=== block 1 ===
block_1/clock_nets.png
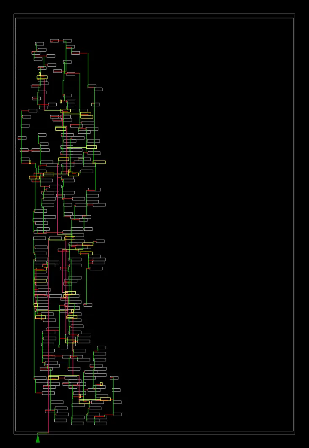
$ cat src/rtl/atax_pkg.sv
// atax_pkg: shared FSM state type and width helpers for the ATAX core
package atax_pkg;
  typedef enum logic [2:0] {IDLE, CLR, P1, P2, WR, DONE} state_t;
  function automatic int clog2(input int v);
    int r;
    r = 1;
    while ((1 << r) < v) r++;
    return r;
  endfunction
  function automatic int a_aw(input int r, input int c);
    return clog2(r * c);
  endfunction
  function automatic int x_aw(input int c);
    return clog2(c);
  endfunction
  function automatic int y_aw(input int r, input int c);
    return clog2(r > c ? r : c);
  endfunction
endpackage

$ cat src/rtl/atax_param_core_mac.sv
// atax_mac: wrapping signed multiply-add, y = a*b + c modulo 2^DATA_W
module atax_mac #(
  parameter int DATA_W = 32
) (
  input  logic signed [DATA_W-1:0] a,
  input  logic signed [DATA_W-1:0] b,
  input  logic signed [DATA_W-1:0] c,
  output logic signed [DATA_W-1:0] y
);
  assign y = a * b + c;
endmodule

$ cat src/rtl/atax_param_core.sv
// atax_param_core: y = A^T(A x) (mode 0) or y = A x (mode 1) over external 1-cycle-latency memories
module atax_param_core
  import atax_pkg::*;
#(
  parameter int DATA_W = 32,
  parameter int N_ROWS = 4,
  parameter int N_COLS = 4,
  localparam int A_AW = a_aw(N_ROWS, N_COLS),
  localparam int X_AW = x_aw(N_COLS),
  localparam int Y_AW = y_aw(N_ROWS, N_COLS)
) (
  input  logic                     clk,
  input  logic                     reset,
  input  logic                     start,
  input  logic                     mode,
  output logic                     finish,
  output logic [A_AW-1:0]          main_A_address_a,
  output logic                     main_A_enable_a,
  input  logic signed [DATA_W-1:0] main_A_out_a,
  output logic [X_AW-1:0]          main_x_address_a,
  output logic                     main_x_enable_a,
  input  logic signed [DATA_W-1:0] main_x_out_a,
  output logic [Y_AW-1:0]          main_y_address_a,
  output logic                     main_y_enable_a,
  output logic                     main_y_write_enable_a,
  output logic signed [DATA_W-1:0] main_y_in_a
);
  localparam logic [15:0] LC = 16'(N_COLS);
  localparam logic [15:0] LR = 16'(N_ROWS);
  state_t state;
  logic md, rd, wr_row;
  logic [15:0] cnt, row;
  logic [A_AW-1:0] base;
  logic [X_AW-1:0] jm;
  logic signed [DATA_W-1:0] tmp, mb, mc, mr;
  logic signed [DATA_W-1:0] acc [N_COLS];
  // one MAC: P1 folds A*x into tmp, P2 folds A*tmp into acc[j-1]
  assign jm = X_AW'(cnt - 16'd1);
  assign mb = state == P2 ? tmp : main_x_out_a;
  assign mc = state == P2 ? acc[jm] : tmp;
  atax_mac #(.DATA_W(DATA_W)) u_mac (
    .a(main_A_out_a),
    .b(mb),
    .c(mc),
    .y(mr)
  );
  assign rd = cnt < LC;
  assign wr_row = state == P1 && md && cnt == LC + 16'd1;
  assign main_A_enable_a = (state == P1 || state == P2) && rd;
  assign main_A_address_a = base + A_AW'(cnt);
  assign main_x_enable_a = state == P1 && rd;
  assign main_x_address_a = X_AW'(cnt);
  assign main_y_enable_a = wr_row || state == WR;
  assign main_y_write_enable_a = main_y_enable_a;
  assign main_y_address_a = state == WR ? Y_AW'(cnt) : Y_AW'(row);
  assign main_y_in_a = state == WR ? acc[X_AW'(cnt)] : tmp;
  always_ff @(posedge clk) begin
    if (reset) begin
      state <= IDLE;
      md <= 1'b0;
      cnt <= '0;
      row <= '0;
      base <= '0;
      tmp <= '0;
      finish <= 1'b0;
      for (int k = 0; k < N_COLS; k++) acc[k] <= '0;
    end else begin
      finish <= state == DONE;
      case (state)
        IDLE: if (start) begin
          md <= mode;
          state <= CLR;
        end
        CLR: begin
          for (int k = 0; k < N_COLS; k++) acc[k] <= '0;
          tmp <= '0;
          row <= '0;
          base <= '0;
          cnt <= '0;
          state <= P1;
        end
        P1: begin
          if (cnt >= 16'd1 && cnt <= LC) tmp <= mr;
          if (cnt == LC + 16'd1) begin
            cnt <= '0;
            if (md) begin
              tmp <= '0;
              row <= row + 16'd1;
              base <= base + A_AW'(N_COLS);
              state <= row == LR - 16'd1 ? DONE : P1;
            end else begin
              state <= P2;
            end
          end else begin
            cnt <= cnt + 16'd1;
          end
        end
        P2: begin
          if (cnt >= 16'd1) acc[jm] <= mr;
          if (cnt == LC) begin
            cnt <= '0;
            tmp <= '0;
            row <= row + 16'd1;
            base <= base + A_AW'(N_COLS);
            state <= row == LR - 16'd1 ? WR : P1;
          end else begin
            cnt <= cnt + 16'd1;
          end
        end
        WR: if (cnt == LC - 16'd1) begin
          cnt <= '0;
          state <= DONE;
        end else begin
          cnt <= cnt + 16'd1;
        end
        DONE: state <= IDLE;
        default: state <= IDLE;
      endcase
    end
  end
endmodule

$ cat config.mk
export PLATFORM = sky130hd
export DESIGN_NAME = atax_param_core
export DESIGN_NICKNAME = d
export VERILOG_FILES = /design/src/rtl/atax_pkg.sv /design/src/rtl/atax_param_core_mac.sv /design/src/rtl/atax_param_core.sv
export SDC_FILE = /design/constraint.sdc
export NUM_CORES = 2
export LEC_CHECK = 0
export ABC_AREA = 1
export CAP_MARGIN = 15
export CORE_ASPECT_RATIO = 1.5
export CORE_UTILIZATION = 30
export DETAILED_ROUTE_END_ITERATION = 16
export SETUP_SLACK_MARGIN = 0.1
export SYNTH_ARGS = -nofsm -noshare
export SYNTH_HDL_FRONTEND = slang
export SYNTH_SLANG_ARGS = --single-unit
$ cat constraint.sdc
create_clock -name clk -period 17.35 [get_ports clk]
set_clock_uncertainty 0.2 [all_clocks]
set_input_delay 1.735 -clock clk [delete_from_list [all_inputs] [get_ports clk]]
set_output_delay 1.735 -clock clk [all_outputs]
set_load 0.02 [all_outputs]
==> impl_metrics.csv <==
group,metric,value,unit
run_status,status,"finished, final reports clean",
final_timing,slew_headroom,24.7,%
layout,fillers,9723,
layout,seq_share,17.1,%
grt,grt_pass1_vias,24692,
synthesis,top_cell,"inv_1",
min_path,worst_hold_path.endpoint,"row[10]",
grt,grt_pass1_wl,149000,um
synthesis,top_cells_by_count,"inv_1, nor2_1, nand2_1",
routing,drc,0,
routing,ant_nets,0,
synthesis,synth_seq_share,18.9,%
setup_path,critPathCapture,"acc[3][26]",
layout,lay_top_count,"inv_1",
synthesis,ff_type,"edfxtp_1",
final_timing,tns,0,ns
routing,drtPass1Iterations,5,
final_timing,setup_violations,0,
layout,clk_share,2.06,%
min_path,worstHoldPathType,"flip-flop to flip-flop",
clock_tree,path_clk_slew,0.08,ns
setup_path,r2r_setup_slack,6.98,ns
About block_1/clock_nets.png:
CTS buffer count: 18
clk latency late pin: 0.53 ns

## worst max-delay path, delay by kind of cell (launching register included)
family          cells  cell delay, ns
buf+inv            11            2.13
simple gates        8            1.23
flops               1            0.63
compound gates      5            1.37
fa+ha+maj          10            4.63
## cell families (layout without fill, tap and decap cells)
family          count (synthesis)  after routing  share of synthesized area, %
compound gates                457            457                          9.16
xor+xnor                       42             42                          1.31
buf+inv                       976           1004                          13.3
flops                         201            201                          18.9
simple gates                 1302           1302                          18.9
fa+ha+maj                     597            597                          38.4
## per-layer routing
layer  vias up  track usage [%]
met5         -                0
met3       274             1.72
met2       852             37.9
li1      10893                -
met1     11770             23.0
met4         4             14.8
## flip-flops by register name, indices dropped and copies added, names as in the netlist, named ones only
| signal | cells |
|---|---|
| tmp | 32 |
| finish | 1 |
| cnt | 16 |
| base | 2 |
| state | 3 |
| acc | 128 |
| row | 16 |
| md | 1 |

=== block 2 ===
`config.mk`:
```
export PLATFORM = sky130hd
export DESIGN_NAME = tj_readout_rx
export DESIGN_NICKNAME = d
export VERILOG_FILES = /design/src/rtl/tj_readout_rx_pkg.sv /design/src/rtl/tj_readout_rx_fifo.sv /design/src/rtl/tj_readout_rx.sv
export SDC_FILE = /design/constraint.sdc
export NUM_CORES = 1
export LEC_CHECK = 0
export ABC_AREA = 1
export CAP_MARGIN = 10
export CELL_PAD_IN_SITES_DETAIL_PLACEMENT = 0
export CELL_PAD_IN_SITES_GLOBAL_PLACEMENT = 1
export CORE_MARGIN = 2
export CORE_UTILIZATION = 35
export DETAILED_ROUTE_END_ITERATION = 10
export GPL_TIMING_DRIVEN = 1
export PLACE_DENSITY = 0.56
export SYNTH_ARGS = -nofsm -noshare
export SYNTH_HDL_FRONTEND = slang
export SYNTH_SLANG_ARGS = --single-unit
```
`constraint.sdc`:
```
create_clock -name ClkOut -period 2 [get_ports ClkOut]
set_input_delay 0.3 -clock ClkOut [delete_from_list [all_inputs] [get_ports ClkOut]]
set_output_delay 0.3 -clock ClkOut [all_outputs]
set_load 0.1 [all_outputs]
```
`src/rtl/tj_readout_rx_pkg.sv`:
```
// ---------------------------------------------------------------------------
// tj_readout_rx_pkg
//
// Purpose : Shared types and constants for the chip readout receiver
//           (tj_readout_rx) and its output FIFO.
//
// Contents:
//   WORD_W, COL_W, DATA_W  serial word geometry {ColAddr, ColData}, MSB first
//   TS_W                   width of the optional hit timestamp
//   rx_state_t             receiver FSM states
//   rx_word_t              one buffered hit word as stored in the FIFO
//
// Configuration macro: TJ_READOUT_RX_TIMESTAMP_EN adds the ts field to
// rx_word_t. Without it the stored word is exactly WORD_W bits wide.
// ---------------------------------------------------------------------------
package tj_readout_rx_pkg;

  localparam int WORD_W = 27;
  localparam int COL_W  = 6;
  localparam int DATA_W = 21;
  localparam int TS_W   = 16;

  typedef enum logic [2:0] {
    IDLE,
    READ,
    WAIT,
    SHIFT,
    PUSH
  } rx_state_t;

  typedef struct packed {
    logic [COL_W-1:0]  col;
    logic [DATA_W-1:0] data;
`ifdef TJ_READOUT_RX_TIMESTAMP_EN
    logic [TS_W-1:0]   ts;
`endif
  } rx_word_t;

endpackage

```
`src/rtl/tj_readout_rx_fifo.sv`:
```
// ---------------------------------------------------------------------------
// tj_rx_fifo
//
// Purpose : Synchronous first-word-fall-through FIFO shared by the DAQ
//           receivers. The head entry is visible on o_rdata whenever
//           o_empty is low; o_rdata reads as zero while the FIFO is empty.
//           Push and pop in the same cycle are accepted at any occupancy
//           (a push into a full FIFO succeeds only when a pop frees a slot
//           in the same cycle).
//
// Parameters:
//   WIDTH  entry width in bits
//   DEPTH  entry count, power of two, at least 2
//
// Ports:
//   clk      in   clock, rising edge
//   rst_n    in   asynchronous active-low reset
//   i_push   in   write i_wdata this cycle
//   i_wdata  in   WIDTH  write data
//   i_pop    in   consume the head this cycle (ignored when empty)
//   o_rdata  out  WIDTH  head entry
//   o_full   out  registered, FIFO holds DEPTH entries
//   o_empty  out  registered, FIFO holds no entries
//   o_free   out  number of free slots
// ---------------------------------------------------------------------------
module tj_rx_fifo #(
  parameter int WIDTH = 27,
  parameter int DEPTH = 8
) (
  input  logic                       clk,
  input  logic                       rst_n,
  input  logic                       i_push,
  input  logic [WIDTH-1:0]           i_wdata,
  input  logic                       i_pop,
  output logic [WIDTH-1:0]           o_rdata,
  output logic                       o_full,
  output logic                       o_empty,
  output logic [$clog2(DEPTH):0]     o_free
);

  localparam int AW    = $clog2(DEPTH);
  localparam int CNT_W = AW + 1;

  logic [WIDTH-1:0] r_mem [DEPTH];
  logic [AW-1:0]    r_wrPtr;
  logic [AW-1:0]    r_rdPtr;
  logic [CNT_W-1:0] r_count;
  logic [CNT_W-1:0] w_countNext;
  logic             r_full;
  logic             r_empty;
  logic             w_doPush;
  logic             w_doPop;

  // A pop on an empty FIFO is meaningless; a push into a full FIFO is only
  // legal when the same-cycle pop makes room for it.
  assign w_doPop  = i_pop & ~r_empty;
  assign w_doPush = i_push & (~r_full | w_doPop);

  // Occupancy after this cycle's push/pop, used so that full/empty are
  // registered yet already reflect the current cycle's traffic.
  always_comb begin
    w_countNext = r_count;
    if (w_doPush && !w_doPop) begin
      w_countNext = r_count + CNT_W'(1);
    end else if (!w_doPush && w_doPop) begin
      w_countNext = r_count - CNT_W'(1);
    end
  end

  // Pointers, occupancy and status flags.
  always_ff @(posedge clk or negedge rst_n) begin
    if (!rst_n) begin
      r_wrPtr <= '0;
      r_rdPtr <= '0;
      r_count <= '0;
      r_full  <= 1'b0;
      r_empty <= 1'b1;
    end else begin
      if (w_doPush) begin
        r_wrPtr <= r_wrPtr + AW'(1);
      end
      if (w_doPop) begin
        r_rdPtr <= r_rdPtr + AW'(1);
      end
      r_count <= w_countNext;
      r_full  <= (w_countNext == CNT_W'(DEPTH));
      r_empty <= (w_countNext == '0);
    end
  end

  // Storage is not reset; stale contents are hidden by the empty gating on
  // the read port below.
  always_ff @(posedge clk) begin
    if (w_doPush) begin
      r_mem[r_wrPtr] <= i_wdata;
    end
  end

  assign o_rdata = r_empty ? '0 : r_mem[r_rdPtr];
  assign o_full  = r_full;
  assign o_empty = r_empty;
  assign o_free  = CNT_W'(DEPTH) - r_count;

endmodule

```
`src/rtl/tj_readout_rx.sv`:
```
// ---------------------------------------------------------------------------
// tj_readout_rx
//
// Purpose : FPGA-side receiver for the chip readout serializer. Watches the
//           chip TokenOut, issues one Read strobe per hit word, deserializes
//           the 27-bit word {ColAddr[5:0], ColData[20:0]} (MSB first) from
//           DataIn, buffers it in a FWFT FIFO and offers it to the DAQ on a
//           valid/ready interface. A FIFO slot is reserved before each Read,
//           so readout stalls instead of losing hits when the FIFO fills.
//
// Parameters:
//   READ_LAT    cycles of WAIT between the Read cycle and the first SHIFT
//               cycle, 1..7
//   FIFO_DEPTH  output FIFO capacity, power of two, at least 2
//
// Ports:
//   ClkOut     in   serial clock, all logic on its rising edge
//   ResetB     in   asynchronous active-low reset (released synchronously)
//   TokenIn    in   chip TokenOut, high while hits are pending
//   DataIn     in   chip serial DataOut
//   Read       out  one-cycle read strobe per word
//   Busy       out  high while a word is in flight (FSM not IDLE)
//   WordValid  out  FIFO head valid
//   WordReady  in   consumer accepts the head when WordValid is high
//   WordCol    out  6   column address of the head word
//   WordData   out  21  column data of the head word
//   FifoFull   out  FIFO holds FIFO_DEPTH words
//   WordTs     out  16  head word timestamp (only with the macro below)
//
// Configuration macro: TJ_READOUT_RX_TIMESTAMP_EN adds a free-running 16-bit
// ClkOut counter, latched in the READ cycle and stored with each word.
// ---------------------------------------------------------------------------
module tj_readout_rx
  import tj_readout_rx_pkg::*;
#(
  parameter int READ_LAT   = 2,
  parameter int FIFO_DEPTH = 8
) (
  input  logic              ClkOut,
  input  logic              ResetB,
  input  logic              TokenIn,
  input  logic              DataIn,
  output logic              Read,
  output logic              Busy,
  output logic              WordValid,
  input  logic              WordReady,
  output logic [COL_W-1:0]  WordCol,
  output logic [DATA_W-1:0] WordData,
  output logic              FifoFull
`ifdef TJ_READOUT_RX_TIMESTAMP_EN
  ,
  output logic [TS_W-1:0]   WordTs
`endif
);

  localparam int CNT_W  = $clog2(FIFO_DEPTH) + 1;
  localparam int FIFO_W = $bits(rx_word_t);

  logic [1:0]        r_rstSync;
  logic              w_rstN;

  rx_state_t         r_state;
  logic [2:0]        r_lat;
  logic [4:0]        r_bitCnt;
  logic [WORD_W-1:0] r_shift;
  logic              r_read;
  logic              r_busy;

  logic              w_fifoPush;
  logic              w_fifoPop;
  logic              w_fifoFull;
  logic              w_fifoEmpty;
  logic [CNT_W-1:0]  w_fifoFree;
  logic [CNT_W:0]    w_freeAfterPop;
  rx_word_t          w_wrWord;
  rx_word_t          w_rdWord;

`ifdef TJ_READOUT_RX_TIMESTAMP_EN
  logic [TS_W-1:0]   r_tsCnt;
  logic [TS_W-1:0]   r_tsLatch;
`endif

  // Reset synchronizer: assertion reaches every register at once through
  // the async clear, release is aligned to ClkOut two edges later.
  always_ff @(posedge ClkOut or negedge ResetB) begin
    if (!ResetB) begin
      r_rstSync <= 2'b00;
    end else begin
      r_rstSync <= {r_rstSync[0], 1'b1};
    end
  end

  assign w_rstN = r_rstSync[1];

  assign w_fifoPop  = ~w_fifoEmpty & WordReady;
  assign w_fifoPush = (r_state == PUSH);

  // Free slots once this cycle's pop is accounted for. In IDLE nothing is
  // in flight, so one slot is enough to start a read. In PUSH the word being
  // written still occupies a slot, so a follow-on read needs two.
  assign w_freeAfterPop = {1'b0, w_fifoFree} + {{CNT_W{1'b0}}, w_fifoPop};

  // Receiver FSM. Read and Busy are registered and change together with the
  // state so that they are glitch-free towards the chip.
  always_ff @(posedge ClkOut or negedge w_rstN) begin
    if (!w_rstN) begin
      r_state  <= IDLE;
      r_lat    <= '0;
      r_bitCnt <= '0;
      r_shift  <= '0;
      r_read   <= 1'b0;
      r_busy   <= 1'b0;
    end else begin
      r_read <= 1'b0;
      case (r_state)
        IDLE: begin
          if (TokenIn && (w_freeAfterPop >= (CNT_W+1)'(1))) begin
            r_state <= READ;
            r_read  <= 1'b1;
            r_busy  <= 1'b1;
          end
        end
        READ: begin
          r_state <= WAIT;
          r_lat   <= 3'(READ_LAT - 1);
        end
        WAIT: begin
          if (r_lat == '0) begin
            r_state  <= SHIFT;
            r_bitCnt <= '0;
          end else begin
            r_lat <= r_lat - 3'd1;
          end
        end
        SHIFT: begin
          r_shift <= {r_shift[WORD_W-2:0], DataIn};
          if (r_bitCnt == 5'(WORD_W - 1)) begin
            r_state <= PUSH;
          end else begin
            r_bitCnt <= r_bitCnt + 5'd1;
          end
        end
        PUSH: begin
          if (TokenIn && (w_freeAfterPop >= (CNT_W+1)'(2))) begin
            r_state <= READ;
            r_read  <= 1'b1;
          end else begin
            r_state <= IDLE;
            r_busy  <= 1'b0;
          end
        end
        default: begin
          r_state <= IDLE;
          r_busy  <= 1'b0;
        end
      endcase
    end
  end

`ifdef TJ_READOUT_RX_TIMESTAMP_EN
  // Free-running timestamp; its value during the READ cycle tags the word.
  always_ff @(posedge ClkOut or negedge w_rstN) begin
    if (!w_rstN) begin
      r_tsCnt   <= '0;
      r_tsLatch <= '0;
    end else begin
      r_tsCnt <= r_tsCnt + TS_W'(1);
      if (r_state == READ) begin
        r_tsLatch <= r_tsCnt;
      end
    end
  end
`endif

  // Split the completed shift register into the stored word fields.
  always_comb begin
    w_wrWord      = '0;
    w_wrWord.col  = r_shift[WORD_W-1 -: COL_W];
    w_wrWord.data = r_shift[DATA_W-1:0];
`ifdef TJ_READOUT_RX_TIMESTAMP_EN
    w_wrWord.ts   = r_tsLatch;
`endif
  end

  tj_rx_fifo #(
    .WIDTH (FIFO_W),
    .DEPTH (FIFO_DEPTH)
  ) u_fifo (
    .clk     (ClkOut),
    .rst_n   (w_rstN),
    .i_push  (w_fifoPush),
    .i_wdata (w_wrWord),
    .i_pop   (w_fifoPop),
    .o_rdata (w_rdWord),
    .o_full  (w_fifoFull),
    .o_empty (w_fifoEmpty),
    .o_free  (w_fifoFree)
  );

  assign Read      = r_read;
  assign Busy      = r_busy;
  assign WordValid = ~w_fifoEmpty;
  assign WordCol   = w_rdWord.col;
  assign WordData  = w_rdWord.data;
  assign FifoFull  = w_fifoFull;
`ifdef TJ_READOUT_RX_TIMESTAMP_EN
  assign WordTs    = w_rdWord.ts;
`endif

endmodule

```
block_2/clock_nets.png
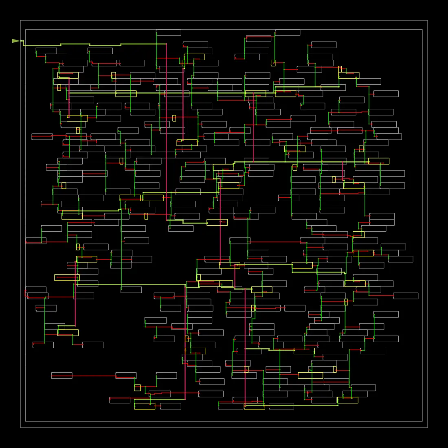
clk_skew: 0.00637 ns
CTS buffer count: 30
FF+latch count: 270
clk latency late pin: 0.55 ns

==> impl_metrics.csv <==
group,metric,value,unit
setup_path,crit_family,"buffers and inverters",
run_status,status,"finished with violations",
setup_path,critPathCapture,"WordData[16]",
synthesis,syn-num-nets,960,
final_timing,setup_ws,-0.478,ns
layout,syn2layout_area_growth,34.8,%
setup_path,path_common_cell,"buf_12",
layout,seq_share,53.2,%
run_status,violations,"negative setup slack",
synthesis,fa_ha_area_share,1.14,%
clock_tree,cts_num_sinks,270,
layout,fillers,2729,
placed_design,place_inst,1389,
setup_path,r2r_setup_slack,0.17,ns
synthesis,ys_seq_elements,270,
setup_path,r2r_end,"u_fifo.r_mem[2][8]",
synthesis,ys_cells,945,
final_timing,hold_viol_final,0,
layout,nNonClkInverters,37,
layout,fin_nets,1060,
clock_tree,path_clk_slew,0.06,ns
synthesis,synth_cell_types,34,
setup_path,start_kind,"flip-flop",
min_path,worstHoldPathType,"flip-flop to asynchronous set/reset pin",
routing,vias_per_cell,4.85,
die,core_region_area,0.0307,mm2
setup_path,path_cells,"buf_12 > clkinv_8 > clkbuf_16 > nor2_1 > o21ai_1 > o21ai_2 > a31oi_4 > buf_12",
final_timing,setup_violations,27,
final_timing,period_used_share,124,%
layout,fin_cells,1464,
final_timing,rsz0062_at_grt,"true",
layout,sh_comb_area,24.2,%
synthesis,ys_sh_mux,0,%
[state kept, by name (all words and copies together) (netlist names)]
signal	count
u_fifo.r_mem	216
r_bitCnt	5
u_fifo.o_empty	1
r_shift	27
u_fifo.r_count	4
u_fifo.r_wrPtr	3
Busy	1
r_state	3
u_fifo.r_rdPtr	3
Read	1
u_fifo.o_full	1
r_rstSync	2
r_lat	3
[what timing repair did]
| action | CTS | global route |
|---|---|---|
| gates resized | 101 | 154 |
| buffers inserted | 2 | 8 |
| pin swaps | 10 | 46 |
| hold buffers | 1 | 0 |
| gates cloned | 3 | 8 |
| setup endpoints to repair | 27 | 29 |
| hold endpoints to repair | 2 | 0 |
[cell usage in the layout (no fill, tap or decap), types with 11 or more instances in the layout]
master / n
nor2_4: 12
buf_6: 11
nand2_1: 116
nor2_1: 178
buf_4: 37
o21ai_1: 76
inv_1: 30
dfrtp_1: 49
o21ai_2: 58
nand3_1: 11
buf_12: 51
a31oi_4: 27
clkbuf_16: 35
nor2_2: 22
edfxtp_1: 216
o21ai_0: 38
[routing by layer]
layer	vias to the layer above	routed length (um)	global-route usage, %
met5	-	0	0
met4	0	424	3.23
met3	30	870	2.12
met2	85	13200	28.3
met1	3482	12200	21.6
li1	3499	-	-

=== block 3 ===
block_3/floorplan.png
Pins as bars on the die edge. Tap cells in gray.
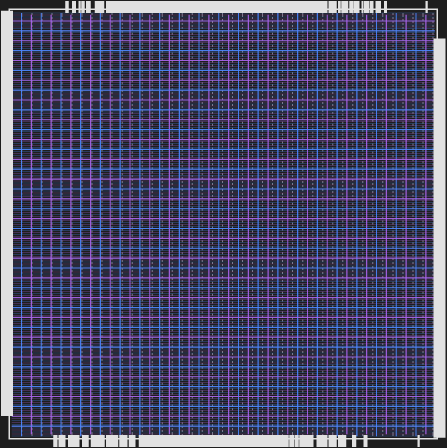
`src/rtl/hs_link_pkg.sv`:
```
// Shared definitions for the four-phase inter-board link: FSM encoding,
// control-bit placement above the payload lanes, and the parity helper.
package hs_link_pkg;

    typedef enum logic [1:0] {
        ST_IDLE    = 2'd0,
        ST_DRIVE   = 2'd1,
        ST_RELEASE = 2'd2
    } state_t;

    // Control bits sit directly above the payload: word[LANE+FLAG_OFS], word[LANE+PAR_OFS].
    localparam int FLAG_OFS  = 0;
    localparam int PAR_OFS   = 1;
    localparam int PAR_MAX_W = 64;

    // Parity bit that makes the whole word (body plus this bit) carry an odd number of ones.
    function automatic logic odd_parity(input logic [PAR_MAX_W-1:0] word);
        return ~^word;
    endfunction

endpackage

```
`src/rtl/hs_frame_sender_if.sv`:
```
// Frame-side valid/ready port plus the req/ack link wires of the frame sender.
// Frame side: a frame moves on the clock edge where wire_frame_valid && reg_frame_ready.
interface hs_frame_sender_if #(
    parameter int FRAME_BITS = 1500,
    parameter int LANE       = 4
);
    import hs_link_pkg::*;

    logic                  wire_frame_valid;
    logic [FRAME_BITS-1:0] wire_frame_in;
    logic                  reg_frame_ready;
    logic                  wire_ack;
    logic                  wire_nack;
    logic                  reg_req;
    logic [LANE+1:0]       reg_data_out;
    logic                  reg_frame_done;
    logic                  reg_error;
    state_t                dbg_state;

    modport master (
        input  wire_frame_valid,
        input  wire_frame_in,
        input  wire_ack,
        input  wire_nack,
        output reg_frame_ready,
        output reg_req,
        output reg_data_out,
        output reg_frame_done,
        output reg_error,
        output dbg_state
    );

    modport slave (
        output wire_frame_valid,
        output wire_frame_in,
        output wire_ack,
        output wire_nack,
        input  reg_frame_ready,
        input  reg_req,
        input  reg_data_out,
        input  reg_frame_done,
        input  reg_error,
        input  dbg_state
    );

endinterface

```
`src/rtl/hs_sync.sv`:
```
// Plain flop-chain synchroniser for an asynchronous level into the local clock.
module hs_sync #(
    parameter int STAGES = 2
) (
    input  logic clk,
    input  logic rst,
    input  logic i_d,
    output logic o_q
);

    logic [STAGES-1:0] r_chain;

    always_ff @(posedge clk or posedge rst) begin
        if (rst) begin
            r_chain <= '0;
        end else begin
            r_chain <= {r_chain[STAGES-2:0], i_d};
        end
    end

    assign o_q = r_chain[STAGES-1];

endmodule

```
`src/rtl/hs_frame_sender.sv`:
```
// Four-phase frame sender: one header beat (sequence bit) then ceil(FRAME_BITS/LANE)
// data beats, each word carrying a reset flag and odd parity, with bounded NACK retry.
module hs_frame_sender
    import hs_link_pkg::*;
#(
    parameter int FRAME_BITS  = 1500,
    parameter int LANE        = 4,
    parameter int MAX_RETRY   = 3,
    parameter int SYNC_STAGES = 2
) (
    input  logic               clk_sender,
    input  logic               rst,
    hs_frame_sender_if.master  bus
);

    localparam int BEATS  = (FRAME_BITS + LANE - 1) / LANE;
    localparam int PTR_W  = $clog2(BEATS + 1);
    localparam int RC_W   = (MAX_RETRY > 0) ? $clog2(MAX_RETRY + 1) : 1;
    localparam int BUF_W  = BEATS * LANE;
    localparam int WORD_W = LANE + 2;

    localparam logic [WORD_W-1:0] RESET_WORD = {1'b0, 1'b1, {LANE{1'b0}}};

    function automatic logic [WORD_W-1:0] make_word(input logic [LANE-1:0] pay, input logic flag);
        logic [WORD_W-1:0] word;
        word                = '0;
        word[LANE-1:0]      = pay;
        word[LANE+FLAG_OFS] = flag;
        word[LANE+PAR_OFS]  = odd_parity(64'({flag, pay}));
        return word;
    endfunction

    logic w_ack_s;
    logic w_nack_s;

    hs_sync #(.STAGES(SYNC_STAGES)) u_sync_ack (
        .clk (clk_sender),
        .rst (rst),
        .i_d (bus.wire_ack),
        .o_q (w_ack_s)
    );

    hs_sync #(.STAGES(SYNC_STAGES)) u_sync_nack (
        .clk (clk_sender),
        .rst (rst),
        .i_d (bus.wire_nack),
        .o_q (w_nack_s)
    );

    state_t              r_state;
    logic                r_ready;
    logic                r_req;
    logic                r_done;
    logic                r_err;
    logic                r_seq;
    logic                r_rst_flag;
    logic                r_nack_l;
    logic [PTR_W-1:0]    r_beat;
    logic [RC_W-1:0]     r_retry;
    logic [BUF_W-1:0]    r_buf;
    logic [WORD_W-1:0]   r_data;

    logic [BUF_W-1:0]    w_buf_in;
    logic [BUF_W-1:0]    w_buf_shift;
    logic [LANE-1:0]     w_hdr_pay;
    logic [WORD_W-1:0]   w_hdr_word;
    logic [WORD_W-1:0]   w_data_word;
    logic                w_last;
    logic                w_retry_left;

    // Buffer is padded to whole beats so bits past FRAME_BITS read back as 0.
    assign w_buf_in     = BUF_W'(bus.wire_frame_in);
    assign w_hdr_pay    = {{(LANE-1){1'b0}}, r_seq};
    assign w_hdr_word   = make_word(w_hdr_pay, r_rst_flag);
    // r_beat counts the header as beat 0, so it is also the index of the next data beat.
    assign w_buf_shift  = r_buf >> (32'(r_beat) * LANE);
    assign w_data_word  = make_word(w_buf_shift[LANE-1:0], r_rst_flag);
    assign w_last       = (r_beat == PTR_W'(BEATS));
    assign w_retry_left = (r_retry != RC_W'(MAX_RETRY));

    always_ff @(posedge clk_sender or posedge rst) begin
        if (rst) begin
            r_state    <= ST_IDLE;
            r_ready    <= 1'b1;
            r_req      <= 1'b0;
            r_done     <= 1'b0;
            r_err      <= 1'b0;
            r_seq      <= 1'b0;
            r_rst_flag <= 1'b1;
            r_nack_l   <= 1'b0;
            r_beat     <= '0;
            r_retry    <= '0;
            r_buf      <= '0;
            r_data     <= RESET_WORD;
        end else begin
            r_done <= 1'b0;
            r_err  <= 1'b0;
            case (r_state)
                ST_IDLE: begin
                    if (bus.wire_frame_valid && r_ready) begin
                        r_buf   <= w_buf_in;
                        r_beat  <= '0;
                        r_retry <= '0;
                        r_ready <= 1'b0;
                        r_data  <= w_hdr_word;
                        r_req   <= 1'b1;
                        r_state <= ST_DRIVE;
                    end
                end
                ST_DRIVE: begin
                    // An ack still high on entry counts as this beat's handshake.
                    if (w_ack_s) begin
                        r_req    <= 1'b0;
                        r_nack_l <= w_nack_s;
                        r_state  <= ST_RELEASE;
                    end
                end
                ST_RELEASE: begin
                    if (!w_ack_s) begin
                        if (r_nack_l && w_retry_left) begin
                            r_retry <= r_retry + 1'b1;
                            r_req   <= 1'b1;
                            r_state <= ST_DRIVE;
                        end else if (r_nack_l) begin
                            r_err   <= 1'b1;
                            r_ready <= 1'b1;
                            r_state <= ST_IDLE;
                        end else if (w_last) begin
                            r_done     <= 1'b1;
                            r_seq      <= ~r_seq;
                            r_rst_flag <= 1'b0;
                            r_ready    <= 1'b1;
                            r_state    <= ST_IDLE;
                        end else begin
                            r_beat  <= r_beat + 1'b1;
                            r_retry <= '0;
                            r_data  <= w_data_word;
                            r_req   <= 1'b1;
                            r_state <= ST_DRIVE;
                        end
                    end
                end
                default: begin
                    r_state <= ST_IDLE;
                    r_ready <= 1'b1;
                    r_req   <= 1'b0;
                end
            endcase
        end
    end

    assign bus.reg_frame_ready = r_ready;
    assign bus.reg_req         = r_req;
    assign bus.reg_data_out    = r_data;
    assign bus.reg_frame_done  = r_done;
    assign bus.reg_error       = r_err;
    assign bus.dbg_state       = r_state;

endmodule

```
`src/flat_wrapper.sv`:
```
// flat-port wrapper written by rule: the top's interface ports become plain ports
module hs_frame_sender_flat import hs_link_pkg::*;
#(
    parameter int FRAME_BITS  = 1500,
    parameter int LANE        = 4,
    parameter int MAX_RETRY   = 3,
    parameter int SYNC_STAGES = 2
)
  (clk_sender, rst, bus_wire_frame_valid, bus_wire_frame_in, bus_wire_ack, bus_wire_nack, bus_reg_frame_ready, bus_reg_req, bus_reg_data_out, bus_reg_frame_done, bus_reg_error, bus_dbg_state);
  hs_frame_sender_if #(.FRAME_BITS(FRAME_BITS), .LANE(LANE)) bus_i ();
  input  logic clk_sender;
  input  logic rst;
  input wire logic [$bits(bus_i.wire_frame_valid)-1:0] bus_wire_frame_valid;
  input wire logic [$bits(bus_i.wire_frame_in)-1:0] bus_wire_frame_in;
  input wire logic [$bits(bus_i.wire_ack)-1:0] bus_wire_ack;
  input wire logic [$bits(bus_i.wire_nack)-1:0] bus_wire_nack;
  output wire logic [$bits(bus_i.reg_frame_ready)-1:0] bus_reg_frame_ready;
  output wire logic [$bits(bus_i.reg_req)-1:0] bus_reg_req;
  output wire logic [$bits(bus_i.reg_data_out)-1:0] bus_reg_data_out;
  output wire logic [$bits(bus_i.reg_frame_done)-1:0] bus_reg_frame_done;
  output wire logic [$bits(bus_i.reg_error)-1:0] bus_reg_error;
  output wire logic [$bits(bus_i.dbg_state)-1:0] bus_dbg_state;
  assign bus_i.wire_frame_valid = bus_wire_frame_valid;
  assign bus_i.wire_frame_in = bus_wire_frame_in;
  assign bus_i.wire_ack = bus_wire_ack;
  assign bus_i.wire_nack = bus_wire_nack;
  assign bus_reg_frame_ready = bus_i.reg_frame_ready;
  assign bus_reg_req = bus_i.reg_req;
  assign bus_reg_data_out = bus_i.reg_data_out;
  assign bus_reg_frame_done = bus_i.reg_frame_done;
  assign bus_reg_error = bus_i.reg_error;
  assign bus_dbg_state = bus_i.dbg_state;
  hs_frame_sender #(.FRAME_BITS(FRAME_BITS), .LANE(LANE), .MAX_RETRY(MAX_RETRY), .SYNC_STAGES(SYNC_STAGES)) u_core (.clk_sender(clk_sender), .rst(rst), .bus(bus_i));
endmodule
```
`config.mk`:
```
export PLATFORM = sky130hd
export DESIGN_NAME = hs_frame_sender_flat
export DESIGN_NICKNAME = d
export VERILOG_FILES = /design/src/rtl/hs_link_pkg.sv /design/src/rtl/hs_frame_sender_if.sv /design/src/rtl/hs_sync.sv /design/src/rtl/hs_frame_sender.sv /design/src/flat_wrapper.sv
export SDC_FILE = /design/constraint.sdc
export NUM_CORES = 2
export LEC_CHECK = 0
export CORE_AREA = 2 2 585 587
export DETAILED_ROUTE_END_ITERATION = 16
export DIE_AREA = 0 0 587 589
export GPL_ROUTABILITY_DRIVEN = 0
export PLACE_DENSITY_LB_ADDON = 0.05
export SKIP_CTS_REPAIR_TIMING = 1
export SYNTH_ARGS = -nofsm -noshare
export SYNTH_HDL_FRONTEND = slang
export SYNTH_SLANG_ARGS = --single-unit
```
`constraint.sdc`:
```
create_clock -name clk_sender -period 86.4 [get_ports clk_sender]
set_input_delay 17.28 -clock clk_sender [delete_from_list [all_inputs] [get_ports clk_sender]]
set_output_delay 17.28 -clock clk_sender [all_outputs]
set_load 0.02 [all_outputs]
```
==> impl_metrics.csv <==
group,metric,value,unit
layout,design_area,0.0961,mm2
setup_path,worstPathArrival,22.95,ns
power,total_power,3.26,mW
layout,fin_cells,13552,
setup_path,r2r_setup_slack,80.04,ns
die,die-width,587,um
setup_path,rr_worst_depth,13,
final_timing,tns,0,ns
grt,top_usage_layer,"met2",
setup_path,start_kind,"primary input",
routing,ant_nets,0,
synthesis,synth_cell_types,80,
die,die-height,589,um
final_timing,period_minus_slack,22.18,ns
final_timing,setup_violations,0,
placed_design,port_buffers,1516,
power,cellLeakagePower,45.2,nW
synthesis,syn-num-nets,8953,
run_status,status,"finished, final reports clean",
routing,met1_length,165000,um
final_timing,hold_viol_final,0,
final_timing,drv_slew,0,
min_path,worst_hold_path.endpoint,"u_core.u_sync_nack.r_chain[1]",
layout,regMostFlops,"u_core.r_buf",
synthesis,yosysChipArea,0.0696,mm2
synthesis,ys_seq_elements,1530,
grt,grt_pass1_wl,526000,um
final_timing,skew,0.0327,ns
## Picture notes: block_3/floorplan.png
purple -> VDD
blue -> VSS
met1 rails = 215
signal pins = 1,517
met5 straps = 42
met4 straps = 42
tap cells = 4,536

worst max-delay path: stages:
cell and delay (ns):
clkdlybuf4s50_1 0.41, nand2b_1 0.13, nor2_1 0.12, nand2_4 0.32, buf_12 0.56, buf_4 0.92, buf_4 0.91, buf_4 0.73
buf_4 0.78, nand2_1 0.14, nand2_1 0.10
cells by family after synthesis:
kind of cell / share of synthesized area, %
simple gates: 25.7
flops: 55.0
mux: 13.6
buf+inv: 3.16
compound gates: 2.42
xor+xnor: 0.126
fa+ha+maj: 0.0359
cell type report:
| cell class | count | area share, % |
|---|---|---|
| Sequential cell | 1530 | 39.9 |
| Tap cell | 4536 | 5.90 |
| Clock inverter | 35 | 0.474 |
| Timing Repair Buffer | 1625 | 16.8 |
| Inverter | 11 | 0.0586 |
| Multi-Input combinational cell | 5434 | 30.4 |
| Antenna cell | 67 | 0.174 |
| Clock buffer | 314 | 6.32 |
power by group:
group / switching, mW / leakage [nW] / internal (mW)
logic: 0.652 / 22.8 / 0.501
clock network: 0.344 / 3.22 / 0.503
registers: 0.206 / 19.2 / 1.06

=== block 4 ===
block_4/floorplan.png
Pins as bars on the die edge. Tap cells in gray.
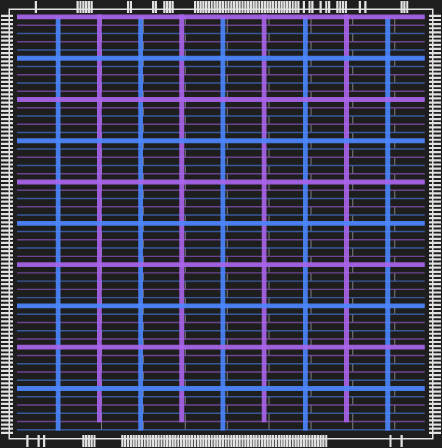
block_4/clock_wires.png
The bar under the picture is 50 um long.
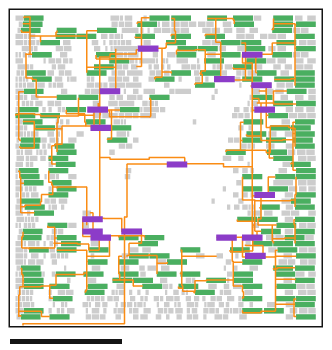
block_4/class_map.png
The bar under the picture is 50 um long.
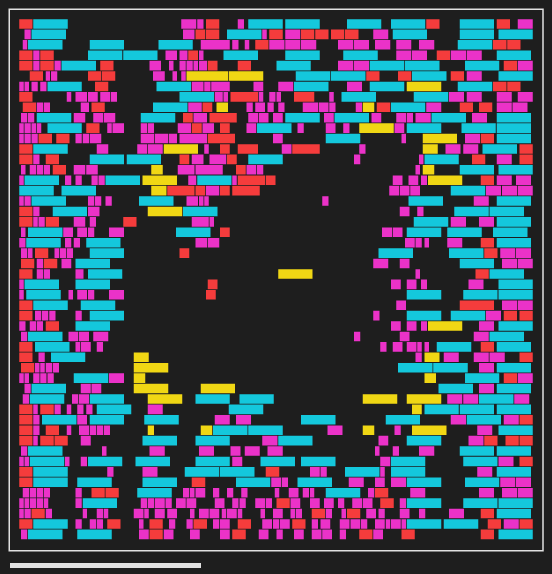
===== src/rtl/mem_arbiter_if.sv =====
// mem_arbiter_if: request/grant/done buses of the load, store and fetch clients
// plus the command/response bus of the downstream memory controller.
//   master : arbiter side (drives grants, dones, returned data and mc_* commands)
//   slave  : environment side (drives requests, control inputs and mc_done/mc_rdata)
interface mem_arbiter_if;
  logic        rdy_in;
  logic        roll_back;
  logic        io_buffer_full;
  logic        ld_req;
  logic [31:0] ld_addr;
  logic [5:0]  ld_op;
  logic        ld_gnt;
  logic        ld_done;
  logic [31:0] ld_data;
  logic        st_req;
  logic [31:0] st_addr;
  logic [5:0]  st_op;
  logic [31:0] st_data;
  logic        st_gnt;
  logic        st_done;
  logic        if_req;
  logic [31:0] if_pc;
  logic        if_gnt;
  logic        if_done;
  logic [31:0] if_inst;
  logic [31:0] if_pc_out;
  logic        mc_valid;
  logic [1:0]  mc_kind;
  logic [31:0] mc_addr;
  logic [5:0]  mc_op;
  logic [31:0] mc_wdata;
  logic        mc_done;
  logic [31:0] mc_rdata;
  modport master (
    input  rdy_in, roll_back, io_buffer_full,
    input  ld_req, ld_addr, ld_op, st_req, st_addr, st_op, st_data, if_req, if_pc,
    input  mc_done, mc_rdata,
    output ld_gnt, ld_done, ld_data, st_gnt, st_done,
    output if_gnt, if_done, if_inst, if_pc_out,
    output mc_valid, mc_kind, mc_addr, mc_op, mc_wdata
  );
  modport slave (
    output rdy_in, roll_back, io_buffer_full,
    output ld_req, ld_addr, ld_op, st_req, st_addr, st_op, st_data, if_req, if_pc,
    output mc_done, mc_rdata,
    input  ld_gnt, ld_done, ld_data, st_gnt, st_done,
    input  if_gnt, if_done, if_inst, if_pc_out,
    input  mc_valid, mc_kind, mc_addr, mc_op, mc_wdata
  );
endinterface


===== src/rtl/mem_arbiter.sv =====
// mem_arbiter: arbitrates store > load > fetch onto one memory controller, with
// fetch starvation override, IO-full store gating, roll_back flush and rdy_in stall.
//   clk_in : system clock
//   rst_in : asynchronous active-low reset
//   bus    : mem_arbiter_if.master (client requests/grants/dones, mc_* command bus)
module mem_arbiter #(
  parameter int STARVE_LIMIT = 4
) (
  input logic           clk_in,
  input logic           rst_in,
  mem_arbiter_if.master bus
);
  typedef enum logic [1:0] {IDLE, ISSUE, BUSY, DRAIN} state_t;
  localparam logic [1:0] K_IF = 2'b00, K_LD = 2'b01, K_ST = 2'b10;
  state_t     state;
  logic [2:0] starve_cnt;
  logic       st_ok, starved, any_req, flush;
  logic [1:0] win;
  always_comb begin
    st_ok   = bus.st_req && !(bus.st_addr[17:16] == 2'b11 && bus.io_buffer_full);
    starved = bus.if_req && starve_cnt == 3'(STARVE_LIMIT);
    any_req = st_ok || bus.ld_req || bus.if_req;
    win     = starved ? K_IF : st_ok ? K_ST : bus.ld_req ? K_LD : K_IF;
    // stores are never aborted by roll_back; loads and fetches are
    flush   = bus.roll_back && bus.mc_kind != K_ST;
  end
  always_ff @(posedge clk_in or negedge rst_in) begin
    if (!rst_in) begin
      state         <= IDLE;
      starve_cnt    <= '0;
      bus.ld_gnt    <= 1'b0;
      bus.st_gnt    <= 1'b0;
      bus.if_gnt    <= 1'b0;
      bus.ld_done   <= 1'b0;
      bus.st_done   <= 1'b0;
      bus.if_done   <= 1'b0;
      bus.mc_valid  <= 1'b0;
      bus.mc_kind   <= '0;
      bus.mc_addr   <= '0;
      bus.mc_op     <= '0;
      bus.mc_wdata  <= '0;
      bus.ld_data   <= '0;
      bus.if_inst   <= '0;
      bus.if_pc_out <= '0;
    end else if (bus.rdy_in) begin
      bus.ld_gnt   <= 1'b0;
      bus.st_gnt   <= 1'b0;
      bus.if_gnt   <= 1'b0;
      bus.ld_done  <= 1'b0;
      bus.st_done  <= 1'b0;
      bus.if_done  <= 1'b0;
      bus.mc_valid <= 1'b0;
      if (bus.roll_back) starve_cnt <= '0;
      case (state)
        IDLE: begin
          if (!bus.if_req) starve_cnt <= '0;
          if (!bus.roll_back && any_req) begin
            state        <= ISSUE;
            bus.mc_valid <= 1'b1;
            bus.mc_kind  <= win;
            bus.mc_addr  <= win == K_ST ? bus.st_addr : win == K_LD ? bus.ld_addr : bus.if_pc;
            bus.mc_op    <= win == K_ST ? bus.st_op : win == K_LD ? bus.ld_op : '0;
            bus.mc_wdata <= win == K_ST ? bus.st_data : '0;
            bus.st_gnt   <= win == K_ST;
            bus.ld_gnt   <= win == K_LD;
            bus.if_gnt   <= win == K_IF;
            if (bus.if_req)
              starve_cnt <= win == K_IF ? '0 : starve_cnt + 3'(starve_cnt != 3'(STARVE_LIMIT));
          end
        end
        ISSUE: state <= flush ? DRAIN : BUSY;
        BUSY: begin
          if (flush) state <= bus.mc_done ? IDLE : DRAIN;
          else if (bus.mc_done) begin
            state       <= IDLE;
            bus.st_done <= bus.mc_kind == K_ST;
            bus.ld_done <= bus.mc_kind == K_LD;
            bus.if_done <= bus.mc_kind == K_IF;
            if (bus.mc_kind == K_LD) bus.ld_data <= bus.mc_rdata;
            if (bus.mc_kind == K_IF) begin
              bus.if_inst   <= bus.mc_rdata;
              bus.if_pc_out <= bus.mc_addr;
            end
          end
        end
        DRAIN: if (bus.mc_done) state <= IDLE;
        default: state <= IDLE;
      endcase
    end
  end
endmodule


===== src/flat_wrapper.sv =====
// flat-port wrapper written by rule: the top's interface ports become plain ports
module mem_arbiter_flat 
#(
  parameter int STARVE_LIMIT = 4
)
  (clk_in, rst_in, bus_rdy_in, bus_roll_back, bus_io_buffer_full, bus_ld_req, bus_ld_addr, bus_ld_op, bus_st_req, bus_st_addr, bus_st_op, bus_st_data, bus_if_req, bus_if_pc, bus_mc_done, bus_mc_rdata, bus_ld_gnt, bus_ld_done, bus_ld_data, bus_st_gnt, bus_st_done, bus_if_gnt, bus_if_done, bus_if_inst, bus_if_pc_out, bus_mc_valid, bus_mc_kind, bus_mc_addr, bus_mc_op, bus_mc_wdata);
  mem_arbiter_if bus_i ();
  input logic clk_in;
  input logic rst_in;
  input wire logic [$bits(bus_i.rdy_in)-1:0] bus_rdy_in;
  input wire logic [$bits(bus_i.roll_back)-1:0] bus_roll_back;
  input wire logic [$bits(bus_i.io_buffer_full)-1:0] bus_io_buffer_full;
  input wire logic [$bits(bus_i.ld_req)-1:0] bus_ld_req;
  input wire logic [$bits(bus_i.ld_addr)-1:0] bus_ld_addr;
  input wire logic [$bits(bus_i.ld_op)-1:0] bus_ld_op;
  input wire logic [$bits(bus_i.st_req)-1:0] bus_st_req;
  input wire logic [$bits(bus_i.st_addr)-1:0] bus_st_addr;
  input wire logic [$bits(bus_i.st_op)-1:0] bus_st_op;
  input wire logic [$bits(bus_i.st_data)-1:0] bus_st_data;
  input wire logic [$bits(bus_i.if_req)-1:0] bus_if_req;
  input wire logic [$bits(bus_i.if_pc)-1:0] bus_if_pc;
  input wire logic [$bits(bus_i.mc_done)-1:0] bus_mc_done;
  input wire logic [$bits(bus_i.mc_rdata)-1:0] bus_mc_rdata;
  output wire logic [$bits(bus_i.ld_gnt)-1:0] bus_ld_gnt;
  output wire logic [$bits(bus_i.ld_done)-1:0] bus_ld_done;
  output wire logic [$bits(bus_i.ld_data)-1:0] bus_ld_data;
  output wire logic [$bits(bus_i.st_gnt)-1:0] bus_st_gnt;
  output wire logic [$bits(bus_i.st_done)-1:0] bus_st_done;
  output wire logic [$bits(bus_i.if_gnt)-1:0] bus_if_gnt;
  output wire logic [$bits(bus_i.if_done)-1:0] bus_if_done;
  output wire logic [$bits(bus_i.if_inst)-1:0] bus_if_inst;
  output wire logic [$bits(bus_i.if_pc_out)-1:0] bus_if_pc_out;
  output wire logic [$bits(bus_i.mc_valid)-1:0] bus_mc_valid;
  output wire logic [$bits(bus_i.mc_kind)-1:0] bus_mc_kind;
  output wire logic [$bits(bus_i.mc_addr)-1:0] bus_mc_addr;
  output wire logic [$bits(bus_i.mc_op)-1:0] bus_mc_op;
  output wire logic [$bits(bus_i.mc_wdata)-1:0] bus_mc_wdata;
  assign bus_i.rdy_in = bus_rdy_in;
  assign bus_i.roll_back = bus_roll_back;
  assign bus_i.io_buffer_full = bus_io_buffer_full;
  assign bus_i.ld_req = bus_ld_req;
  assign bus_i.ld_addr = bus_ld_addr;
  assign bus_i.ld_op = bus_ld_op;
  assign bus_i.st_req = bus_st_req;
  assign bus_i.st_addr = bus_st_addr;
  assign bus_i.st_op = bus_st_op;
  assign bus_i.st_data = bus_st_data;
  assign bus_i.if_req = bus_if_req;
  assign bus_i.if_pc = bus_if_pc;
  assign bus_i.mc_done = bus_mc_done;
  assign bus_i.mc_rdata = bus_mc_rdata;
  assign bus_ld_gnt = bus_i.ld_gnt;
  assign bus_ld_done = bus_i.ld_done;
  assign bus_ld_data = bus_i.ld_data;
  assign bus_st_gnt = bus_i.st_gnt;
  assign bus_st_done = bus_i.st_done;
  assign bus_if_gnt = bus_i.if_gnt;
  assign bus_if_done = bus_i.if_done;
  assign bus_if_inst = bus_i.if_inst;
  assign bus_if_pc_out = bus_i.if_pc_out;
  assign bus_mc_valid = bus_i.mc_valid;
  assign bus_mc_kind = bus_i.mc_kind;
  assign bus_mc_addr = bus_i.mc_addr;
  assign bus_mc_op = bus_i.mc_op;
  assign bus_mc_wdata = bus_i.mc_wdata;
  mem_arbiter #(.STARVE_LIMIT(STARVE_LIMIT)) u_core (.clk_in(clk_in), .rst_in(rst_in), .bus(bus_i));
endmodule

===== config.mk =====
export PLATFORM = sky130hd
export DESIGN_NAME = mem_arbiter_flat
export DESIGN_NICKNAME = d
export VERILOG_FILES = /design/src/rtl/mem_arbiter_if.sv /design/src/rtl/mem_arbiter.sv /design/src/flat_wrapper.sv
export SDC_FILE = /design/constraint.sdc
export NUM_CORES = 1
export LEC_CHECK = 0
export CAP_MARGIN = 20
export CORE_AREA = 2 2 137 139
export CTS_CLUSTER_SIZE = 20
export DETAILED_ROUTE_END_ITERATION = 8
export DIE_AREA = 0 0 139 141
export DONT_BUFFER_PORTS = 1
export REMOVE_ABC_BUFFERS = 1
export SYNTH_ARGS = -nofsm -noshare
export SYNTH_HDL_FRONTEND = slang
export SYNTH_SLANG_ARGS = --single-unit
export TNS_END_PERCENT = 10

===== constraint.sdc =====
create_clock -name clk_in -period 1.8 [get_ports clk_in]
set_input_delay 0.18 -clock clk_in [delete_from_list [all_inputs] [get_ports clk_in]]
set_output_delay 0.18 -clock clk_in [all_outputs]
set_load 0.005 [all_outputs]

==> impl_metrics.csv <==
group,metric,value,unit
layout,drive_above_1_share,14.8,%
final_timing,whs,-0.562,ns
setup_path,crit_buf_inv,2,
synthesis,top_cell,"dfrtp_1",
power,powerDensity,1350,mW/mm2
run_status,violations,"negative hold slack",
placed_design,dp.final_hpwl,16500,um
final_timing,hold_viol_final,180,
run_status,status,"finished with violations",
grt,gr-usage-met3,9.31,%
synthesis,yosysChipArea,0.00799,mm2
grt,antenna_found_initial,0,
layout,area_share_nonclk_buffers,14.2,%
synthesis,top_cell_area_share,56.4,%
layout,seq_share,44.9,%
synthesis,ys_seq_elements,180,
run,tool_warnings,30,
## Picture notes: block_4/floorplan.png
purple -> VDD
blue -> VSS
met5 straps = 10
tap cells = 234
rows = 50
met1 rails = 51
signal pins = 356

## Picture notes: block_4/clock_wires.png
orange -> clock wires  # length 2,200 um
green -> flip-flops  # count 180
purple -> clock-net drivers  # count 17
routed clock nets = 18

## Picture notes: block_4/class_map.png
red -> remaining buffers and delay cells  # cells 137, share of their area 15%
cyan -> sequential cells  # cells 180, share of their area 46%
magenta -> remaining logic cells  # cells 456, share of their area 33%
yellow -> clock drivers and dummy loads  # cells 32, share of their area 6.0%

==> where the power goes <==
| part | internal (mW) | total (mW) | switching, mW |
|---|---|---|---|
| Clock | 1.97 | 3.71 | 1.74 |
| Sequential | 5.72 | 7.28 | 1.55 |
| Combinational | 1.37 | 2.52 | 1.15 |
==> flip-flops by register name (all words and copies together) (netlist names) <==
signal and flops:
u_core.bus.if_done 1, u_core.bus.if_gnt 1, u_core.bus.if_inst 32, u_core.bus.if_pc_out 32, u_core.bus.ld_data 32, u_core.bus.ld_done 1
u_core.bus.ld_gnt 1, u_core.bus.mc_addr 32, u_core.bus.mc_kind 2, u_core.bus.mc_op 6, u_core.bus.mc_valid 1, u_core.bus.mc_wdata 32
u_core.bus.st_done 1, u_core.bus.st_gnt 1, u_core.starve_cnt 3, u_core.state 2
==> logic make-up after synthesis <==
family          Yosys count  share of synthesized area [%]
xor+xnor                  1                          0.110
flops                   180                           56.4
compound gates          232                           18.7
fa+ha+maj                 2                          0.313
buf+inv                  65                           4.04
mux                      97                           13.7
simple gates            119                           6.86

=== block 5 ===
block_5/gates.png
The bar under the picture is 50 um long.
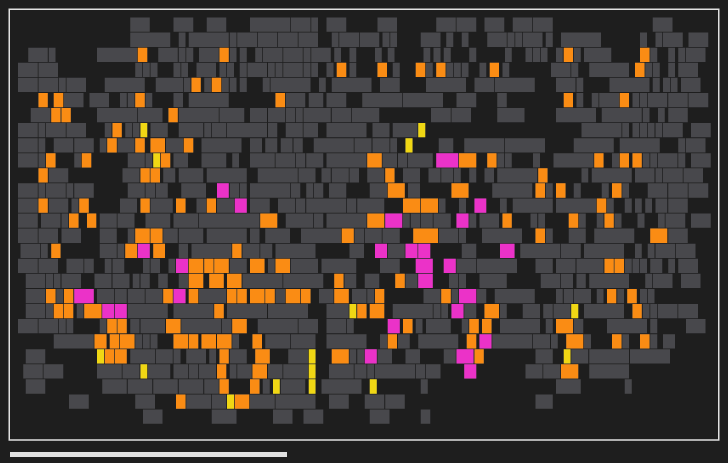
block_5/floorplan.png
Pins as bars on the die edge. Tap cells in gray.
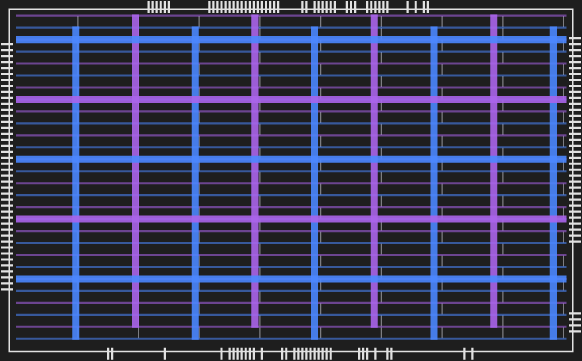
`src/rtl/vram_fill_arb.sv`:
```
// Rectangle fill engine sharing one VRAM port with a CPU; CPU wins except right after its own grant.
// Optional macro FILL_CLIP_EN clips the rectangle to the screen; otherwise rows spill linearly.
module vram_fill_arb #(
    parameter int SCREEN_W = 320,
    parameter int SCREEN_H = 240
) (
    input  logic        clk,
    input  logic        reset,
    input  logic        start,
    input  logic [8:0]  x0,
    input  logic [7:0]  y0,
    input  logic [8:0]  w,
    input  logic [7:0]  h,
    input  logic [15:0] color,
    output logic        busy,
    output logic        done,
    input  logic        cpu_req,
    input  logic        cpu_we,
    input  logic [16:0] cpu_addr,
    input  logic [15:0] cpu_wdata,
    output logic        cpu_ack,
    output logic [15:0] cpu_rdata,
    output logic        vram_enable,
    output logic        vram_we,
    output logic [16:0] vram_address,
    output logic [15:0] vram_wdata,
    input  logic [15:0] vram_rdata
);

    localparam int unsigned XW = 9;
    localparam int unsigned YW = 8;
    localparam int unsigned AW = 17;
    localparam int unsigned DW = 16;
    localparam logic [AW-1:0] ROW_STRIDE = AW'(SCREEN_W);

    // The frame must fit in the 17-bit word address space.
    if (SCREEN_W * SCREEN_H > (1 << AW)) begin : g_bad_size
        $error("vram_fill_arb: SCREEN_W*SCREEN_H exceeds the VRAM address space");
    end

    typedef enum logic [1:0] {IDLE, FILL, DONE} state_t;

    state_t        state, state_d;
    logic [XW-1:0] w_l, w_d, col, col_d;
    logic [YW-1:0] h_l, h_d, row, row_d;
    logic [AW-1:0] row_base, row_base_d;
    logic [DW-1:0] color_l, color_d;
    logic [XW-1:0] eff_w;
    logic [YW-1:0] eff_h;
    logic [AW-1:0] y_scaled, start_addr, pix_addr;
    logic          cpu_grant, fill_grant;

    // y0*SCREEN_W built from shifted copies of y0, one per set bit of the stride
    always_comb begin
        y_scaled = '0;
        for (int unsigned i = 0; i < AW; i++) begin
            if (ROW_STRIDE[i]) begin
                y_scaled = y_scaled + (AW'(y0) << i);
            end
        end
        start_addr = y_scaled + AW'(x0);
    end

`ifdef FILL_CLIP_EN
    localparam logic [XW:0] W_LIM = (XW+1)'(SCREEN_W);
    localparam logic [YW:0] H_LIM = (YW+1)'(SCREEN_H);
    logic [XW:0] room_w;
    logic [YW:0] room_h;

    always_comb begin
        room_w = W_LIM - {1'b0, x0};
        room_h = H_LIM - {1'b0, y0};
        if (({1'b0, x0} >= W_LIM) || ({1'b0, y0} >= H_LIM)) begin
            eff_w = '0;
            eff_h = '0;
        end else begin
            eff_w = ({1'b0, w} > room_w) ? XW'(room_w) : w;
            eff_h = ({1'b0, h} > room_h) ? YW'(room_h) : h;
        end
    end
`else
    assign eff_w = w;
    assign eff_h = h;
`endif

    assign pix_addr = row_base + AW'(col);

    // Next state, arbitration and pixel walk
    always_comb begin
        state_d    = state;
        w_d        = w_l;
        h_d        = h_l;
        color_d    = color_l;
        col_d      = col;
        row_d      = row;
        row_base_d = row_base;
        cpu_grant  = cpu_req && !cpu_ack;
        fill_grant = 1'b0;

        case (state)
            IDLE: begin
                if (start) begin
                    w_d        = eff_w;
                    h_d        = eff_h;
                    color_d    = color;
                    col_d      = '0;
                    row_d      = '0;
                    row_base_d = start_addr;
                    state_d    = ((eff_w == '0) || (eff_h == '0)) ? DONE : FILL;
                end
            end
            FILL: begin
                fill_grant = !cpu_grant;
                if (fill_grant) begin
                    if (col == w_l - XW'(1)) begin
                        col_d      = '0;
                        row_d      = row + YW'(1);
                        row_base_d = row_base + ROW_STRIDE;
                        if (row == h_l - YW'(1)) begin
                            state_d = DONE;
                        end
                    end else begin
                        col_d = col + XW'(1);
                    end
                end
            end
            DONE: begin
                state_d = IDLE;
            end
            default: begin
                state_d = IDLE;
            end
        endcase
    end

    always_ff @(posedge clk) begin
        if (reset) begin
            state    <= IDLE;
            cpu_ack  <= 1'b0;
            w_l      <= '0;
            h_l      <= '0;
            color_l  <= '0;
            col      <= '0;
            row      <= '0;
            row_base <= '0;
        end else begin
            state    <= state_d;
            cpu_ack  <= cpu_grant;
            w_l      <= w_d;
            h_l      <= h_d;
            color_l  <= color_d;
            col      <= col_d;
            row      <= row_d;
            row_base <= row_base_d;
        end
    end

    assign busy         = (state != IDLE);
    assign done         = (state == DONE);
    assign cpu_rdata    = vram_rdata;
    assign vram_enable  = cpu_grant || fill_grant;
    assign vram_we      = cpu_grant ? cpu_we : fill_grant;
    assign vram_address = cpu_grant ? cpu_addr : pix_addr;
    assign vram_wdata   = cpu_grant ? cpu_wdata : color_l;

endmodule

```
`config.mk`:
```
export PLATFORM = sky130hd
export DESIGN_NAME = vram_fill_arb
export DESIGN_NICKNAME = d
export VERILOG_FILES = /design/src/rtl/vram_fill_arb.sv
export SDC_FILE = /design/constraint.sdc
export NUM_CORES = 1
export LEC_CHECK = 0
export CORE_ASPECT_RATIO = 0.6
export CORE_UTILIZATION = 52
export CTS_BUF_LIST = sky130_fd_sc_hd__clkbuf_2 sky130_fd_sc_hd__clkbuf_4 sky130_fd_sc_hd__clkbuf_8
export CTS_CLUSTER_DIAMETER = 80
export DETAILED_ROUTE_END_ITERATION = 10
export GPL_ROUTABILITY_DRIVEN = 0
export PLACE_DENSITY = 0.89
export SETUP_SLACK_MARGIN = 0.02
export SKIP_LAST_GASP = 1
export SLEW_MARGIN = 20
export SYNTH_ARGS = -nofsm -noshare
export SYNTH_HDL_FRONTEND = slang
export SYNTH_SLANG_ARGS = --single-unit
```
`constraint.sdc`:
```
create_clock -name clk -period 4.8 [get_ports clk]
set_input_delay 0.96 -clock clk [delete_from_list [all_inputs] [get_ports clk]]
set_output_delay 0.96 -clock clk [all_outputs]
set_load 0.02 [all_outputs]
```
==> impl_metrics.csv <==
group,metric,value,unit
run_status,status,"finished, final reports clean",
synthesis,syn-num-nets,808,
synthesis,top_cell,"nand2_1",
layout,sh_comb_area,50.6,%
final_timing,rsz0062_at_grt,"false",
layout,antenna_cells,0,
clock_tree,htree_levels,3,
layout,logic_area,0.00321,mm2
power,pwr-share-clk,27.3,%
synthesis,syn_inst,672,
setup_path,end_kind,"primary output",
layout,nClkBuffers,12,
die,die-width,128,um
final_timing,worstMarginPinSlew,0.753,ns
setup_path,cp_max_fo,5,
final_timing,fmax,229,MHz
grt,antenna_found_initial,0,
layout,largest_register_ffs,17,
setup_path,path_common_cell,"o21ai_0",
layout,syn2layout_area_growth,28.5,%
power,seq_power_share,38.4,%
synthesis,largest_area_cell,"dfxtp_1",
final_timing,whs,0.455,ns
layout,fin_nets,899,
clock_tree,root_buffer,"clkbuf_8",
layout,nNonClkInverters,15,
routing,ant_nets,0,
setup_path,required,3.84,ns
clock_tree,cts_resized,0,
clock_tree,numCtsBuffers,9,
synthesis,async_reset_ff_share,0,%
Notes on block_5/gates.png above:
magenta -> and/or cells  # cells 26, most used or3_1
orange -> aoi and oai cells  # cells 139, most used a21oi_1
yellow -> inv cells  # cells 15, most used inv_1

Notes on block_5/floorplan.png above:
purple -> VDD
blue -> VSS
met1 rails = 28
met4 straps = 9
signal pins = 158
tap cells = 130

## routing by layer
| layer | up-vias | GRT usage [%] | part of all wire [%] |
|---|---|---|---|
| li1 | 2517 | - | - |
| met3 | 33 | 8.83 | 8.5 |
| met5 | - | 0 | 0 |
| met2 | 260 | 46.2 | 44 |
| met1 | 2397 | 37.2 | 46 |
| met4 | 0 | 9.41 | 1.7 |
## kinds of logic (layout without fill, tap and decap cells)
| kind of cell | Yosys count | after routing | synth area share (%) |
|---|---|---|---|
| AND-OR/OR-AND | 159 | 159 | 20.1 |
| AND/OR/NAND/NOR | 291 | 291 | 26.9 |
| adder cells (fa/ha/maj) | 32 | 32 | 8.57 |
| XOR/XNOR | 46 | 46 | 8.17 |
| multiplexers | 6 | 6 | 1.22 |
| flip-flops | 70 | 70 | 28.4 |
| buffers and inverters | 68 | 164 | 6.59 |
## path summary, 6_finish.rpt
check / start / end / slack [ns] / cells past startpoint
hold / removal: color_l[12] / color_l[12] / 0.46 / 2
hold reg to reg: color_l[12] / color_l[12] / 0.46 / 2
setup / recovery: col[0] / vram_address[12] / 0.44 / 10
setup reg to reg: w_l[0] / row[0] / 1.83 / 9

=== block 6 ===
block_6/clock_wires.png
The bar under the picture is 20 um long.
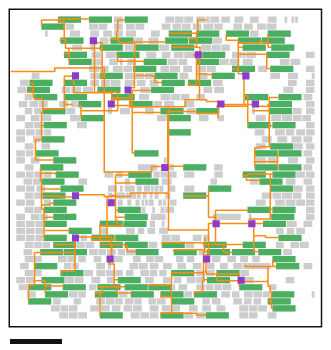
[config.mk]
export PLATFORM = sky130hd
export DESIGN_NAME = ci_dotp_master
export DESIGN_NICKNAME = d
export VERILOG_FILES = /design/src/rtl/ci_dotp_master.sv
export SDC_FILE = /design/constraint.sdc
export NUM_CORES = 1
export LEC_CHECK = 0
export CORE_AREA = 2 2 118 120
export CTS_BUF_LIST = sky130_fd_sc_hd__clkbuf_4
export CTS_CLUSTER_SIZE = 8
export DETAILED_ROUTE_END_ITERATION = 8
export DIE_AREA = 0 0 120 122
export PLACE_DENSITY = 0.88
export SLEW_MARGIN = 40
export SYNTH_ARGS = -nofsm -noshare
export SYNTH_HDL_FRONTEND = slang
export SYNTH_SLANG_ARGS = --single-unit
[constraint.sdc]
create_clock -name clk -period 6.3 [get_ports clk]
set_input_delay 1.26 -clock clk [delete_from_list [all_inputs] [get_ports clk]]
set_output_delay 1.26 -clock clk [all_outputs]
set_load 0.03 [all_outputs]
[src/rtl/ci_dotp_master.sv]
// ---------------------------------------------------------------------------
// ci_dotp_master
//   Streams signed 32-bit operand pairs into a custom-instruction (CI) MAC
//   slave and reads back the 64-bit accumulated dot product.
//   Per pair: one MAC issue (n=1 for the first pair of a vector, n=2 after).
//   After the last pair: read the low word (n=3), then the high word (n=4).
//
// Parameters
//   TIMEOUT      max wait cycles for ci_done (only with CIM_TIMEOUT_EN)
//
// Build option
//   CIM_TIMEOUT_EN  when defined, a watchdog aborts a wait state after
//                   TIMEOUT cycles without ci_done and returns an error result.
//
// Ports
//   clk, reset              clock, asynchronous active-high reset
//   cmd_valid/ready         operand pair handshake (cmd_a, cmd_b, cmd_last)
//   res_valid/ready         result handshake (res_data = {hi,lo}, res_err)
//   ci_clk_en, ci_start     CI clock enable, one-cycle start pulse
//   ci_n, ci_dataa/datab    CI opcode and operands, held until ci_done
//   ci_done, ci_result      CI completion and read data
// ---------------------------------------------------------------------------
module ci_dotp_master #(
   parameter int TIMEOUT = 255
) (
   input  logic        clk,
   input  logic        reset,
   input  logic        cmd_valid,
   output logic        cmd_ready,
   input  logic [31:0] cmd_a,
   input  logic [31:0] cmd_b,
   input  logic        cmd_last,
   output logic        res_valid,
   input  logic        res_ready,
   output logic [63:0] res_data,
   output logic        res_err,
   output logic        ci_clk_en,
   output logic        ci_start,
   output logic [7:0]  ci_n,
   output logic [31:0] ci_dataa,
   output logic [31:0] ci_datab,
   input  logic        ci_done,
   input  logic [31:0] ci_result
);

   localparam logic [2:0] S_IDLE = 3'd0;
   localparam logic [2:0] S_MAC  = 3'd1;
   localparam logic [2:0] S_WMAC = 3'd2;
   localparam logic [2:0] S_RLO  = 3'd3;
   localparam logic [2:0] S_WLO  = 3'd4;
   localparam logic [2:0] S_RHI  = 3'd5;
   localparam logic [2:0] S_WHI  = 3'd6;
   localparam logic [2:0] S_OUT  = 3'd7;

   localparam logic [7:0] N_MAC_FIRST = 8'd1;
   localparam logic [7:0] N_MAC_ACC   = 8'd2;
   localparam logic [7:0] N_RD_LO     = 8'd3;
   localparam logic [7:0] N_RD_HI     = 8'd4;

   logic [2:0]  state_q, state_d;
   logic        first_q, first_d;
   logic        last_q, last_d;
   logic [7:0]  n_q, n_d;
   logic [31:0] dataa_q, dataa_d;
   logic [31:0] datab_q, datab_d;
   logic [31:0] lo_q, lo_d;
   logic [31:0] hi_q, hi_d;
   logic        ready_q;
   logic        clk_en_q;

`ifdef CIM_TIMEOUT_EN
   localparam int CW = $clog2(TIMEOUT + 1);
   logic [CW-1:0] cnt_q, cnt_d;
   logic          err_q, err_d;
   logic          in_wait;

   assign in_wait = (state_q == S_WMAC) || (state_q == S_WLO) || (state_q == S_WHI);
`endif

   always_comb begin
      state_d = state_q;
      first_d = first_q;
      last_d  = last_q;
      n_d     = n_q;
      dataa_d = dataa_q;
      datab_d = datab_q;
      lo_d    = lo_q;
      hi_d    = hi_q;
`ifdef CIM_TIMEOUT_EN
      cnt_d   = '0;
      err_d   = err_q;
`endif
      // Opcode and operands are loaded on the transition into an issue
      // state so they are already stable in the start cycle.
      case (state_q)
         S_IDLE: begin
            if (cmd_valid && ready_q) begin
               dataa_d = cmd_a;
               datab_d = cmd_b;
               last_d  = cmd_last;
               n_d     = first_q ? N_MAC_FIRST : N_MAC_ACC;
               state_d = S_MAC;
            end
         end
         S_MAC: begin
            first_d = 1'b0;
            state_d = S_WMAC;
         end
         S_WMAC: begin
            if (ci_done) begin
               if (last_q) begin
                  n_d     = N_RD_LO;
                  dataa_d = '0;
                  datab_d = '0;
                  state_d = S_RLO;
               end else begin
                  state_d = S_IDLE;
               end
            end
         end
         S_RLO: state_d = S_WLO;
         S_WLO: begin
            if (ci_done) begin
               lo_d    = ci_result;
               n_d     = N_RD_HI;
               state_d = S_RHI;
            end
         end
         S_RHI: state_d = S_WHI;
         S_WHI: begin
            if (ci_done) begin
               hi_d    = ci_result;
               state_d = S_OUT;
            end
         end
         S_OUT: begin
            if (res_ready) begin
               first_d = 1'b1;
               state_d = S_IDLE;
`ifdef CIM_TIMEOUT_EN
               err_d   = 1'b0;
`endif
            end
         end
         default: state_d = S_IDLE;
      endcase
`ifdef CIM_TIMEOUT_EN
      // Watchdog: counts consecutive wait cycles without ci_done; the
      // counter falls back to zero whenever the FSM leaves a wait state.
      if (in_wait && !ci_done) begin
         if (cnt_q == CW'(TIMEOUT - 1)) begin
            lo_d    = '0;
            hi_d    = '0;
            err_d   = 1'b1;
            state_d = S_OUT;
         end else begin
            cnt_d = cnt_q + 1'b1;
         end
      end
`endif
   end

   always_ff @(posedge clk or posedge reset) begin
      if (reset) begin
         state_q  <= S_IDLE;
         first_q  <= 1'b1;
         last_q   <= 1'b0;
         n_q      <= '0;
         dataa_q  <= '0;
         datab_q  <= '0;
         lo_q     <= '0;
         hi_q     <= '0;
         ready_q  <= 1'b0;
         clk_en_q <= 1'b0;
      end else begin
         state_q  <= state_d;
         first_q  <= first_d;
         last_q   <= last_d;
         n_q      <= n_d;
         dataa_q  <= dataa_d;
         datab_q  <= datab_d;
         lo_q     <= lo_d;
         hi_q     <= hi_d;
         // Registered from the next state so it stays low through reset
         // and rises on the first clock after release.
         ready_q  <= (state_d == S_IDLE);
         clk_en_q <= 1'b1;
      end
   end

`ifdef CIM_TIMEOUT_EN
   always_ff @(posedge clk or posedge reset) begin
      if (reset) begin
         cnt_q <= '0;
         err_q <= 1'b0;
      end else begin
         cnt_q <= cnt_d;
         err_q <= err_d;
      end
   end

   assign res_err = err_q;
`else
   // Watchdog compiled out: error flag is constant low (TIMEOUT is never
   // negative).
   assign res_err = (TIMEOUT < 0);
`endif

   assign cmd_ready = ready_q;
   assign res_valid = (state_q == S_OUT);
   assign res_data  = {hi_q, lo_q};
   assign ci_clk_en = clk_en_q;
   assign ci_start  = (state_q == S_MAC) || (state_q == S_RLO) || (state_q == S_RHI);
   assign ci_n      = n_q;
   assign ci_dataa  = dataa_q;
   assign ci_datab  = datab_q;

endmodule

==> impl_metrics.csv <==
group,metric,value,unit
synthesis,ys_sh_mux,14.4,%
setup_path,crit_family,"flip-flops",
synthesis,ff_type,"dfrtp_1",
grt,grt_max_degree,91,
routing,met1_length,5380,um
grt,grt.total_usage,18.5,%
die,rows,43,
die,top_level_ports,243,
run_status,status,"finished, final reports clean",
setup_path,rr_startpoint,"state_q[1]",
synthesis,synth_cell_types,31,
final_timing,worstMarginPinSlew,0.678,ns
routing,drc,0,
synthesis,syn_area_per_cell,15.2,um2
setup_path,crit_start,"state_q[1]",
grt,grt_use_met2,30.5,%
final_timing,tns,0,ns
placed_design,place_area,0.00769,mm2
synthesis,synth_seq_share,66.1,%
power,total_power,4.60,mW
clock_tree,tritoncts,"built",
final_timing,period_used_share,55.5,%
power,cellLeakagePower,3.46,nW
## Picture notes: block_6/clock_wires.png
green -> flip-flops  # count 138
orange -> clock wires  # length 1,660 um
purple -> clock-net drivers  # count 17
flops lie = spread over the die

-- sequential cells by signal (all words and copies together) (netlist names) --
register   count
ci_clk_en      1
ci_datab      32
cmd_ready      1
state_q        3
last_q         1
ci_n           3
lo_q          32
hi_q          32
first_q        1
ci_dataa      32
-- area by class of cell --
type                    count  area (um2)
fillers                  1080        5550
flip-flops and latches    138        3450
repair buffers            240        2390
multi-input cells         176        1600
well taps                 180         225
clock buffers              20         150
clock inverters            12         106
inverters                   4        25.0
-- worst paths after layout --
path                                endpoint  slack (ns)  depth (start not counted)
worst max-delay path               res_valid        2.80                          3
min in group asynchronous       ci_datab[23]        1.21                          2
worst min-delay path                lo_q[21]        0.50                          1
worst min register to register      lo_q[21]        0.50                          1
max in group asynchronous       ci_dataa[11]        4.07                          3
worst max register to register  ci_dataa[16]        4.01                          4
-- where the power goes --
group / switching (mW) / total, mW / internal (mW) / leakage (nW)
sequential: 0.281 / 1.60 / 1.32 / 1.74
clock: 0.303 / 0.542 / 0.239 / 0.144
combinational: 1.32 / 2.46 / 1.14 / 1.58
total: 1.91 / 4.60 / 2.70 / 3.46

=== block 7 ===
File: src/rtl/dma_desc_sched.sv
// Descriptor scheduler: on a go edge, walks the descriptor table in order and hands each live
// descriptor to the streamer. Optional busy-cycle counter under `DMA_SCHED_PERF_CNT_EN`.

module dma_desc_sched #(
    parameter  int NUM_DESC    = 2,
    parameter  int ADDR_WIDTH  = 32,
    parameter  int BYTES_WIDTH = 32,
    localparam int IDX_W       = (NUM_DESC > 1) ? $clog2(NUM_DESC) : 1
) (
    input  logic                          clk,
    input  logic                          rst_n,
    input  logic                          go_i,
    input  logic                          abort_i,
    input  logic [NUM_DESC-1:0]           desc_en_i,
    input  logic [NUM_DESC*ADDR_WIDTH-1:0]  desc_src_i,
    input  logic [NUM_DESC*ADDR_WIDTH-1:0]  desc_dst_i,
    input  logic [NUM_DESC*BYTES_WIDTH-1:0] desc_bytes_i,
    input  logic [NUM_DESC-1:0]           desc_wr_mode_i,
    input  logic [NUM_DESC-1:0]           desc_rd_mode_i,
    output logic                          xfer_valid_o,
    input  logic                          xfer_ready_i,
    output logic [ADDR_WIDTH-1:0]         xfer_src_o,
    output logic [ADDR_WIDTH-1:0]         xfer_dst_o,
    output logic [BYTES_WIDTH-1:0]        xfer_bytes_o,
    output logic                          xfer_wr_mode_o,
    output logic                          xfer_rd_mode_o,
    output logic [IDX_W-1:0]              xfer_idx_o,
    input  logic                          xfer_done_i,
    input  logic                          xfer_err_i,
    output logic                          flush_o,
    input  logic                          flush_ack_i,
    output logic                          busy_o,
    output logic                          done_o,
    output logic                          error_o,
`ifdef DMA_SCHED_PERF_CNT_EN
    output logic [31:0]                   perf_cycles_o,
`endif
    output logic [IDX_W-1:0]              err_idx_o
);

    typedef enum logic [2:0] {
        S_IDLE,
        S_SCAN,
        S_DISPATCH,
        S_WAIT,
        S_FLUSH,
        S_FINISH
    } state_t;

    state_t           state;
    state_t           next_state;
    logic [IDX_W-1:0] idx;
    logic [IDX_W-1:0] idx_next;
    logic             go_q;
    logic             go_start;
    logic             idx_last;
    logic             load_fields;
    logic             set_err;

    logic                   desc_en_sel;
    logic [ADDR_WIDTH-1:0]  desc_src_sel;
    logic [ADDR_WIDTH-1:0]  desc_dst_sel;
    logic [BYTES_WIDTH-1:0] desc_bytes_sel;
    logic                   desc_wr_sel;
    logic                   desc_rd_sel;
    logic                   desc_hit;

    // Only the descriptor under the scan pointer is ever looked at.
    assign desc_en_sel    = desc_en_i[idx];
    assign desc_src_sel   = desc_src_i[int'(idx)*ADDR_WIDTH +: ADDR_WIDTH];
    assign desc_dst_sel   = desc_dst_i[int'(idx)*ADDR_WIDTH +: ADDR_WIDTH];
    assign desc_bytes_sel = desc_bytes_i[int'(idx)*BYTES_WIDTH +: BYTES_WIDTH];
    assign desc_wr_sel    = desc_wr_mode_i[idx];
    assign desc_rd_sel    = desc_rd_mode_i[idx];
    assign desc_hit       = desc_en_sel && (desc_bytes_sel != '0);

    assign idx_last = (idx == IDX_W'(NUM_DESC - 1));
    assign go_start = (state == S_IDLE) && go_i && !go_q;

    // NOTE: every signal written here gets a default first so no path leaves it unassigned,
    // which keeps this block purely combinational instead of inferring latches.
    always_comb begin
        next_state  = state;
        idx_next    = idx;
        load_fields = 1'b0;
        set_err     = 1'b0;

        case (state)
            S_IDLE: begin
                if (go_start) begin
                    next_state = S_SCAN;
                    idx_next   = '0;
                end
            end

            S_SCAN: begin
                if (abort_i) begin
                    next_state = S_FLUSH;
                end else if (desc_hit) begin
                    next_state  = S_DISPATCH;
                    load_fields = 1'b1;
                end else if (idx_last) begin
                    next_state = S_FINISH;
                end else begin
                    idx_next = idx + 1'b1;
                end
            end

            S_DISPATCH: begin
                // Abort wins even over a same-cycle handshake.
                if (abort_i) begin
                    next_state = S_FLUSH;
                end else if (xfer_ready_i) begin
                    next_state = S_WAIT;
                end
            end

            S_WAIT: begin
                set_err = xfer_err_i;
                if (abort_i || xfer_err_i) begin
                    next_state = S_FLUSH;
                end else if (xfer_done_i) begin
                    if (idx_last) begin
                        next_state = S_FINISH;
                    end else begin
                        next_state = S_SCAN;
                        idx_next   = idx + 1'b1;
                    end
                end
            end

            S_FLUSH: begin
                if (flush_ack_i) begin
                    next_state = S_FINISH;
                end
            end

            S_FINISH: begin
                next_state = S_IDLE;
            end

            default: begin
                next_state = S_IDLE;
            end
        endcase
    end

    // NOTE: state and outputs are all updated with non-blocking assignments so every
    // register samples pre-edge values; reset is synchronous and clears every output.
    always_ff @(posedge clk) begin
        if (!rst_n) begin
            state          <= S_IDLE;
            idx            <= '0;
            go_q           <= 1'b0;
            xfer_valid_o   <= 1'b0;
            xfer_src_o     <= '0;
            xfer_dst_o     <= '0;
            xfer_bytes_o   <= '0;
            xfer_wr_mode_o <= 1'b0;
            xfer_rd_mode_o <= 1'b0;
            xfer_idx_o     <= '0;
            flush_o        <= 1'b0;
            busy_o         <= 1'b0;
            done_o         <= 1'b0;
            error_o        <= 1'b0;
            err_idx_o      <= '0;
        end else begin
            state <= next_state;
            idx   <= idx_next;
            go_q  <= go_i;

            // Outputs are registered off the next state so they line up with it.
            xfer_valid_o <= (next_state == S_DISPATCH);
            flush_o      <= (next_state == S_FLUSH);
            busy_o       <= (next_state != S_IDLE);

            if (load_fields) begin
                xfer_src_o     <= desc_src_sel;
                xfer_dst_o     <= desc_dst_sel;
                xfer_bytes_o   <= desc_bytes_sel;
                xfer_wr_mode_o <= desc_wr_sel;
                xfer_rd_mode_o <= desc_rd_sel;
                xfer_idx_o     <= idx;
            end

            if (go_start) begin
                done_o  <= 1'b0;
                error_o <= 1'b0;
            end

            if (state == S_FINISH) begin
                done_o <= 1'b1;
            end

            if (set_err) begin
                error_o   <= 1'b1;
                err_idx_o <= idx;
            end
        end
    end

`ifdef DMA_SCHED_PERF_CNT_EN
    logic [31:0] perf_cnt;

    always_ff @(posedge clk) begin
        if (!rst_n) begin
            perf_cnt <= '0;
        end else if (go_start) begin
            perf_cnt <= '0;
        end else if (busy_o && (perf_cnt != 32'hFFFF_FFFF)) begin
            perf_cnt <= perf_cnt + 32'd1;
        end
    end

    assign perf_cycles_o = perf_cnt;
`endif

endmodule

File: config.mk
export PLATFORM = sky130hd
export DESIGN_NAME = dma_desc_sched
export DESIGN_NICKNAME = d
export VERILOG_FILES = /design/src/rtl/dma_desc_sched.sv
export SDC_FILE = /design/constraint.sdc
export NUM_CORES = 1
export LEC_CHECK = 0
export CORE_MARGIN = 2
export CORE_UTILIZATION = 40
export DETAILED_ROUTE_END_ITERATION = 10
export PLACE_DENSITY = 0.82
export SLEW_MARGIN = 30
export SYNTH_ARGS = -nofsm -noshare
export SYNTH_HDL_FRONTEND = slang
export SYNTH_SLANG_ARGS = --single-unit
File: constraint.sdc
create_clock -name clk -period 2.3 [get_ports clk]
set_clock_uncertainty 0.1 [all_clocks]
set_input_delay 0.46 -clock clk [delete_from_list [all_inputs] [get_ports clk]]
set_output_delay 0.46 -clock clk [all_outputs]
set_load 0.02 [all_outputs]
block_7/class_map.png
The bar under the picture is 50 um long.
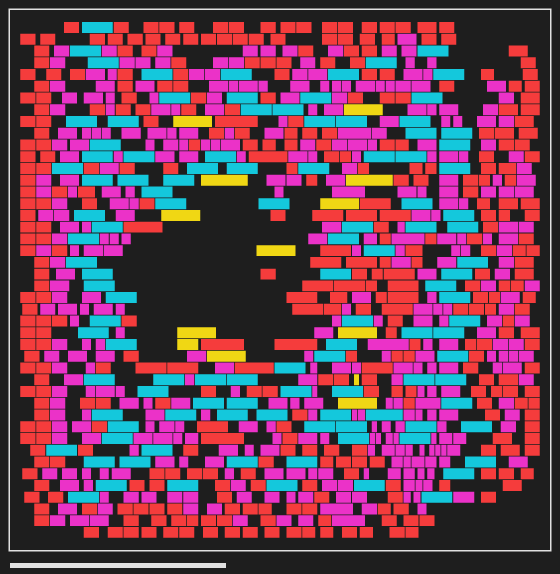
red -> remaining buffers and delay cells  # cells 373, share of their area 40%
magenta -> remaining logic cells  # cells 370, share of their area 35%
cyan -> sequential cells  # cells 110, share of their area 22%
yellow -> clock drivers and dummy loads  # cells 13, share of their area 3.0%

==> impl_metrics.csv <==
group,metric,value,unit
routing,drc,0,
synthesis,synth_seq_share,37.5,%
synthesis,largest_area_cell,"dfxtp_1",
routing,vias,6151,
synthesis,syn_inst,548,
clock_tree,tritoncts,"built",
setup_path,worstPathArrival,2.35,ns
die,die-height,125,um
power,cellLeakagePower,3.60,nW
power,powerDensity,456,mW/mm2
setup_path,r2r_setup_slack,0.18,ns
placed_design,port_buffers,310,
min_path,worstHoldPathType,"flip-flop to flip-flop",
synthesis,async_reset_ff_share,0,%
final_timing,period_used_share,97.4,%
clock_tree,postCtsSetupBuffers,11,
setup_path,start_kind,"primary input",
final_timing,slew_headroom,68.4,%
setup_path,cpPeakStageDelay,0.42,ns
placed_design,place_inst,1017,
grt,grt.total_usage,26.6,%
final_timing,setup_violations,0,
synthesis,syn_area_per_cell,10.7,um2
final_timing,setup_ws,0.0599,ns
synthesis,synth.cell_area,0.00587,mm2
layout,largest_registers,"xfer_bytes_o: 32 flops, xfer_dst_o: 32 flops, xfer_src_o: 32 flops",
clock_tree,path_clk_slew,0.07,ns
synthesis,ys_seq_elements,110,
layout,fin_nets,1070,
synthesis,yosysChipArea,0.00587,mm2
run_status,status,"finished, final reports clean",
routing,drtPass1Iterations,6,
clock_tree,ctsHoldBuffers,0,
die,die_area,0.0157,mm2
block_7/clock_nets.png
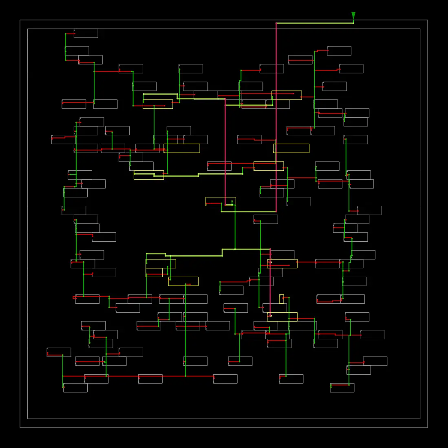
clk latency late pin: 0.34 ns
clock sink count: 110
clkbuf count: 11

cell type report:
class,instances,area share (%)
flip-flops and latches,110,21.7
multi-input cells,367,33.8
diodes,1,0.0246
well taps,184,2.26
clock buffers,11,2.39
repair buffers,373,39.1
inverters,3,0.160
clock inverters,2,0.590
cells by family after synthesis:
logic type	Yosys count	synth area share, %
compound gates	123	24.2
buf+inv	71	6.10
flops	110	37.5
mux	98	16.7
simple gates	146	15.5
critical path, delay by kind of cell:
family / cells / cell delay [ns]
AND-OR/OR-AND: 2 / 0.34
AND/OR/NAND/NOR: 3 / 0.74
buffers and inverters: 4 / 0.81
power by group:
part | leakage (nW) | switching, mW | internal, mW
combinational | 2.56 | 0.454 | 0.552
sequential | 0.890 | 0.0330 | 1.95
clock | 0.148 | 0.675 | 0.968
routing by layer:
layer / routed length [um] / up-vias / track usage (%)
met5: 12 / - / 0
met4: 867 / 2 / 11.6
met3: 1770 / 59 / 6.80
met2: 11000 / 336 / 46.5
met1: 8230 / 2933 / 30.6
li1: - / 2821 / -

=== block 8 ===
<file path="src/rtl/watch_time_counter.sv">
// BCD hh:mm:ss timekeeping core for the watch, with a RUN/SET mode FSM.
// HOUR_24 selects 00..23 hours or 01..12 hours with a pm flag.
module watch_time_counter #(
  parameter bit HOUR_24 = 1'b1
) (
  input  logic       i_clk,
  input  logic       i_rst_n,
  input  logic       i_tick,
  input  logic       i_set_mode,
  input  logic [1:0] i_set_sel,
  input  logic       i_set_inc,
  output logic [3:0] o_sec_ones,
  output logic [3:0] o_sec_tens,
  output logic [3:0] o_min_ones,
  output logic [3:0] o_min_tens,
  output logic [3:0] o_hour_ones,
  output logic [3:0] o_hour_tens,
  output logic       o_pm,
  output logic       o_day_pulse,
  output logic       o_setting
);

  typedef enum logic {
    ST_RUN = 1'b0,
    ST_SET = 1'b1
  } state_t;

  localparam logic [1:0] SEL_SEC  = 2'b00;
  localparam logic [1:0] SEL_MIN  = 2'b01;
  localparam logic [1:0] SEL_HOUR = 2'b10;

  localparam logic [3:0] HOUR_RST_TENS = HOUR_24 ? 4'd0 : 4'd1;
  localparam logic [3:0] HOUR_RST_ONES = HOUR_24 ? 4'd0 : 4'd2;

  state_t     r_state;
  state_t     w_nextState;

  logic [3:0] r_secOnes, r_secTens, r_minOnes, r_minTens, r_hourOnes, r_hourTens;
  logic       r_pm;
  logic       r_dayPulse;

  logic [3:0] w_secOnes, w_secTens, w_minOnes, w_minTens, w_hourOnes, w_hourTens;
  logic       w_pm;
  logic       w_dayPulse;
  logic       w_secWrap, w_minWrap, w_hourWrap;

  // Returns {wrap, tens, ones}; >= compares keep the digits inside 00..59.
  function automatic logic [8:0] incMod60(input logic [3:0] ones, input logic [3:0] tens);
    logic [8:0] res;
    if (ones >= 4'd9) begin
      if (tens >= 4'd5) res = {1'b1, 4'd0, 4'd0};
      else              res = {1'b0, tens + 4'd1, 4'd0};
    end else begin
      res = {1'b0, tens, ones + 4'd1};
    end
    return res;
  endfunction

  // Returns {dayWrap, pm, tens, ones}; in 12h mode midnight is 11 pm -> 12 am.
  function automatic logic [9:0] incHour(input logic [3:0] ones, input logic [3:0] tens,
                                         input logic pm);
    logic [9:0] res;
    res = {1'b0, pm, tens, ones + 4'd1};
    if (HOUR_24) begin
      if (tens >= 4'd2 && ones >= 4'd3) res = {1'b1, 1'b0, 4'd0, 4'd0};
      else if (ones >= 4'd9)            res = {1'b0, 1'b0, tens + 4'd1, 4'd0};
    end else begin
      if (tens >= 4'd1 && ones >= 4'd2)      res = {1'b0, pm, 4'd0, 4'd1};
      else if (tens >= 4'd1 && ones == 4'd1) res = {pm, ~pm, 4'd1, 4'd2};
      else if (ones >= 4'd9)                 res = {1'b0, pm, 4'd1, 4'd0};
    end
    return res;
  endfunction

  always_ff @(posedge i_clk) begin
    if (!i_rst_n) r_state <= ST_RUN;
    else          r_state <= w_nextState;
  end

  always_comb begin
    w_nextState = r_state;
    case (r_state)
      ST_RUN:  if (i_set_mode)  w_nextState = ST_SET;
      ST_SET:  if (!i_set_mode) w_nextState = ST_RUN;
      default: w_nextState = ST_RUN;
    endcase
  end

  // Entering SET wins over a coincident tick or set_inc: only seconds clear.
  always_comb begin
    w_secOnes  = r_secOnes;
    w_secTens  = r_secTens;
    w_minOnes  = r_minOnes;
    w_minTens  = r_minTens;
    w_hourOnes = r_hourOnes;
    w_hourTens = r_hourTens;
    w_pm       = r_pm;
    w_dayPulse = 1'b0;
    w_secWrap  = 1'b0;
    w_minWrap  = 1'b0;
    w_hourWrap = 1'b0;
    if (r_state == ST_RUN) begin
      if (i_set_mode) begin
        w_secOnes = 4'd0;
        w_secTens = 4'd0;
      end else if (i_tick) begin
        {w_secWrap, w_secTens, w_secOnes} = incMod60(r_secOnes, r_secTens);
        if (w_secWrap) begin
          {w_minWrap, w_minTens, w_minOnes} = incMod60(r_minOnes, r_minTens);
          if (w_minWrap) begin
            {w_hourWrap, w_pm, w_hourTens, w_hourOnes} = incHour(r_hourOnes, r_hourTens, r_pm);
            w_dayPulse = w_hourWrap;
          end
        end
      end
    end else if (i_set_inc) begin
      case (i_set_sel)
        SEL_SEC:  {w_secWrap, w_secTens, w_secOnes} = incMod60(r_secOnes, r_secTens);
        SEL_MIN:  {w_minWrap, w_minTens, w_minOnes} = incMod60(r_minOnes, r_minTens);
        SEL_HOUR: {w_hourWrap, w_pm, w_hourTens, w_hourOnes} =
                    incHour(r_hourOnes, r_hourTens, r_pm);
        default: ;
      endcase
    end
  end

  always_ff @(posedge i_clk) begin
    if (!i_rst_n) begin
      r_secOnes  <= 4'd0;
      r_secTens  <= 4'd0;
      r_minOnes  <= 4'd0;
      r_minTens  <= 4'd0;
      r_hourOnes <= HOUR_RST_ONES;
      r_hourTens <= HOUR_RST_TENS;
      r_pm       <= 1'b0;
      r_dayPulse <= 1'b0;
    end else begin
      r_secOnes  <= w_secOnes;
      r_secTens  <= w_secTens;
      r_minOnes  <= w_minOnes;
      r_minTens  <= w_minTens;
      r_hourOnes <= w_hourOnes;
      r_hourTens <= w_hourTens;
      r_pm       <= w_pm;
      r_dayPulse <= w_dayPulse;
    end
  end

  assign o_sec_ones  = r_secOnes;
  assign o_sec_tens  = r_secTens;
  assign o_min_ones  = r_minOnes;
  assign o_min_tens  = r_minTens;
  assign o_hour_ones = r_hourOnes;
  assign o_hour_tens = r_hourTens;
  assign o_pm        = HOUR_24 ? 1'b0 : r_pm;
  assign o_day_pulse = r_dayPulse;
  assign o_setting   = (r_state == ST_SET);

endmodule

</file>
<file path="config.mk">
export PLATFORM = sky130hd
export DESIGN_NAME = watch_time_counter
export DESIGN_NICKNAME = d
export VERILOG_FILES = /design/src/rtl/watch_time_counter.sv
export SDC_FILE = /design/constraint.sdc
export NUM_CORES = 1
export LEC_CHECK = 0
export CAP_MARGIN = 20
export CORE_MARGIN = 2
export CORE_UTILIZATION = 35
export CTS_BUF_LIST = sky130_fd_sc_hd__clkbuf_16
export CTS_CLUSTER_DIAMETER = 40
export CTS_CLUSTER_SIZE = 25
export DETAILED_ROUTE_END_ITERATION = 10
export HOLD_SLACK_MARGIN = 0.08
export PLACE_DENSITY = 0.67
export SLEW_MARGIN = 20
export SYNTH_ARGS = -nofsm -noshare
export SYNTH_HDL_FRONTEND = slang
export SYNTH_SLANG_ARGS = --single-unit
</file>
<file path="constraint.sdc">
create_clock -name i_clk -period 2.15 [get_ports i_clk]
set_input_delay 0.645 -clock i_clk [delete_from_list [all_inputs] [get_ports i_clk]]
set_output_delay 0.645 -clock i_clk [all_outputs]
set_load 0.05 [all_outputs]
</file>
==> impl_metrics.csv <==
group,metric,value,unit
run_status,status,"finished, final reports clean",
power,seq_power_share,48.5,%
layout,lay_top_cells,"buf_4, ha_1, dfxtp_1, inv_1, a21oi_1",
routing,wl_per_cell,13.4,um
routing,vias,1488,
placed_design,dp.final_hpwl,2860,um
die,die-height,71.3,um
final_timing,hold_viol_final,0,
run,tool_warnings,37,
clock_tree,ctsHoldBuffers,0,
synthesis,edf_count,0,
clock_tree,tritoncts,"built",
clock_tree,cts_num_sinks,26,
clock_tree,root_buffer,"clkbuf_16",
power,cellLeakagePower,0.862,nW
layout,flop_area,532,um2
grt,grt_max_degree,15,
layout,seq_cells,26,
layout,largest_class,"logic gates",
layout,seq_share,25.2,%
die,die_area,0.00508,mm2
die,rows,24,
synthesis,synth_seq_share,32.8,%
final_timing,rsz0062_at_grt,"false",
## cells by family (layout without fill, tap and decap cells)
group,Yosys count,count (layout),synth area share (%)
adders and majority gates,17,17,13.4
AOI/OAI and AO/OA,49,49,21.0
muxes,1,1,0.631
other,1,1,0.237
and+or+nand+nor,69,69,25.9
DFF,26,26,32.8
buffers and inverters,20,68,5.45
xor gates and xnor gates,1,1,0.553
## synth_stat cells, drive strengths merged, types with 2 or more instances
cell type / count
nand4: 3
nor4: 3
o311ai: 2
o221a: 2
dfxtp: 26
or4b: 2
clkbuf: 3
inv: 14
buf: 2
ha: 17
nand4bb: 2
o31a: 3
and2: 2
o21ai: 12
a41oi: 3
nor3: 4
o31ai: 3
nand2b: 7
nor2: 9
a21oi: 14
nand4b: 5
nand2: 12
a21o: 2
nand3: 9
nor3b: 2
or3: 3
## routing by layer
layer	vias up	share of wire [%]	global-route usage (%)
met5	-	0	0
met4	0	0.55	4.40
met3	2	3.5	2.39
met2	25	49	25.4
met1	683	47	19.9
li1	778	-	-
## flip-flops by register name, summed over array words and instances (netlist names)
signal,count
o_sec_tens,4
o_min_ones,4
o_day_pulse,1
o_min_tens,4
o_setting,1
o_hour_tens,4
o_hour_ones,4
o_sec_ones,4
block_8/clock_wires.png
The bar under the picture is 20 um long.
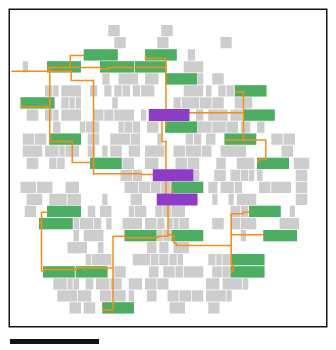
orange -> clock wires  # length 342 um
purple -> clock-net drivers  # count 3
green -> flip-flops  # count 26
flops lie = spread over the die
routed clock nets = 4


=== block 9 ===
--- config.mk ---
export PLATFORM = sky130hd
export DESIGN_NAME = pipelined_addsub
export DESIGN_NICKNAME = d
export VERILOG_FILES = /design/src/rtl/pipelined_addsub.sv
export SDC_FILE = /design/constraint.sdc
export NUM_CORES = 1
export LEC_CHECK = 0
export CORE_ASPECT_RATIO = 2
export CORE_MARGIN = 10
export CORE_UTILIZATION = 39
export DETAILED_ROUTE_END_ITERATION = 7
export RECOVER_POWER = 100
export REMOVE_ABC_BUFFERS = 1
export SLEW_MARGIN = 10
export SYNTH_ARGS = -nofsm -noshare
export SYNTH_HDL_FRONTEND = slang
export SYNTH_SLANG_ARGS = --single-unit
--- constraint.sdc ---
create_clock -name clk -period 8.3 [get_ports clk]
set_clock_uncertainty 0.15 [all_clocks]
set_input_delay 2.49 -clock clk [delete_from_list [all_inputs] [get_ports clk]]
set_output_delay 2.49 -clock clk [all_outputs]
set_load 0.03 [all_outputs]
--- src/rtl/pipelined_addsub.sv ---
// Pipelined ripple-carry adder/subtractor for the ALU datapath (ADD/SUB/ADC/SBC).
// The operands are split into STAGES equal slices. Each stage adds one slice and
// registers the carry for the next stage, so only one slice of carry chain is
// evaluated per cycle. The final stage register doubles as the output register.
// A valid/ready handshake with full backpressure controls the pipeline.
//
// Ports:
//   clk        rising-edge clock
//   clr        asynchronous reset, active-high
//   in_valid   a/b/ci/sub hold an operation
//   in_ready   operation accepted this cycle (combinational from out_ready/out_valid)
//   a, b       operands
//   ci         carry-in (add) / borrow-in (sub)
//   sub        0: a+b+ci, 1: a-b-ci
//   out_valid  sum/co/ovf/zero hold a result
//   out_ready  consumer takes the result this cycle
//   sum        result
//   co         carry-out (for sub, 1 = no borrow)
//   ovf        two's-complement overflow
//   zero       sum == 0
module pipelined_addsub #(
  parameter int unsigned WIDTH  = 32,
  parameter int unsigned STAGES = 4
) (
  input  logic             clk,
  input  logic             clr,
  input  logic             in_valid,
  output logic             in_ready,
  input  logic [WIDTH-1:0] a,
  input  logic [WIDTH-1:0] b,
  input  logic             ci,
  input  logic             sub,
  output logic             out_valid,
  input  logic             out_ready,
  output logic [WIDTH-1:0] sum,
  output logic             co,
  output logic             ovf,
  output logic             zero
);

  localparam int unsigned SW = WIDTH / STAGES;

  // The whole pipeline moves in lockstep; bubbles are only squeezed at the output.
  logic advance;
  assign advance  = ~out_valid | out_ready;
  assign in_ready = advance;

  for (genvar k = 0; k < STAGES; k++) begin : stg
    localparam int unsigned LO  = k * SW;     // bits already summed before this stage
    localparam int unsigned REM = WIDTH - LO; // operand bits still to process, incl. this slice

    logic [REM-1:0]   a_i;
    logic [REM-1:0]   b_i;
    logic             c_i;
    logic             v_i;
    logic [WIDTH-1:0] s_i;
    logic [SW:0]      add_c;
    logic [WIDTH-1:0] s_new;

    // Stage inputs: ports for the first stage, skew/deskew registers otherwise
    if (k == 0) begin : src
      assign a_i = a;
      assign b_i = b ^ {WIDTH{sub}};
      assign c_i = ci ^ sub;
      assign v_i = in_valid;
      assign s_i = '0;
    end else begin : src
      assign a_i = stg[k-1].mid.a_q;
      assign b_i = stg[k-1].mid.b_q;
      assign c_i = stg[k-1].mid.c_q;
      assign v_i = stg[k-1].mid.v_q;
      assign s_i = stg[k-1].mid.s_q;
    end

    // One slice of ripple-carry addition; add_c[SW] is the slice carry-out
    assign add_c = {1'b0, a_i[SW-1:0]} + {1'b0, b_i[SW-1:0]} + (SW+1)'(c_i);
    assign s_new = s_i | (WIDTH'(add_c[SW-1:0]) << LO);

    if (k < STAGES - 1) begin : mid
      logic                v_q;
      logic                c_q;
      logic [WIDTH-1:0]    s_q;
      logic [REM-SW-1:0]   a_q;
      logic [REM-SW-1:0]   b_q;

      // Intermediate stage: carry, finished low slices, untouched high slices
      always_ff @(posedge clk or posedge clr) begin
        if (clr) begin
          v_q <= 1'b0;
          c_q <= 1'b0;
          s_q <= '0;
          a_q <= '0;
          b_q <= '0;
        end else if (advance) begin
          v_q <= v_i;
          c_q <= add_c[SW];
          s_q <= s_new;
          a_q <= a_i[REM-1:SW];
          b_q <= b_i[REM-1:SW];
        end
      end
    end else begin : last
      // Carry into the MSB is recovered as a^b^sum at that bit position
      logic ovf_c;
      assign ovf_c = a_i[SW-1] ^ b_i[SW-1] ^ add_c[SW-1] ^ add_c[SW];

      // Final stage is the output register
      always_ff @(posedge clk or posedge clr) begin
        if (clr) begin
          out_valid <= 1'b0;
          sum       <= '0;
          co        <= 1'b0;
          ovf       <= 1'b0;
          zero      <= 1'b0;
        end else if (advance) begin
          out_valid <= v_i;
          sum       <= s_new;
          co        <= add_c[SW];
          ovf       <= ovf_c;
          zero      <= ~|s_new;
        end
      end
    end
  end

endmodule

==> impl_metrics.csv <==
group,metric,value,unit
run_status,status,"finished with violations",
run_status,violations,"max-capacitance violations, max-slew violations",
synthesis,topCellsByArea,"dfrtp_1, nand2_1, ha_1",
clock_tree,clock_path_buffers,2,
final_timing,setup_violations,0,
setup_path,worstPathArrival,4.72,ns
placed_design,place_inst,1267,
final_timing,period_used_share,88.6,%
layout,design_area,0.0103,mm2
final_timing,drv_slew,248,
power,p_int,2.42,mW
clock_tree,tritoncts,"built",
grt,grt_max_degree,126,
layout,antenna_cells,0,
clock_tree,cts_num_sinks,186,
setup_path,crit_start,"out_ready",
run,drv_cap,3,
routing,ant_nets,0,
-- critical path, stage by stage --
cell	delay [ns]
clkdlybuf4s50_1	0.40
nor2b_1	0.81
inv_4	0.29
clkdlybuf4s50_1	0.71
-- cell type report --
cell class | instances | area [um2]
Clock buffer | 18 | 439
Inverter | 22 | 92.6
Sequential cell | 186 | 4650
Fill cell | 2102 | 11200
Clock inverter | 13 | 145
Tap cell | 273 | 342
Multi-Input combinational cell | 674 | 3520
Timing Repair Buffer | 112 | 1090
-- routing by layer --
metal	routed length, um	vias up	global-route usage (%)
li1	-	3125	-
met1	7610	2871	15.9
met2	9930	86	23.6
met3	603	14	2.82
met4	229	0	4.52
met5	0	-	0
-- flip-flops by register name, indices dropped and copies added (netlist names) --
signal and cells:
out_valid 1, stg.mid.v_q 3, co 1, zero 1, ovf 1, stg.mid.b_q 48
stg.mid.a_q 48, stg.mid.s_q 48, sum 32, stg.mid.c_q 3
-- cells by family after synthesis --
kind of cell    share of synthesized area [%]
xor+xnor                                 5.08
simple gates                             22.3
mux                                     0.400
buf+inv                                  3.20
fa+ha+maj                                6.04
compound gates                           7.89
flops                                    55.1
block_9/floorplan.png
Pins as bars on the die edge. Tap cells in gray.
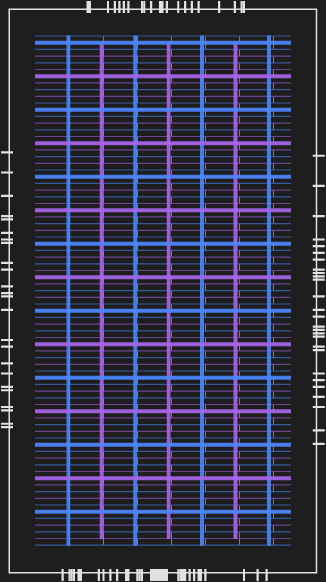
blue -> VSS
purple -> VDD
met5 straps = 15
met1 rails = 77
signal pins = 107
tap cells = 273

block_9/gates.png
The bar under the picture is 20 um long.
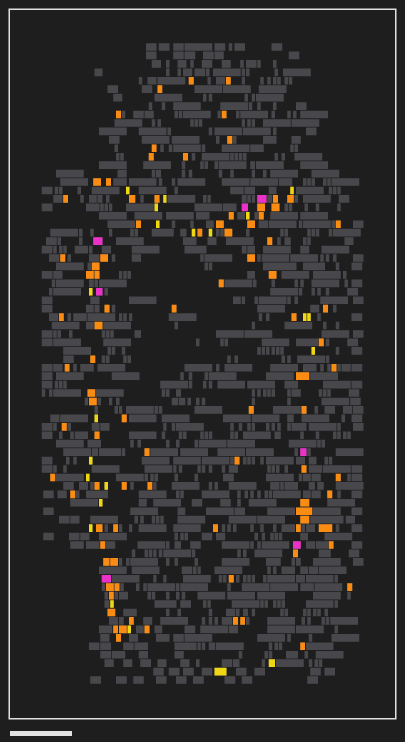
yellow -> inv cells  # cells 22, most used inv_1
magenta -> and/or cells  # cells 7
orange -> aoi and oai cells  # cells 90, most used o21ai_0

block_9/class_map.png
The bar under the picture is 20 um long.
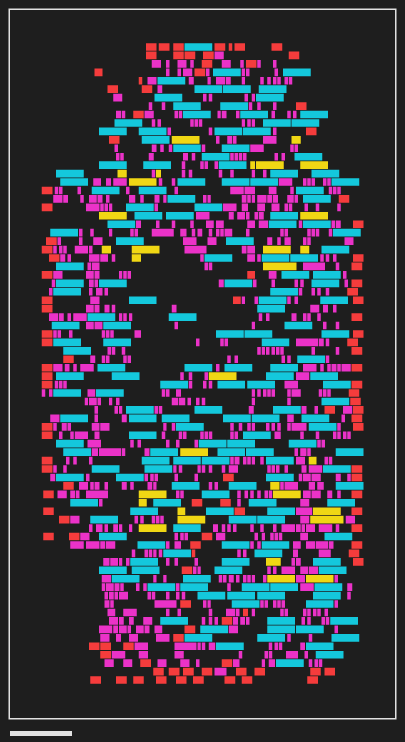
cyan -> sequential cells  # cells 186, share of their area 47%
magenta -> remaining logic cells  # cells 696, share of their area 36%
yellow -> clock drivers and dummy loads  # cells 31, share of their area 5.9%
red -> remaining buffers and delay cells  # cells 112, share of their area 11%


=== block 10 ===
block_10/clock_wires.png
The bar under the picture is 20 um long.
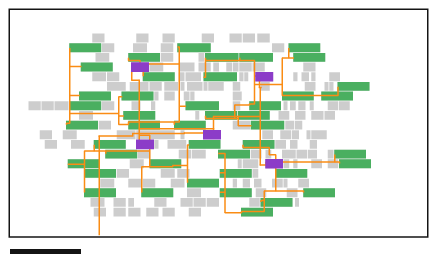
[src/rtl/hexscan_pkg.sv]
// Shared types and nibble helpers for the hex digit scanner.
// HEXSCAN_LZB_EN adds the leading-zero blanking helper.
package hexscan_pkg;

   localparam int NIBBLE_W   = 4;
   localparam int MAX_DIGITS = 16;
   localparam int VALUE_W    = NIBBLE_W * MAX_DIGITS;

   typedef enum logic [1:0] {
      OFF  = 2'd0,
      GAP  = 2'd1,
      SHOW = 2'd2
   } scan_state_t;

   // Callers zero-extend their packed value to VALUE_W bits.
   function automatic logic [NIBBLE_W-1:0] nibble_at(input logic [VALUE_W-1:0] value,
                                                     input int idx);
      return value[idx*NIBBLE_W +: NIBBLE_W];
   endfunction

`ifdef HEXSCAN_LZB_EN
   // True when nibble idx and every more significant nibble are zero.
   function automatic logic lz_blank(input logic [VALUE_W-1:0] value,
                                     input int idx);
      logic any_set;
      any_set = 1'b0;
      for (int i = 0; i < MAX_DIGITS; i++) begin
         if (i >= idx) any_set = any_set | (|value[i*NIBBLE_W +: NIBBLE_W]);
      end
      return !any_set;
   endfunction
`endif

endpackage

[src/rtl/scan_prescaler.sv]
// Free-running slot prescaler: pulses tick once every SCAN_DIV cycles.
module scan_prescaler #(
   parameter int SCAN_DIV = 50000
) (
   input  logic clk,
   input  logic rst_n,
   output logic tick
);

   localparam int CNT_W = $clog2(SCAN_DIV);

   logic [CNT_W-1:0] cnt_q;
   logic [CNT_W-1:0] cnt_d;

   assign tick  = (cnt_q == CNT_W'(SCAN_DIV - 1));
   assign cnt_d = tick ? '0 : cnt_q + 1'b1;

   always_ff @(posedge clk or negedge rst_n) begin
      if (!rst_n) cnt_q <= '0;
      else        cnt_q <= cnt_d;
   end

endmodule

[src/rtl/hex_digit_scanner.sv]
// Multiplexed common-anode seven-segment scanner with a dark gap cycle between digits.
// Define HEXSCAN_LZB_EN to enable leading-zero blanking.
module hex_digit_scanner
   import hexscan_pkg::*;
#(
   parameter int NUM_DIGITS = 4,
   parameter int SCAN_DIV   = 50000
) (
   input  logic                          clk,
   input  logic                          rst_n,
   input  logic [4*NUM_DIGITS-1:0]       value_in,
   input  logic                          load,
   output logic [3:0]                    hex,
   output logic [NUM_DIGITS-1:0]         digit_sel_n,
   output logic [$clog2(NUM_DIGITS)-1:0] digit_idx
);

   localparam int IDX_W = $clog2(NUM_DIGITS);

   logic                    tick;
   logic [4*NUM_DIGITS-1:0] shadow_q, shadow_d;
   logic [VALUE_W-1:0]      shadow_ext;
   scan_state_t             state_q, state_d;
   logic [IDX_W-1:0]        idx_q, idx_d, idx_nxt;
   logic [NIBBLE_W-1:0]     hex_q, hex_d;
   logic [NUM_DIGITS-1:0]   sel_q, sel_d;
`ifdef HEXSCAN_LZB_EN
   logic                    blank_q, blank_d;
`endif

   scan_prescaler #(
      .SCAN_DIV(SCAN_DIV)
   ) u_prescaler (
      .clk  (clk),
      .rst_n(rst_n),
      .tick (tick)
   );

   assign shadow_d = load ? value_in : shadow_q;

   always_comb begin
      shadow_ext                     = '0;
      shadow_ext[4*NUM_DIGITS-1:0]   = shadow_q;
   end

   assign idx_nxt = (idx_q == IDX_W'(NUM_DIGITS - 1)) ? '0 : idx_q + 1'b1;

   // hex and blanking sample shadow_q, so a load on the tick edge shows from the next slot.
   always_comb begin
      state_d = state_q;
      idx_d   = idx_q;
      hex_d   = hex_q;
      sel_d   = sel_q;
`ifdef HEXSCAN_LZB_EN
      blank_d = blank_q;
`endif
      case (state_q)
         OFF, SHOW: begin
            if (tick) begin
               state_d = GAP;
               sel_d   = '1;
               idx_d   = idx_nxt;
               hex_d   = nibble_at(shadow_ext, int'(idx_nxt));
`ifdef HEXSCAN_LZB_EN
               blank_d = (idx_nxt != '0) && lz_blank(shadow_ext, int'(idx_nxt));
`endif
            end
         end
         GAP: begin
            state_d = SHOW;
`ifdef HEXSCAN_LZB_EN
            sel_d   = blank_q ? '1 : ~(NUM_DIGITS'(1) << idx_q);
`else
            sel_d   = ~(NUM_DIGITS'(1) << idx_q);
`endif
         end
         default: begin
            state_d = OFF;
            sel_d   = '1;
         end
      endcase
   end

   always_ff @(posedge clk or negedge rst_n) begin
      if (!rst_n) begin
         shadow_q <= '0;
         state_q  <= OFF;
         idx_q    <= IDX_W'(NUM_DIGITS - 1);
         hex_q    <= '0;
         sel_q    <= '1;
`ifdef HEXSCAN_LZB_EN
         blank_q  <= 1'b0;
`endif
      end else begin
         shadow_q <= shadow_d;
         state_q  <= state_d;
         idx_q    <= idx_d;
         hex_q    <= hex_d;
         sel_q    <= sel_d;
`ifdef HEXSCAN_LZB_EN
         blank_q  <= blank_d;
`endif
      end
   end

   assign hex         = hex_q;
   assign digit_sel_n = sel_q;
   assign digit_idx   = idx_q;

endmodule

[config.mk]
export PLATFORM = sky130hd
export DESIGN_NAME = hex_digit_scanner
export DESIGN_NICKNAME = d
export VERILOG_FILES = /design/src/rtl/hexscan_pkg.sv /design/src/rtl/scan_prescaler.sv /design/src/rtl/hex_digit_scanner.sv
export SDC_FILE = /design/constraint.sdc
export NUM_CORES = 1
export LEC_CHECK = 0
export ABC_AREA = 0
export CAP_MARGIN = 15
export CORE_ASPECT_RATIO = 0.5
export CORE_MARGIN = 5
export CORE_UTILIZATION = 35
export CTS_BUF_LIST = sky130_fd_sc_hd__clkbuf_4 sky130_fd_sc_hd__clkbuf_8
export CTS_CLUSTER_DIAMETER = 200
export DETAILED_ROUTE_END_ITERATION = 12
export REMOVE_ABC_BUFFERS = 1
export SYNTH_ARGS = -nofsm -noshare
export SYNTH_HDL_FRONTEND = slang
export SYNTH_HIERARCHICAL = 1
export SYNTH_SLANG_ARGS = --single-unit
[constraint.sdc]
create_clock -name clk -period 2.3 [get_ports clk]
set_input_delay 0.23 -clock clk [delete_from_list [all_inputs] [get_ports clk]]
set_output_delay 0.23 -clock clk [all_outputs]
set_load 0.03 [all_outputs]
==> impl_metrics.csv <==
group,metric,value,unit
run_status,status,"finished, final reports clean",
setup_path,crit_buf_inv,0,
die,die-width,117,um
layout,clk_share,4.51,%
setup_path,r2r_end,"hex[3]",
grt,grt_use_met1,13.8,%
routing,wl_per_cell,13.5,um
final_timing,setup_violations,0,
setup_path,rr_worst_depth,6,
clock_tree,clock_path_buffers,2,
power,comb-power,0.0949,mW
setup_path,critPathCapture,"hex[3]",
layout,nMultiInputCombCells,101,
setup_path,crit_start,"u_prescaler/cnt_q[0]",
clock_tree,cts_resized,0,
power,p_clk,0.591,mW
layout,syn2layout_area_growth,22.5,%
layout,largest_class,"sequential cells",
synthesis,yosysChipArea,0.00201,mm2
layout,largest_registers,"shadow_q: 16 flops, u_prescaler/cnt_q: 16 flops",
layout,seq_share,44.9,%
placed_design,globalplace.congestion,0.713,
clock_tree,htree_levels,2,
routing,dr_wl_met2,1770,um
power,comb_power_share,6.3,%
grt,grt_pass1_vias,1396,
clock_tree,numCtsBuffers,5,
layout,lay_top_count,"dfrtp_1",
grt,grt_max_degree,26,
die,taps,73,
power,powerSeq,0.815,mW
power,power.group.top,"sequential cells",
About block_10/clock_wires.png:
orange -> clock wires  # length 544 um
green -> flip-flops  # count 44
purple -> clock-net drivers  # count 5
routed clock nets = 6

synthesized netlist by cell type, types with 2 or more instances:
master	count	share of area [%]
dfrtp_1	38	47
mux2_2	16	8.9
nand2_1	11	2.0
mux2i_1	9	4.5
xor2_1	8	3.5
nor2_1	7	1.3
dfstp_2	6	7.8
ha_1	5	3.1
and4_1	4	1.7
inv_1	4	0.75
o221ai_2	4	3.0
xnor2_1	4	1.7
a21oi_1	3	0.75
buf_2	3	0.75
buf_6	3	1.7
nand3_1	3	0.75
nand4_1	3	0.93
and2_1	2	0.62
nor2b_1	2	0.62
nor3_1	2	0.50
o21ai_0	2	0.50
o32a_1	2	0.99
through the flow:
stage | utilization (%) | setup WS [ns] | std cells | hold slack [ns] | cell area, um2
floorplan | - | 0.358 | 149 | -0.0656 | 1970
global placement | 42.4 | 0.448 | 252 | 0.248 | 2350
detailed placement | 42.4 | 0.435 | 252 | 0.257 | 2350
CTS | 44.6 | 0.421 | 261 | 0.465 | 2470
global route | 44.6 | 0.291 | 261 | 0.521 | 2470
finish | 44.6 | 0.446 | 261 | 0.454 | 2470

=== block 11 ===
block_11/clock_wires.png
The bar under the picture is 20 um long.
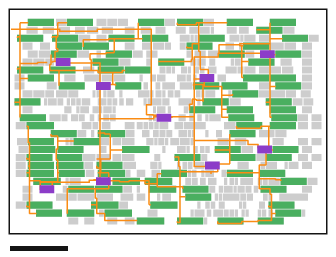
block_11/class_map.png
The bar under the picture is 20 um long.
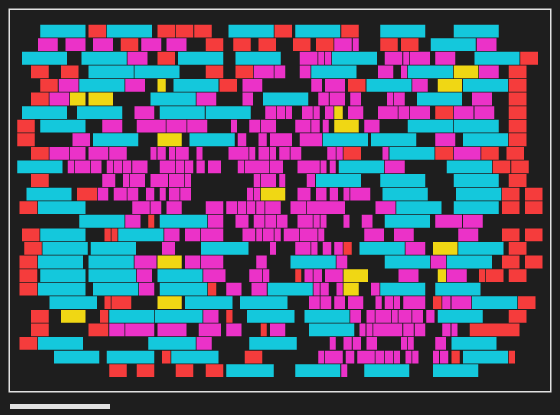
--- config.mk ---
export PLATFORM = sky130hd
export DESIGN_NAME = seg_scan_decoder
export DESIGN_NICKNAME = d
export VERILOG_FILES = /design/src/rtl/seg_scan_decoder_pkg.sv /design/src/rtl/seg_scan_decoder_seg7_to_bcd.sv /design/src/rtl/seg_scan_decoder.sv
export SDC_FILE = /design/constraint.sdc
export NUM_CORES = 1
export LEC_CHECK = 0
export ABC_AREA = 0
export CAP_MARGIN = 10
export CORE_ASPECT_RATIO = 0.7
export CORE_UTILIZATION = 55
export CTS_BUF_LIST = sky130_fd_sc_hd__clkbuf_8
export DETAILED_ROUTE_END_ITERATION = 7
export GPL_TIMING_DRIVEN = 0
export PLACE_DENSITY_LB_ADDON = 0.1
export RECOVER_POWER = 50
export SLEW_MARGIN = 25
export SYNTH_ARGS = -nofsm -noshare
export SYNTH_HDL_FRONTEND = slang
export SYNTH_SLANG_ARGS = --single-unit
--- constraint.sdc ---
create_clock -name mclk -period 4.65 [get_ports mclk]
set_clock_uncertainty 0.1 [all_clocks]
set_input_delay 0.93 -clock mclk [delete_from_list [all_inputs] [get_ports mclk]]
set_output_delay 0.93 -clock mclk [all_outputs]
set_load 0.02 [all_outputs]
--- src/rtl/seg_scan_decoder_pkg.sv ---
// ============================================================================
//  Module      : seg_scan_decoder_pkg
//  Description : Shared FSM encoding, counter width and 7-segment code table
//                for the multiplexed display scan decoder.
//  Revision    : 1.0 - initial release
// ============================================================================
`default_nettype none

package seg_scan_decoder_pkg;

    typedef enum logic [1:0] {
        ST_IDLE   = 2'd0,
        ST_SETTLE = 2'd1,
        ST_HOLD   = 2'd2
    } state_t;

    localparam int CNT_W = 8;

    // Segment order g..a in bits 6:0, active-high.
    localparam logic [6:0] SEG_0     = 7'h3F;
    localparam logic [6:0] SEG_1     = 7'h06;
    localparam logic [6:0] SEG_2     = 7'h5B;
    localparam logic [6:0] SEG_3     = 7'h4F;
    localparam logic [6:0] SEG_4     = 7'h66;
    localparam logic [6:0] SEG_5     = 7'h6D;
    localparam logic [6:0] SEG_6     = 7'h7D;
    localparam logic [6:0] SEG_7     = 7'h07;
    localparam logic [6:0] SEG_8     = 7'h7F;
    localparam logic [6:0] SEG_9     = 7'h67;
    localparam logic [6:0] SEG_BLANK = 7'h00;

endpackage : seg_scan_decoder_pkg

`default_nettype wire

--- src/rtl/seg_scan_decoder_seg7_to_bcd.sv ---
// ============================================================================
//  Module      : seg7_to_bcd
//  Description : Combinational 7-segment pattern to BCD lookup. Unknown
//                patterns return 4'hF, blank returns 0 with is_blank set.
//  Revision    : 1.0 - initial release
// ============================================================================
`default_nettype none

module seg7_to_bcd
    import seg_scan_decoder_pkg::*;
(
    input  logic [6:0] seg,
    output logic [3:0] bcd,
    output logic       is_digit,
    output logic       is_blank
);

    always_comb begin
        bcd      = 4'hF;
        is_digit = 1'b1;
        is_blank = 1'b0;
        case (seg)
            SEG_0:     bcd = 4'd0;
            SEG_1:     bcd = 4'd1;
            SEG_2:     bcd = 4'd2;
            SEG_3:     bcd = 4'd3;
            SEG_4:     bcd = 4'd4;
            SEG_5:     bcd = 4'd5;
            SEG_6:     bcd = 4'd6;
            SEG_7:     bcd = 4'd7;
            SEG_8:     bcd = 4'd8;
            SEG_9:     bcd = 4'd9;
            SEG_BLANK: begin
                bcd      = 4'd0;
                is_digit = 1'b0;
                is_blank = 1'b1;
            end
            default:   is_digit = 1'b0;
        endcase
    end

endmodule : seg7_to_bcd

`default_nettype wire

--- src/rtl/seg_scan_decoder.sv ---
// ============================================================================
//  Module      : seg_scan_decoder
//  Description : Snoops a multiplexed 8-digit 7-segment bus, debounces each
//                digit/segment pattern and captures it as BCD per digit.
//  Revision    : 1.0 - initial release
// ============================================================================
`default_nettype none

module seg_scan_decoder
    import seg_scan_decoder_pkg::*;
#(
    parameter int STABLE_CYCLES = 4
) (
    input  logic        mclk,
    input  logic        rst,
    input  logic [7:0]  seg_com,
    input  logic [7:0]  seg_data,
    output logic [31:0] digit_bcd,
    output logic [7:0]  digit_valid,
    output logic [7:0]  dp,
    output logic        upd,
    output logic [2:0]  upd_idx,
    output logic        err
);

    localparam logic [CNT_W-1:0] C_STABLE  = CNT_W'(STABLE_CYCLES);
    localparam logic [CNT_W-1:0] C_CNT_MAX = {CNT_W{1'b1}};

    logic [7:0]       r_com;
    logic [7:0]       r_data;
    logic [7:0]       r_last_com;
    logic [7:0]       r_last_data;
    state_t           r_state;
    state_t           w_state_nxt;
    logic [CNT_W-1:0] r_cnt;
    logic [CNT_W-1:0] w_cnt_nxt;
    logic [CNT_W-1:0] w_cnt_inc;
    logic             w_capture;
    logic             w_same;
    logic             w_idle;
    logic [7:0]       w_sel;
    logic             w_one_sel;
    logic [2:0]       w_idx;
    logic [3:0]       w_nib;
    logic             w_is_digit;
    logic             w_is_blank;

    logic [31:0]      r_bcd;
    logic [7:0]       r_valid;
    logic [7:0]       r_dp;
    logic             r_upd;
    logic [2:0]       r_idx;
    logic             r_err;

    // Two-deep sample pipe: stability is judged between consecutive
    // registered samples, never against the raw pins.
    always_ff @(posedge mclk or negedge rst) begin
        if (!rst) begin
            r_com       <= 8'hFF;
            r_data      <= 8'h00;
            r_last_com  <= 8'hFF;
            r_last_data <= 8'h00;
        end else begin
            r_com       <= seg_com;
            r_data      <= seg_data;
            r_last_com  <= r_com;
            r_last_data <= r_data;
        end
    end

    assign w_same    = (r_com == r_last_com) && (r_data == r_last_data);
    assign w_idle    = (r_com == 8'hFF);
    assign w_cnt_inc = (r_cnt == C_CNT_MAX) ? r_cnt : r_cnt + 1'b1;

    always_ff @(posedge mclk or negedge rst) begin
        if (!rst) begin
            r_state <= ST_IDLE;
            r_cnt   <= '0;
        end else begin
            r_state <= w_state_nxt;
            r_cnt   <= w_cnt_nxt;
        end
    end

    always_comb begin
        w_state_nxt = r_state;
        w_cnt_nxt   = r_cnt;
        w_capture   = 1'b0;
        if (!w_same) begin
            w_cnt_nxt   = {{(CNT_W-1){1'b0}}, 1'b1};
            w_state_nxt = w_idle ? ST_IDLE : ST_SETTLE;
        end else if (w_idle) begin
            w_state_nxt = ST_IDLE;
            w_cnt_nxt   = w_cnt_inc;
        end else begin
            case (r_state)
                ST_HOLD: w_cnt_nxt = w_cnt_inc;
                default: begin
                    w_cnt_nxt = w_cnt_inc;
                    if (w_cnt_inc == C_STABLE) begin
                        w_capture   = 1'b1;
                        w_state_nxt = ST_HOLD;
                    end
                end
            endcase
        end
    end

    // Exactly one low bit in the select: inverted word is a power of two.
    assign w_sel     = ~r_com;
    assign w_one_sel = (w_sel != 8'd0) && ((w_sel & (w_sel - 8'd1)) == 8'd0);

    always_comb begin
        w_idx = 3'd0;
        for (int i = 0; i < 8; i++) begin
            if (!r_com[i]) begin
                w_idx = 3'(i);
            end
        end
    end

    seg7_to_bcd u_seg7_to_bcd (
        .seg      (r_data[6:0]),
        .bcd      (w_nib),
        .is_digit (w_is_digit),
        .is_blank (w_is_blank)
    );

    always_ff @(posedge mclk or negedge rst) begin
        if (!rst) begin
            r_bcd   <= 32'd0;
            r_valid <= 8'd0;
            r_dp    <= 8'd0;
            r_upd   <= 1'b0;
            r_idx   <= 3'd0;
            r_err   <= 1'b0;
        end else begin
            r_upd <= 1'b0;
            r_err <= 1'b0;
            if (w_capture) begin
                if (w_one_sel) begin
                    r_bcd[{w_idx, 2'b00} +: 4] <= w_nib;
                    r_valid[w_idx]             <= w_is_digit;
                    r_dp[w_idx]                <= r_data[7];
                    r_upd                      <= 1'b1;
                    r_idx                      <= w_idx;
                    r_err                      <= !(w_is_digit || w_is_blank);
                end else begin
                    r_err <= 1'b1;
                end
            end
        end
    end

    assign digit_bcd   = r_bcd;
    assign digit_valid = r_valid;
    assign dp          = r_dp;
    assign upd         = r_upd;
    assign upd_idx     = r_idx;
    assign err         = r_err;

endmodule : seg_scan_decoder

`default_nettype wire

==> impl_metrics.csv <==
group,metric,value,unit
die,taps,98,
setup_path,rr_startpoint,"r_com[4]",
setup_path,r2r_end,"digit_bcd[10]",
clock_tree,path_clk_slew,0.09,ns
setup_path,rr_worst_depth,12,
placed_design,dp.final_hpwl,6570,um
clock_tree,cts_resized,0,
final_timing,hold_viol_final,0,
clock_tree,ctsHoldBuffers,0,
final_timing,period_minus_slack,3.57,ns
power,total_power,1.46,mW
power,powerDensity,272,mW/mm2
final_timing,drv_slew,49,
setup_path,worstPathArrival,3.72,ns
run_status,status,"finished with violations",
placed_design,place_inst,528,
synthesis,ys_sh_mux,12.7,%
run_status,violations,"max-capacitance violations, max-slew violations",
routing,vias_per_cell,5.58,
setup_path,path_cells,"clkbuf_1 > nand2_1 > a21o_1 > nand2_1 > inv_2 > ha_1 > ha_1 > nand2b_1 > or3b_2 > inv_1 > and4_1 > mux2_2",
final_timing,fmax,280,MHz
run,drv_cap,1,
grt,gr-usage-met3,6.16,%
grt,grt_max_degree,50,
setup_path,cpPeakStageDelay,0.54,ns
layout,design_area,0.00537,mm2
Notes on block_11/clock_wires.png above:
orange -> clock wires  # length 1,030 um
green -> flip-flops  # count 95
purple -> clock-net drivers  # count 9
routed clock nets = 10
flops lie = spread over the die

Notes on block_11/class_map.png above:
yellow -> clock drivers and dummy loads  # cells 16, share of their area 3.5%
red -> remaining buffers and delay cells  # cells 88, share of their area 16%
magenta -> remaining logic cells  # cells 247, share of their area 35%
cyan -> sequential cells  # cells 95, share of their area 46%

==> registers in the layout, summed over array words and instances, names as in the netlist <==
name         cells
digit_valid      8
upd              1
r_last_data      8
upd_idx          3
err              1
r_data           8
r_cnt            8
r_state          2
r_com            8
digit_bcd       32
dp               8
r_last_com       8
==> how the worst min path moves through the flow <==
stage          startpoint  cells after the start  slack [ns]            end
2_1_floorplan    r_com[2]                      0        0.25  r_last_com[2]
3_3_place_gp     r_com[6]                      0        0.26  r_last_com[6]
3_5_place_dp     r_com[6]                      0        0.26  r_last_com[6]
4_1_cts          r_com[3]                      0        0.27  r_last_com[3]
5_1_grt          r_com[2]                      0        0.27  r_last_com[2]
6_report         r_com[6]                      0        0.27  r_last_com[6]
==> routing by layer <==
layer	share of wire [%]	vias to the layer above
li1	-	1444
met2	44	98
met1	49	1480
met3	5.8	15
met4	1.3	0
met5	0	-
==> Yosys cell counts, drive strengths merged (7+ instances only) <==
master,instances,area (um2)
dfrtp,79,1980
xor2,17,164
o21ai,7,35.0
mux2,43,492
clkbuf,7,26.3
nand2,15,56.3
nor4,9,96.3
nor3,10,50.1
nand4,11,75.1
nor2,29,109
nand3,10,50.1
buf,10,67.6
a21oi,8,40.0
inv,12,45.0
dfstp,16,420


==> layout pictures side by side <==
Floorplan with the power grid.
Pins as bars on the die edge. Tap cells in gray.
shot_01.png
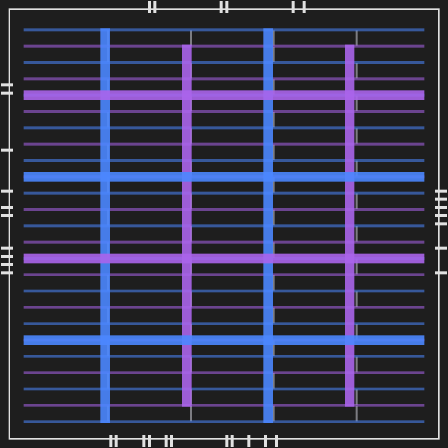
shot_02.png
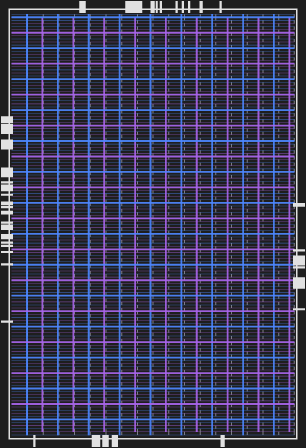
shot_03.png
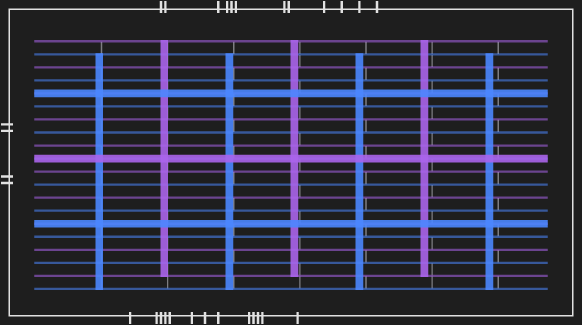
shot_04.png
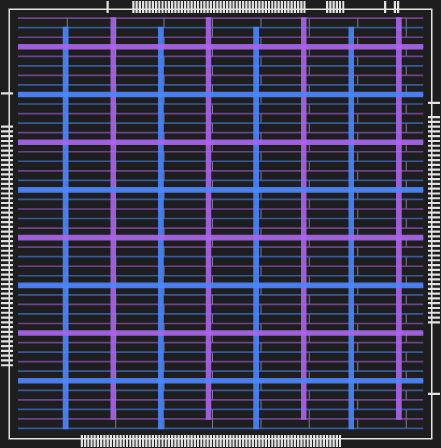
shot_05.png
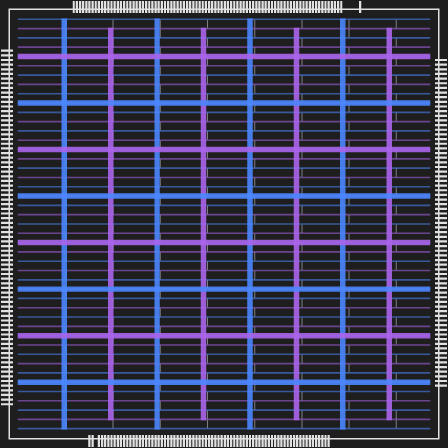
shot_06.png
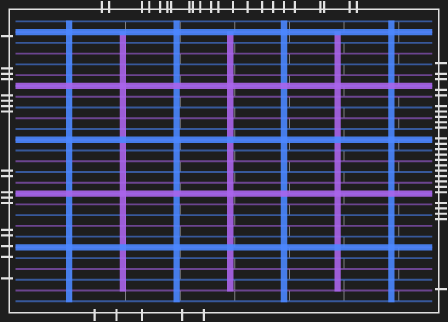
Of these, most pins: shot_05.png
Of these, largest die: shot_02.png
For block 7, see shot_05.png.
For block 6, see shot_04.png.
For block 10, see shot_03.png.
For block 11, see shot_06.png.
For block 8, see shot_01.png.
For block 1, see shot_02.png.


==> layout pictures side by side <==
Cell classes on the final placement.
(a)
The bar under the picture is 20 um long.
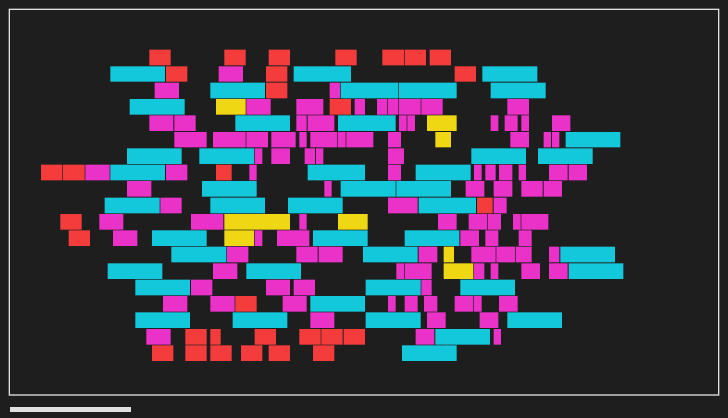
(b)
The bar under the picture is 50 um long.
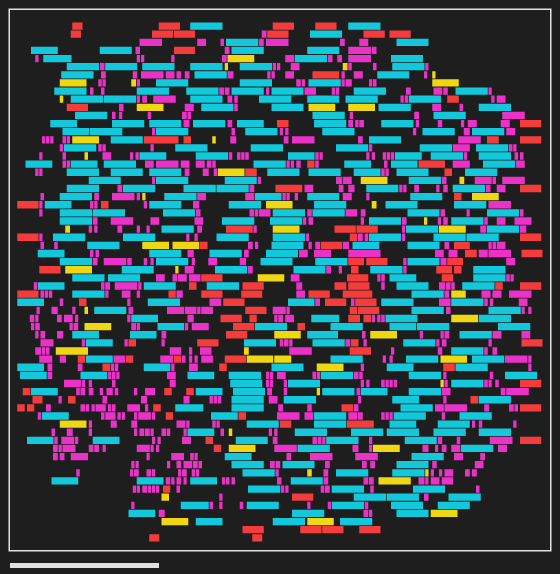
(c)
The bar under the picture is 20 um long.
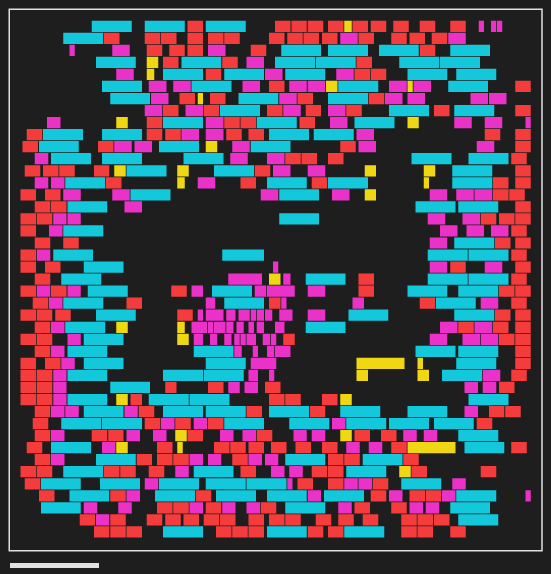
(d)
The bar under the picture is 20 um long.
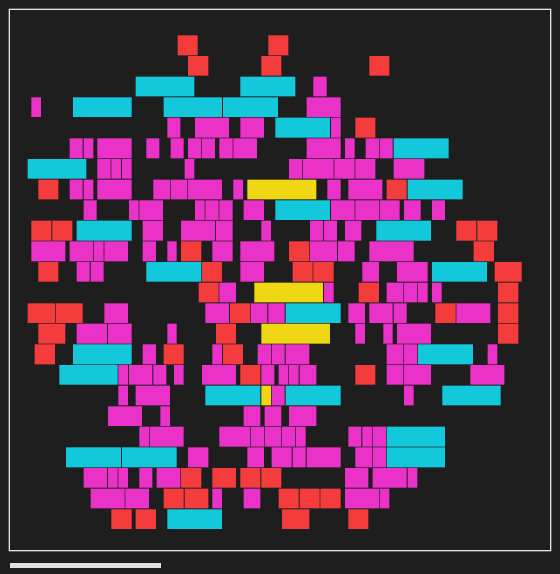
(e)
The bar under the picture is 100 um long.
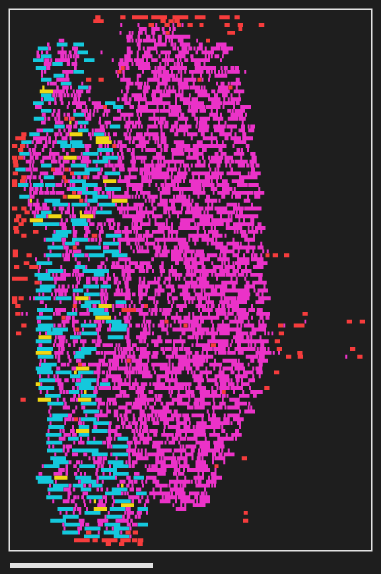
(f)
The bar under the picture is 200 um long.
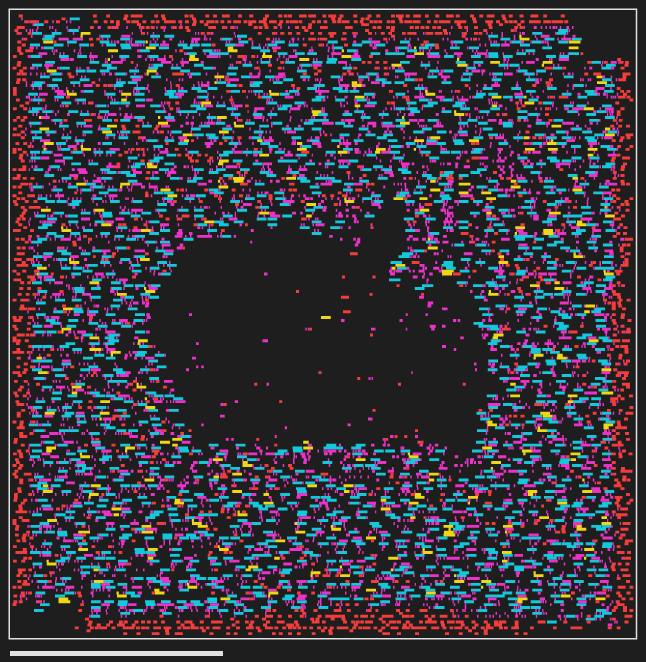
(d) comes from block 8.
(b) comes from block 2.
(c) comes from block 6.
(e) comes from block 1.
(a) comes from block 10.
(f) comes from block 3.

Power and IR drop assume default switching activity.
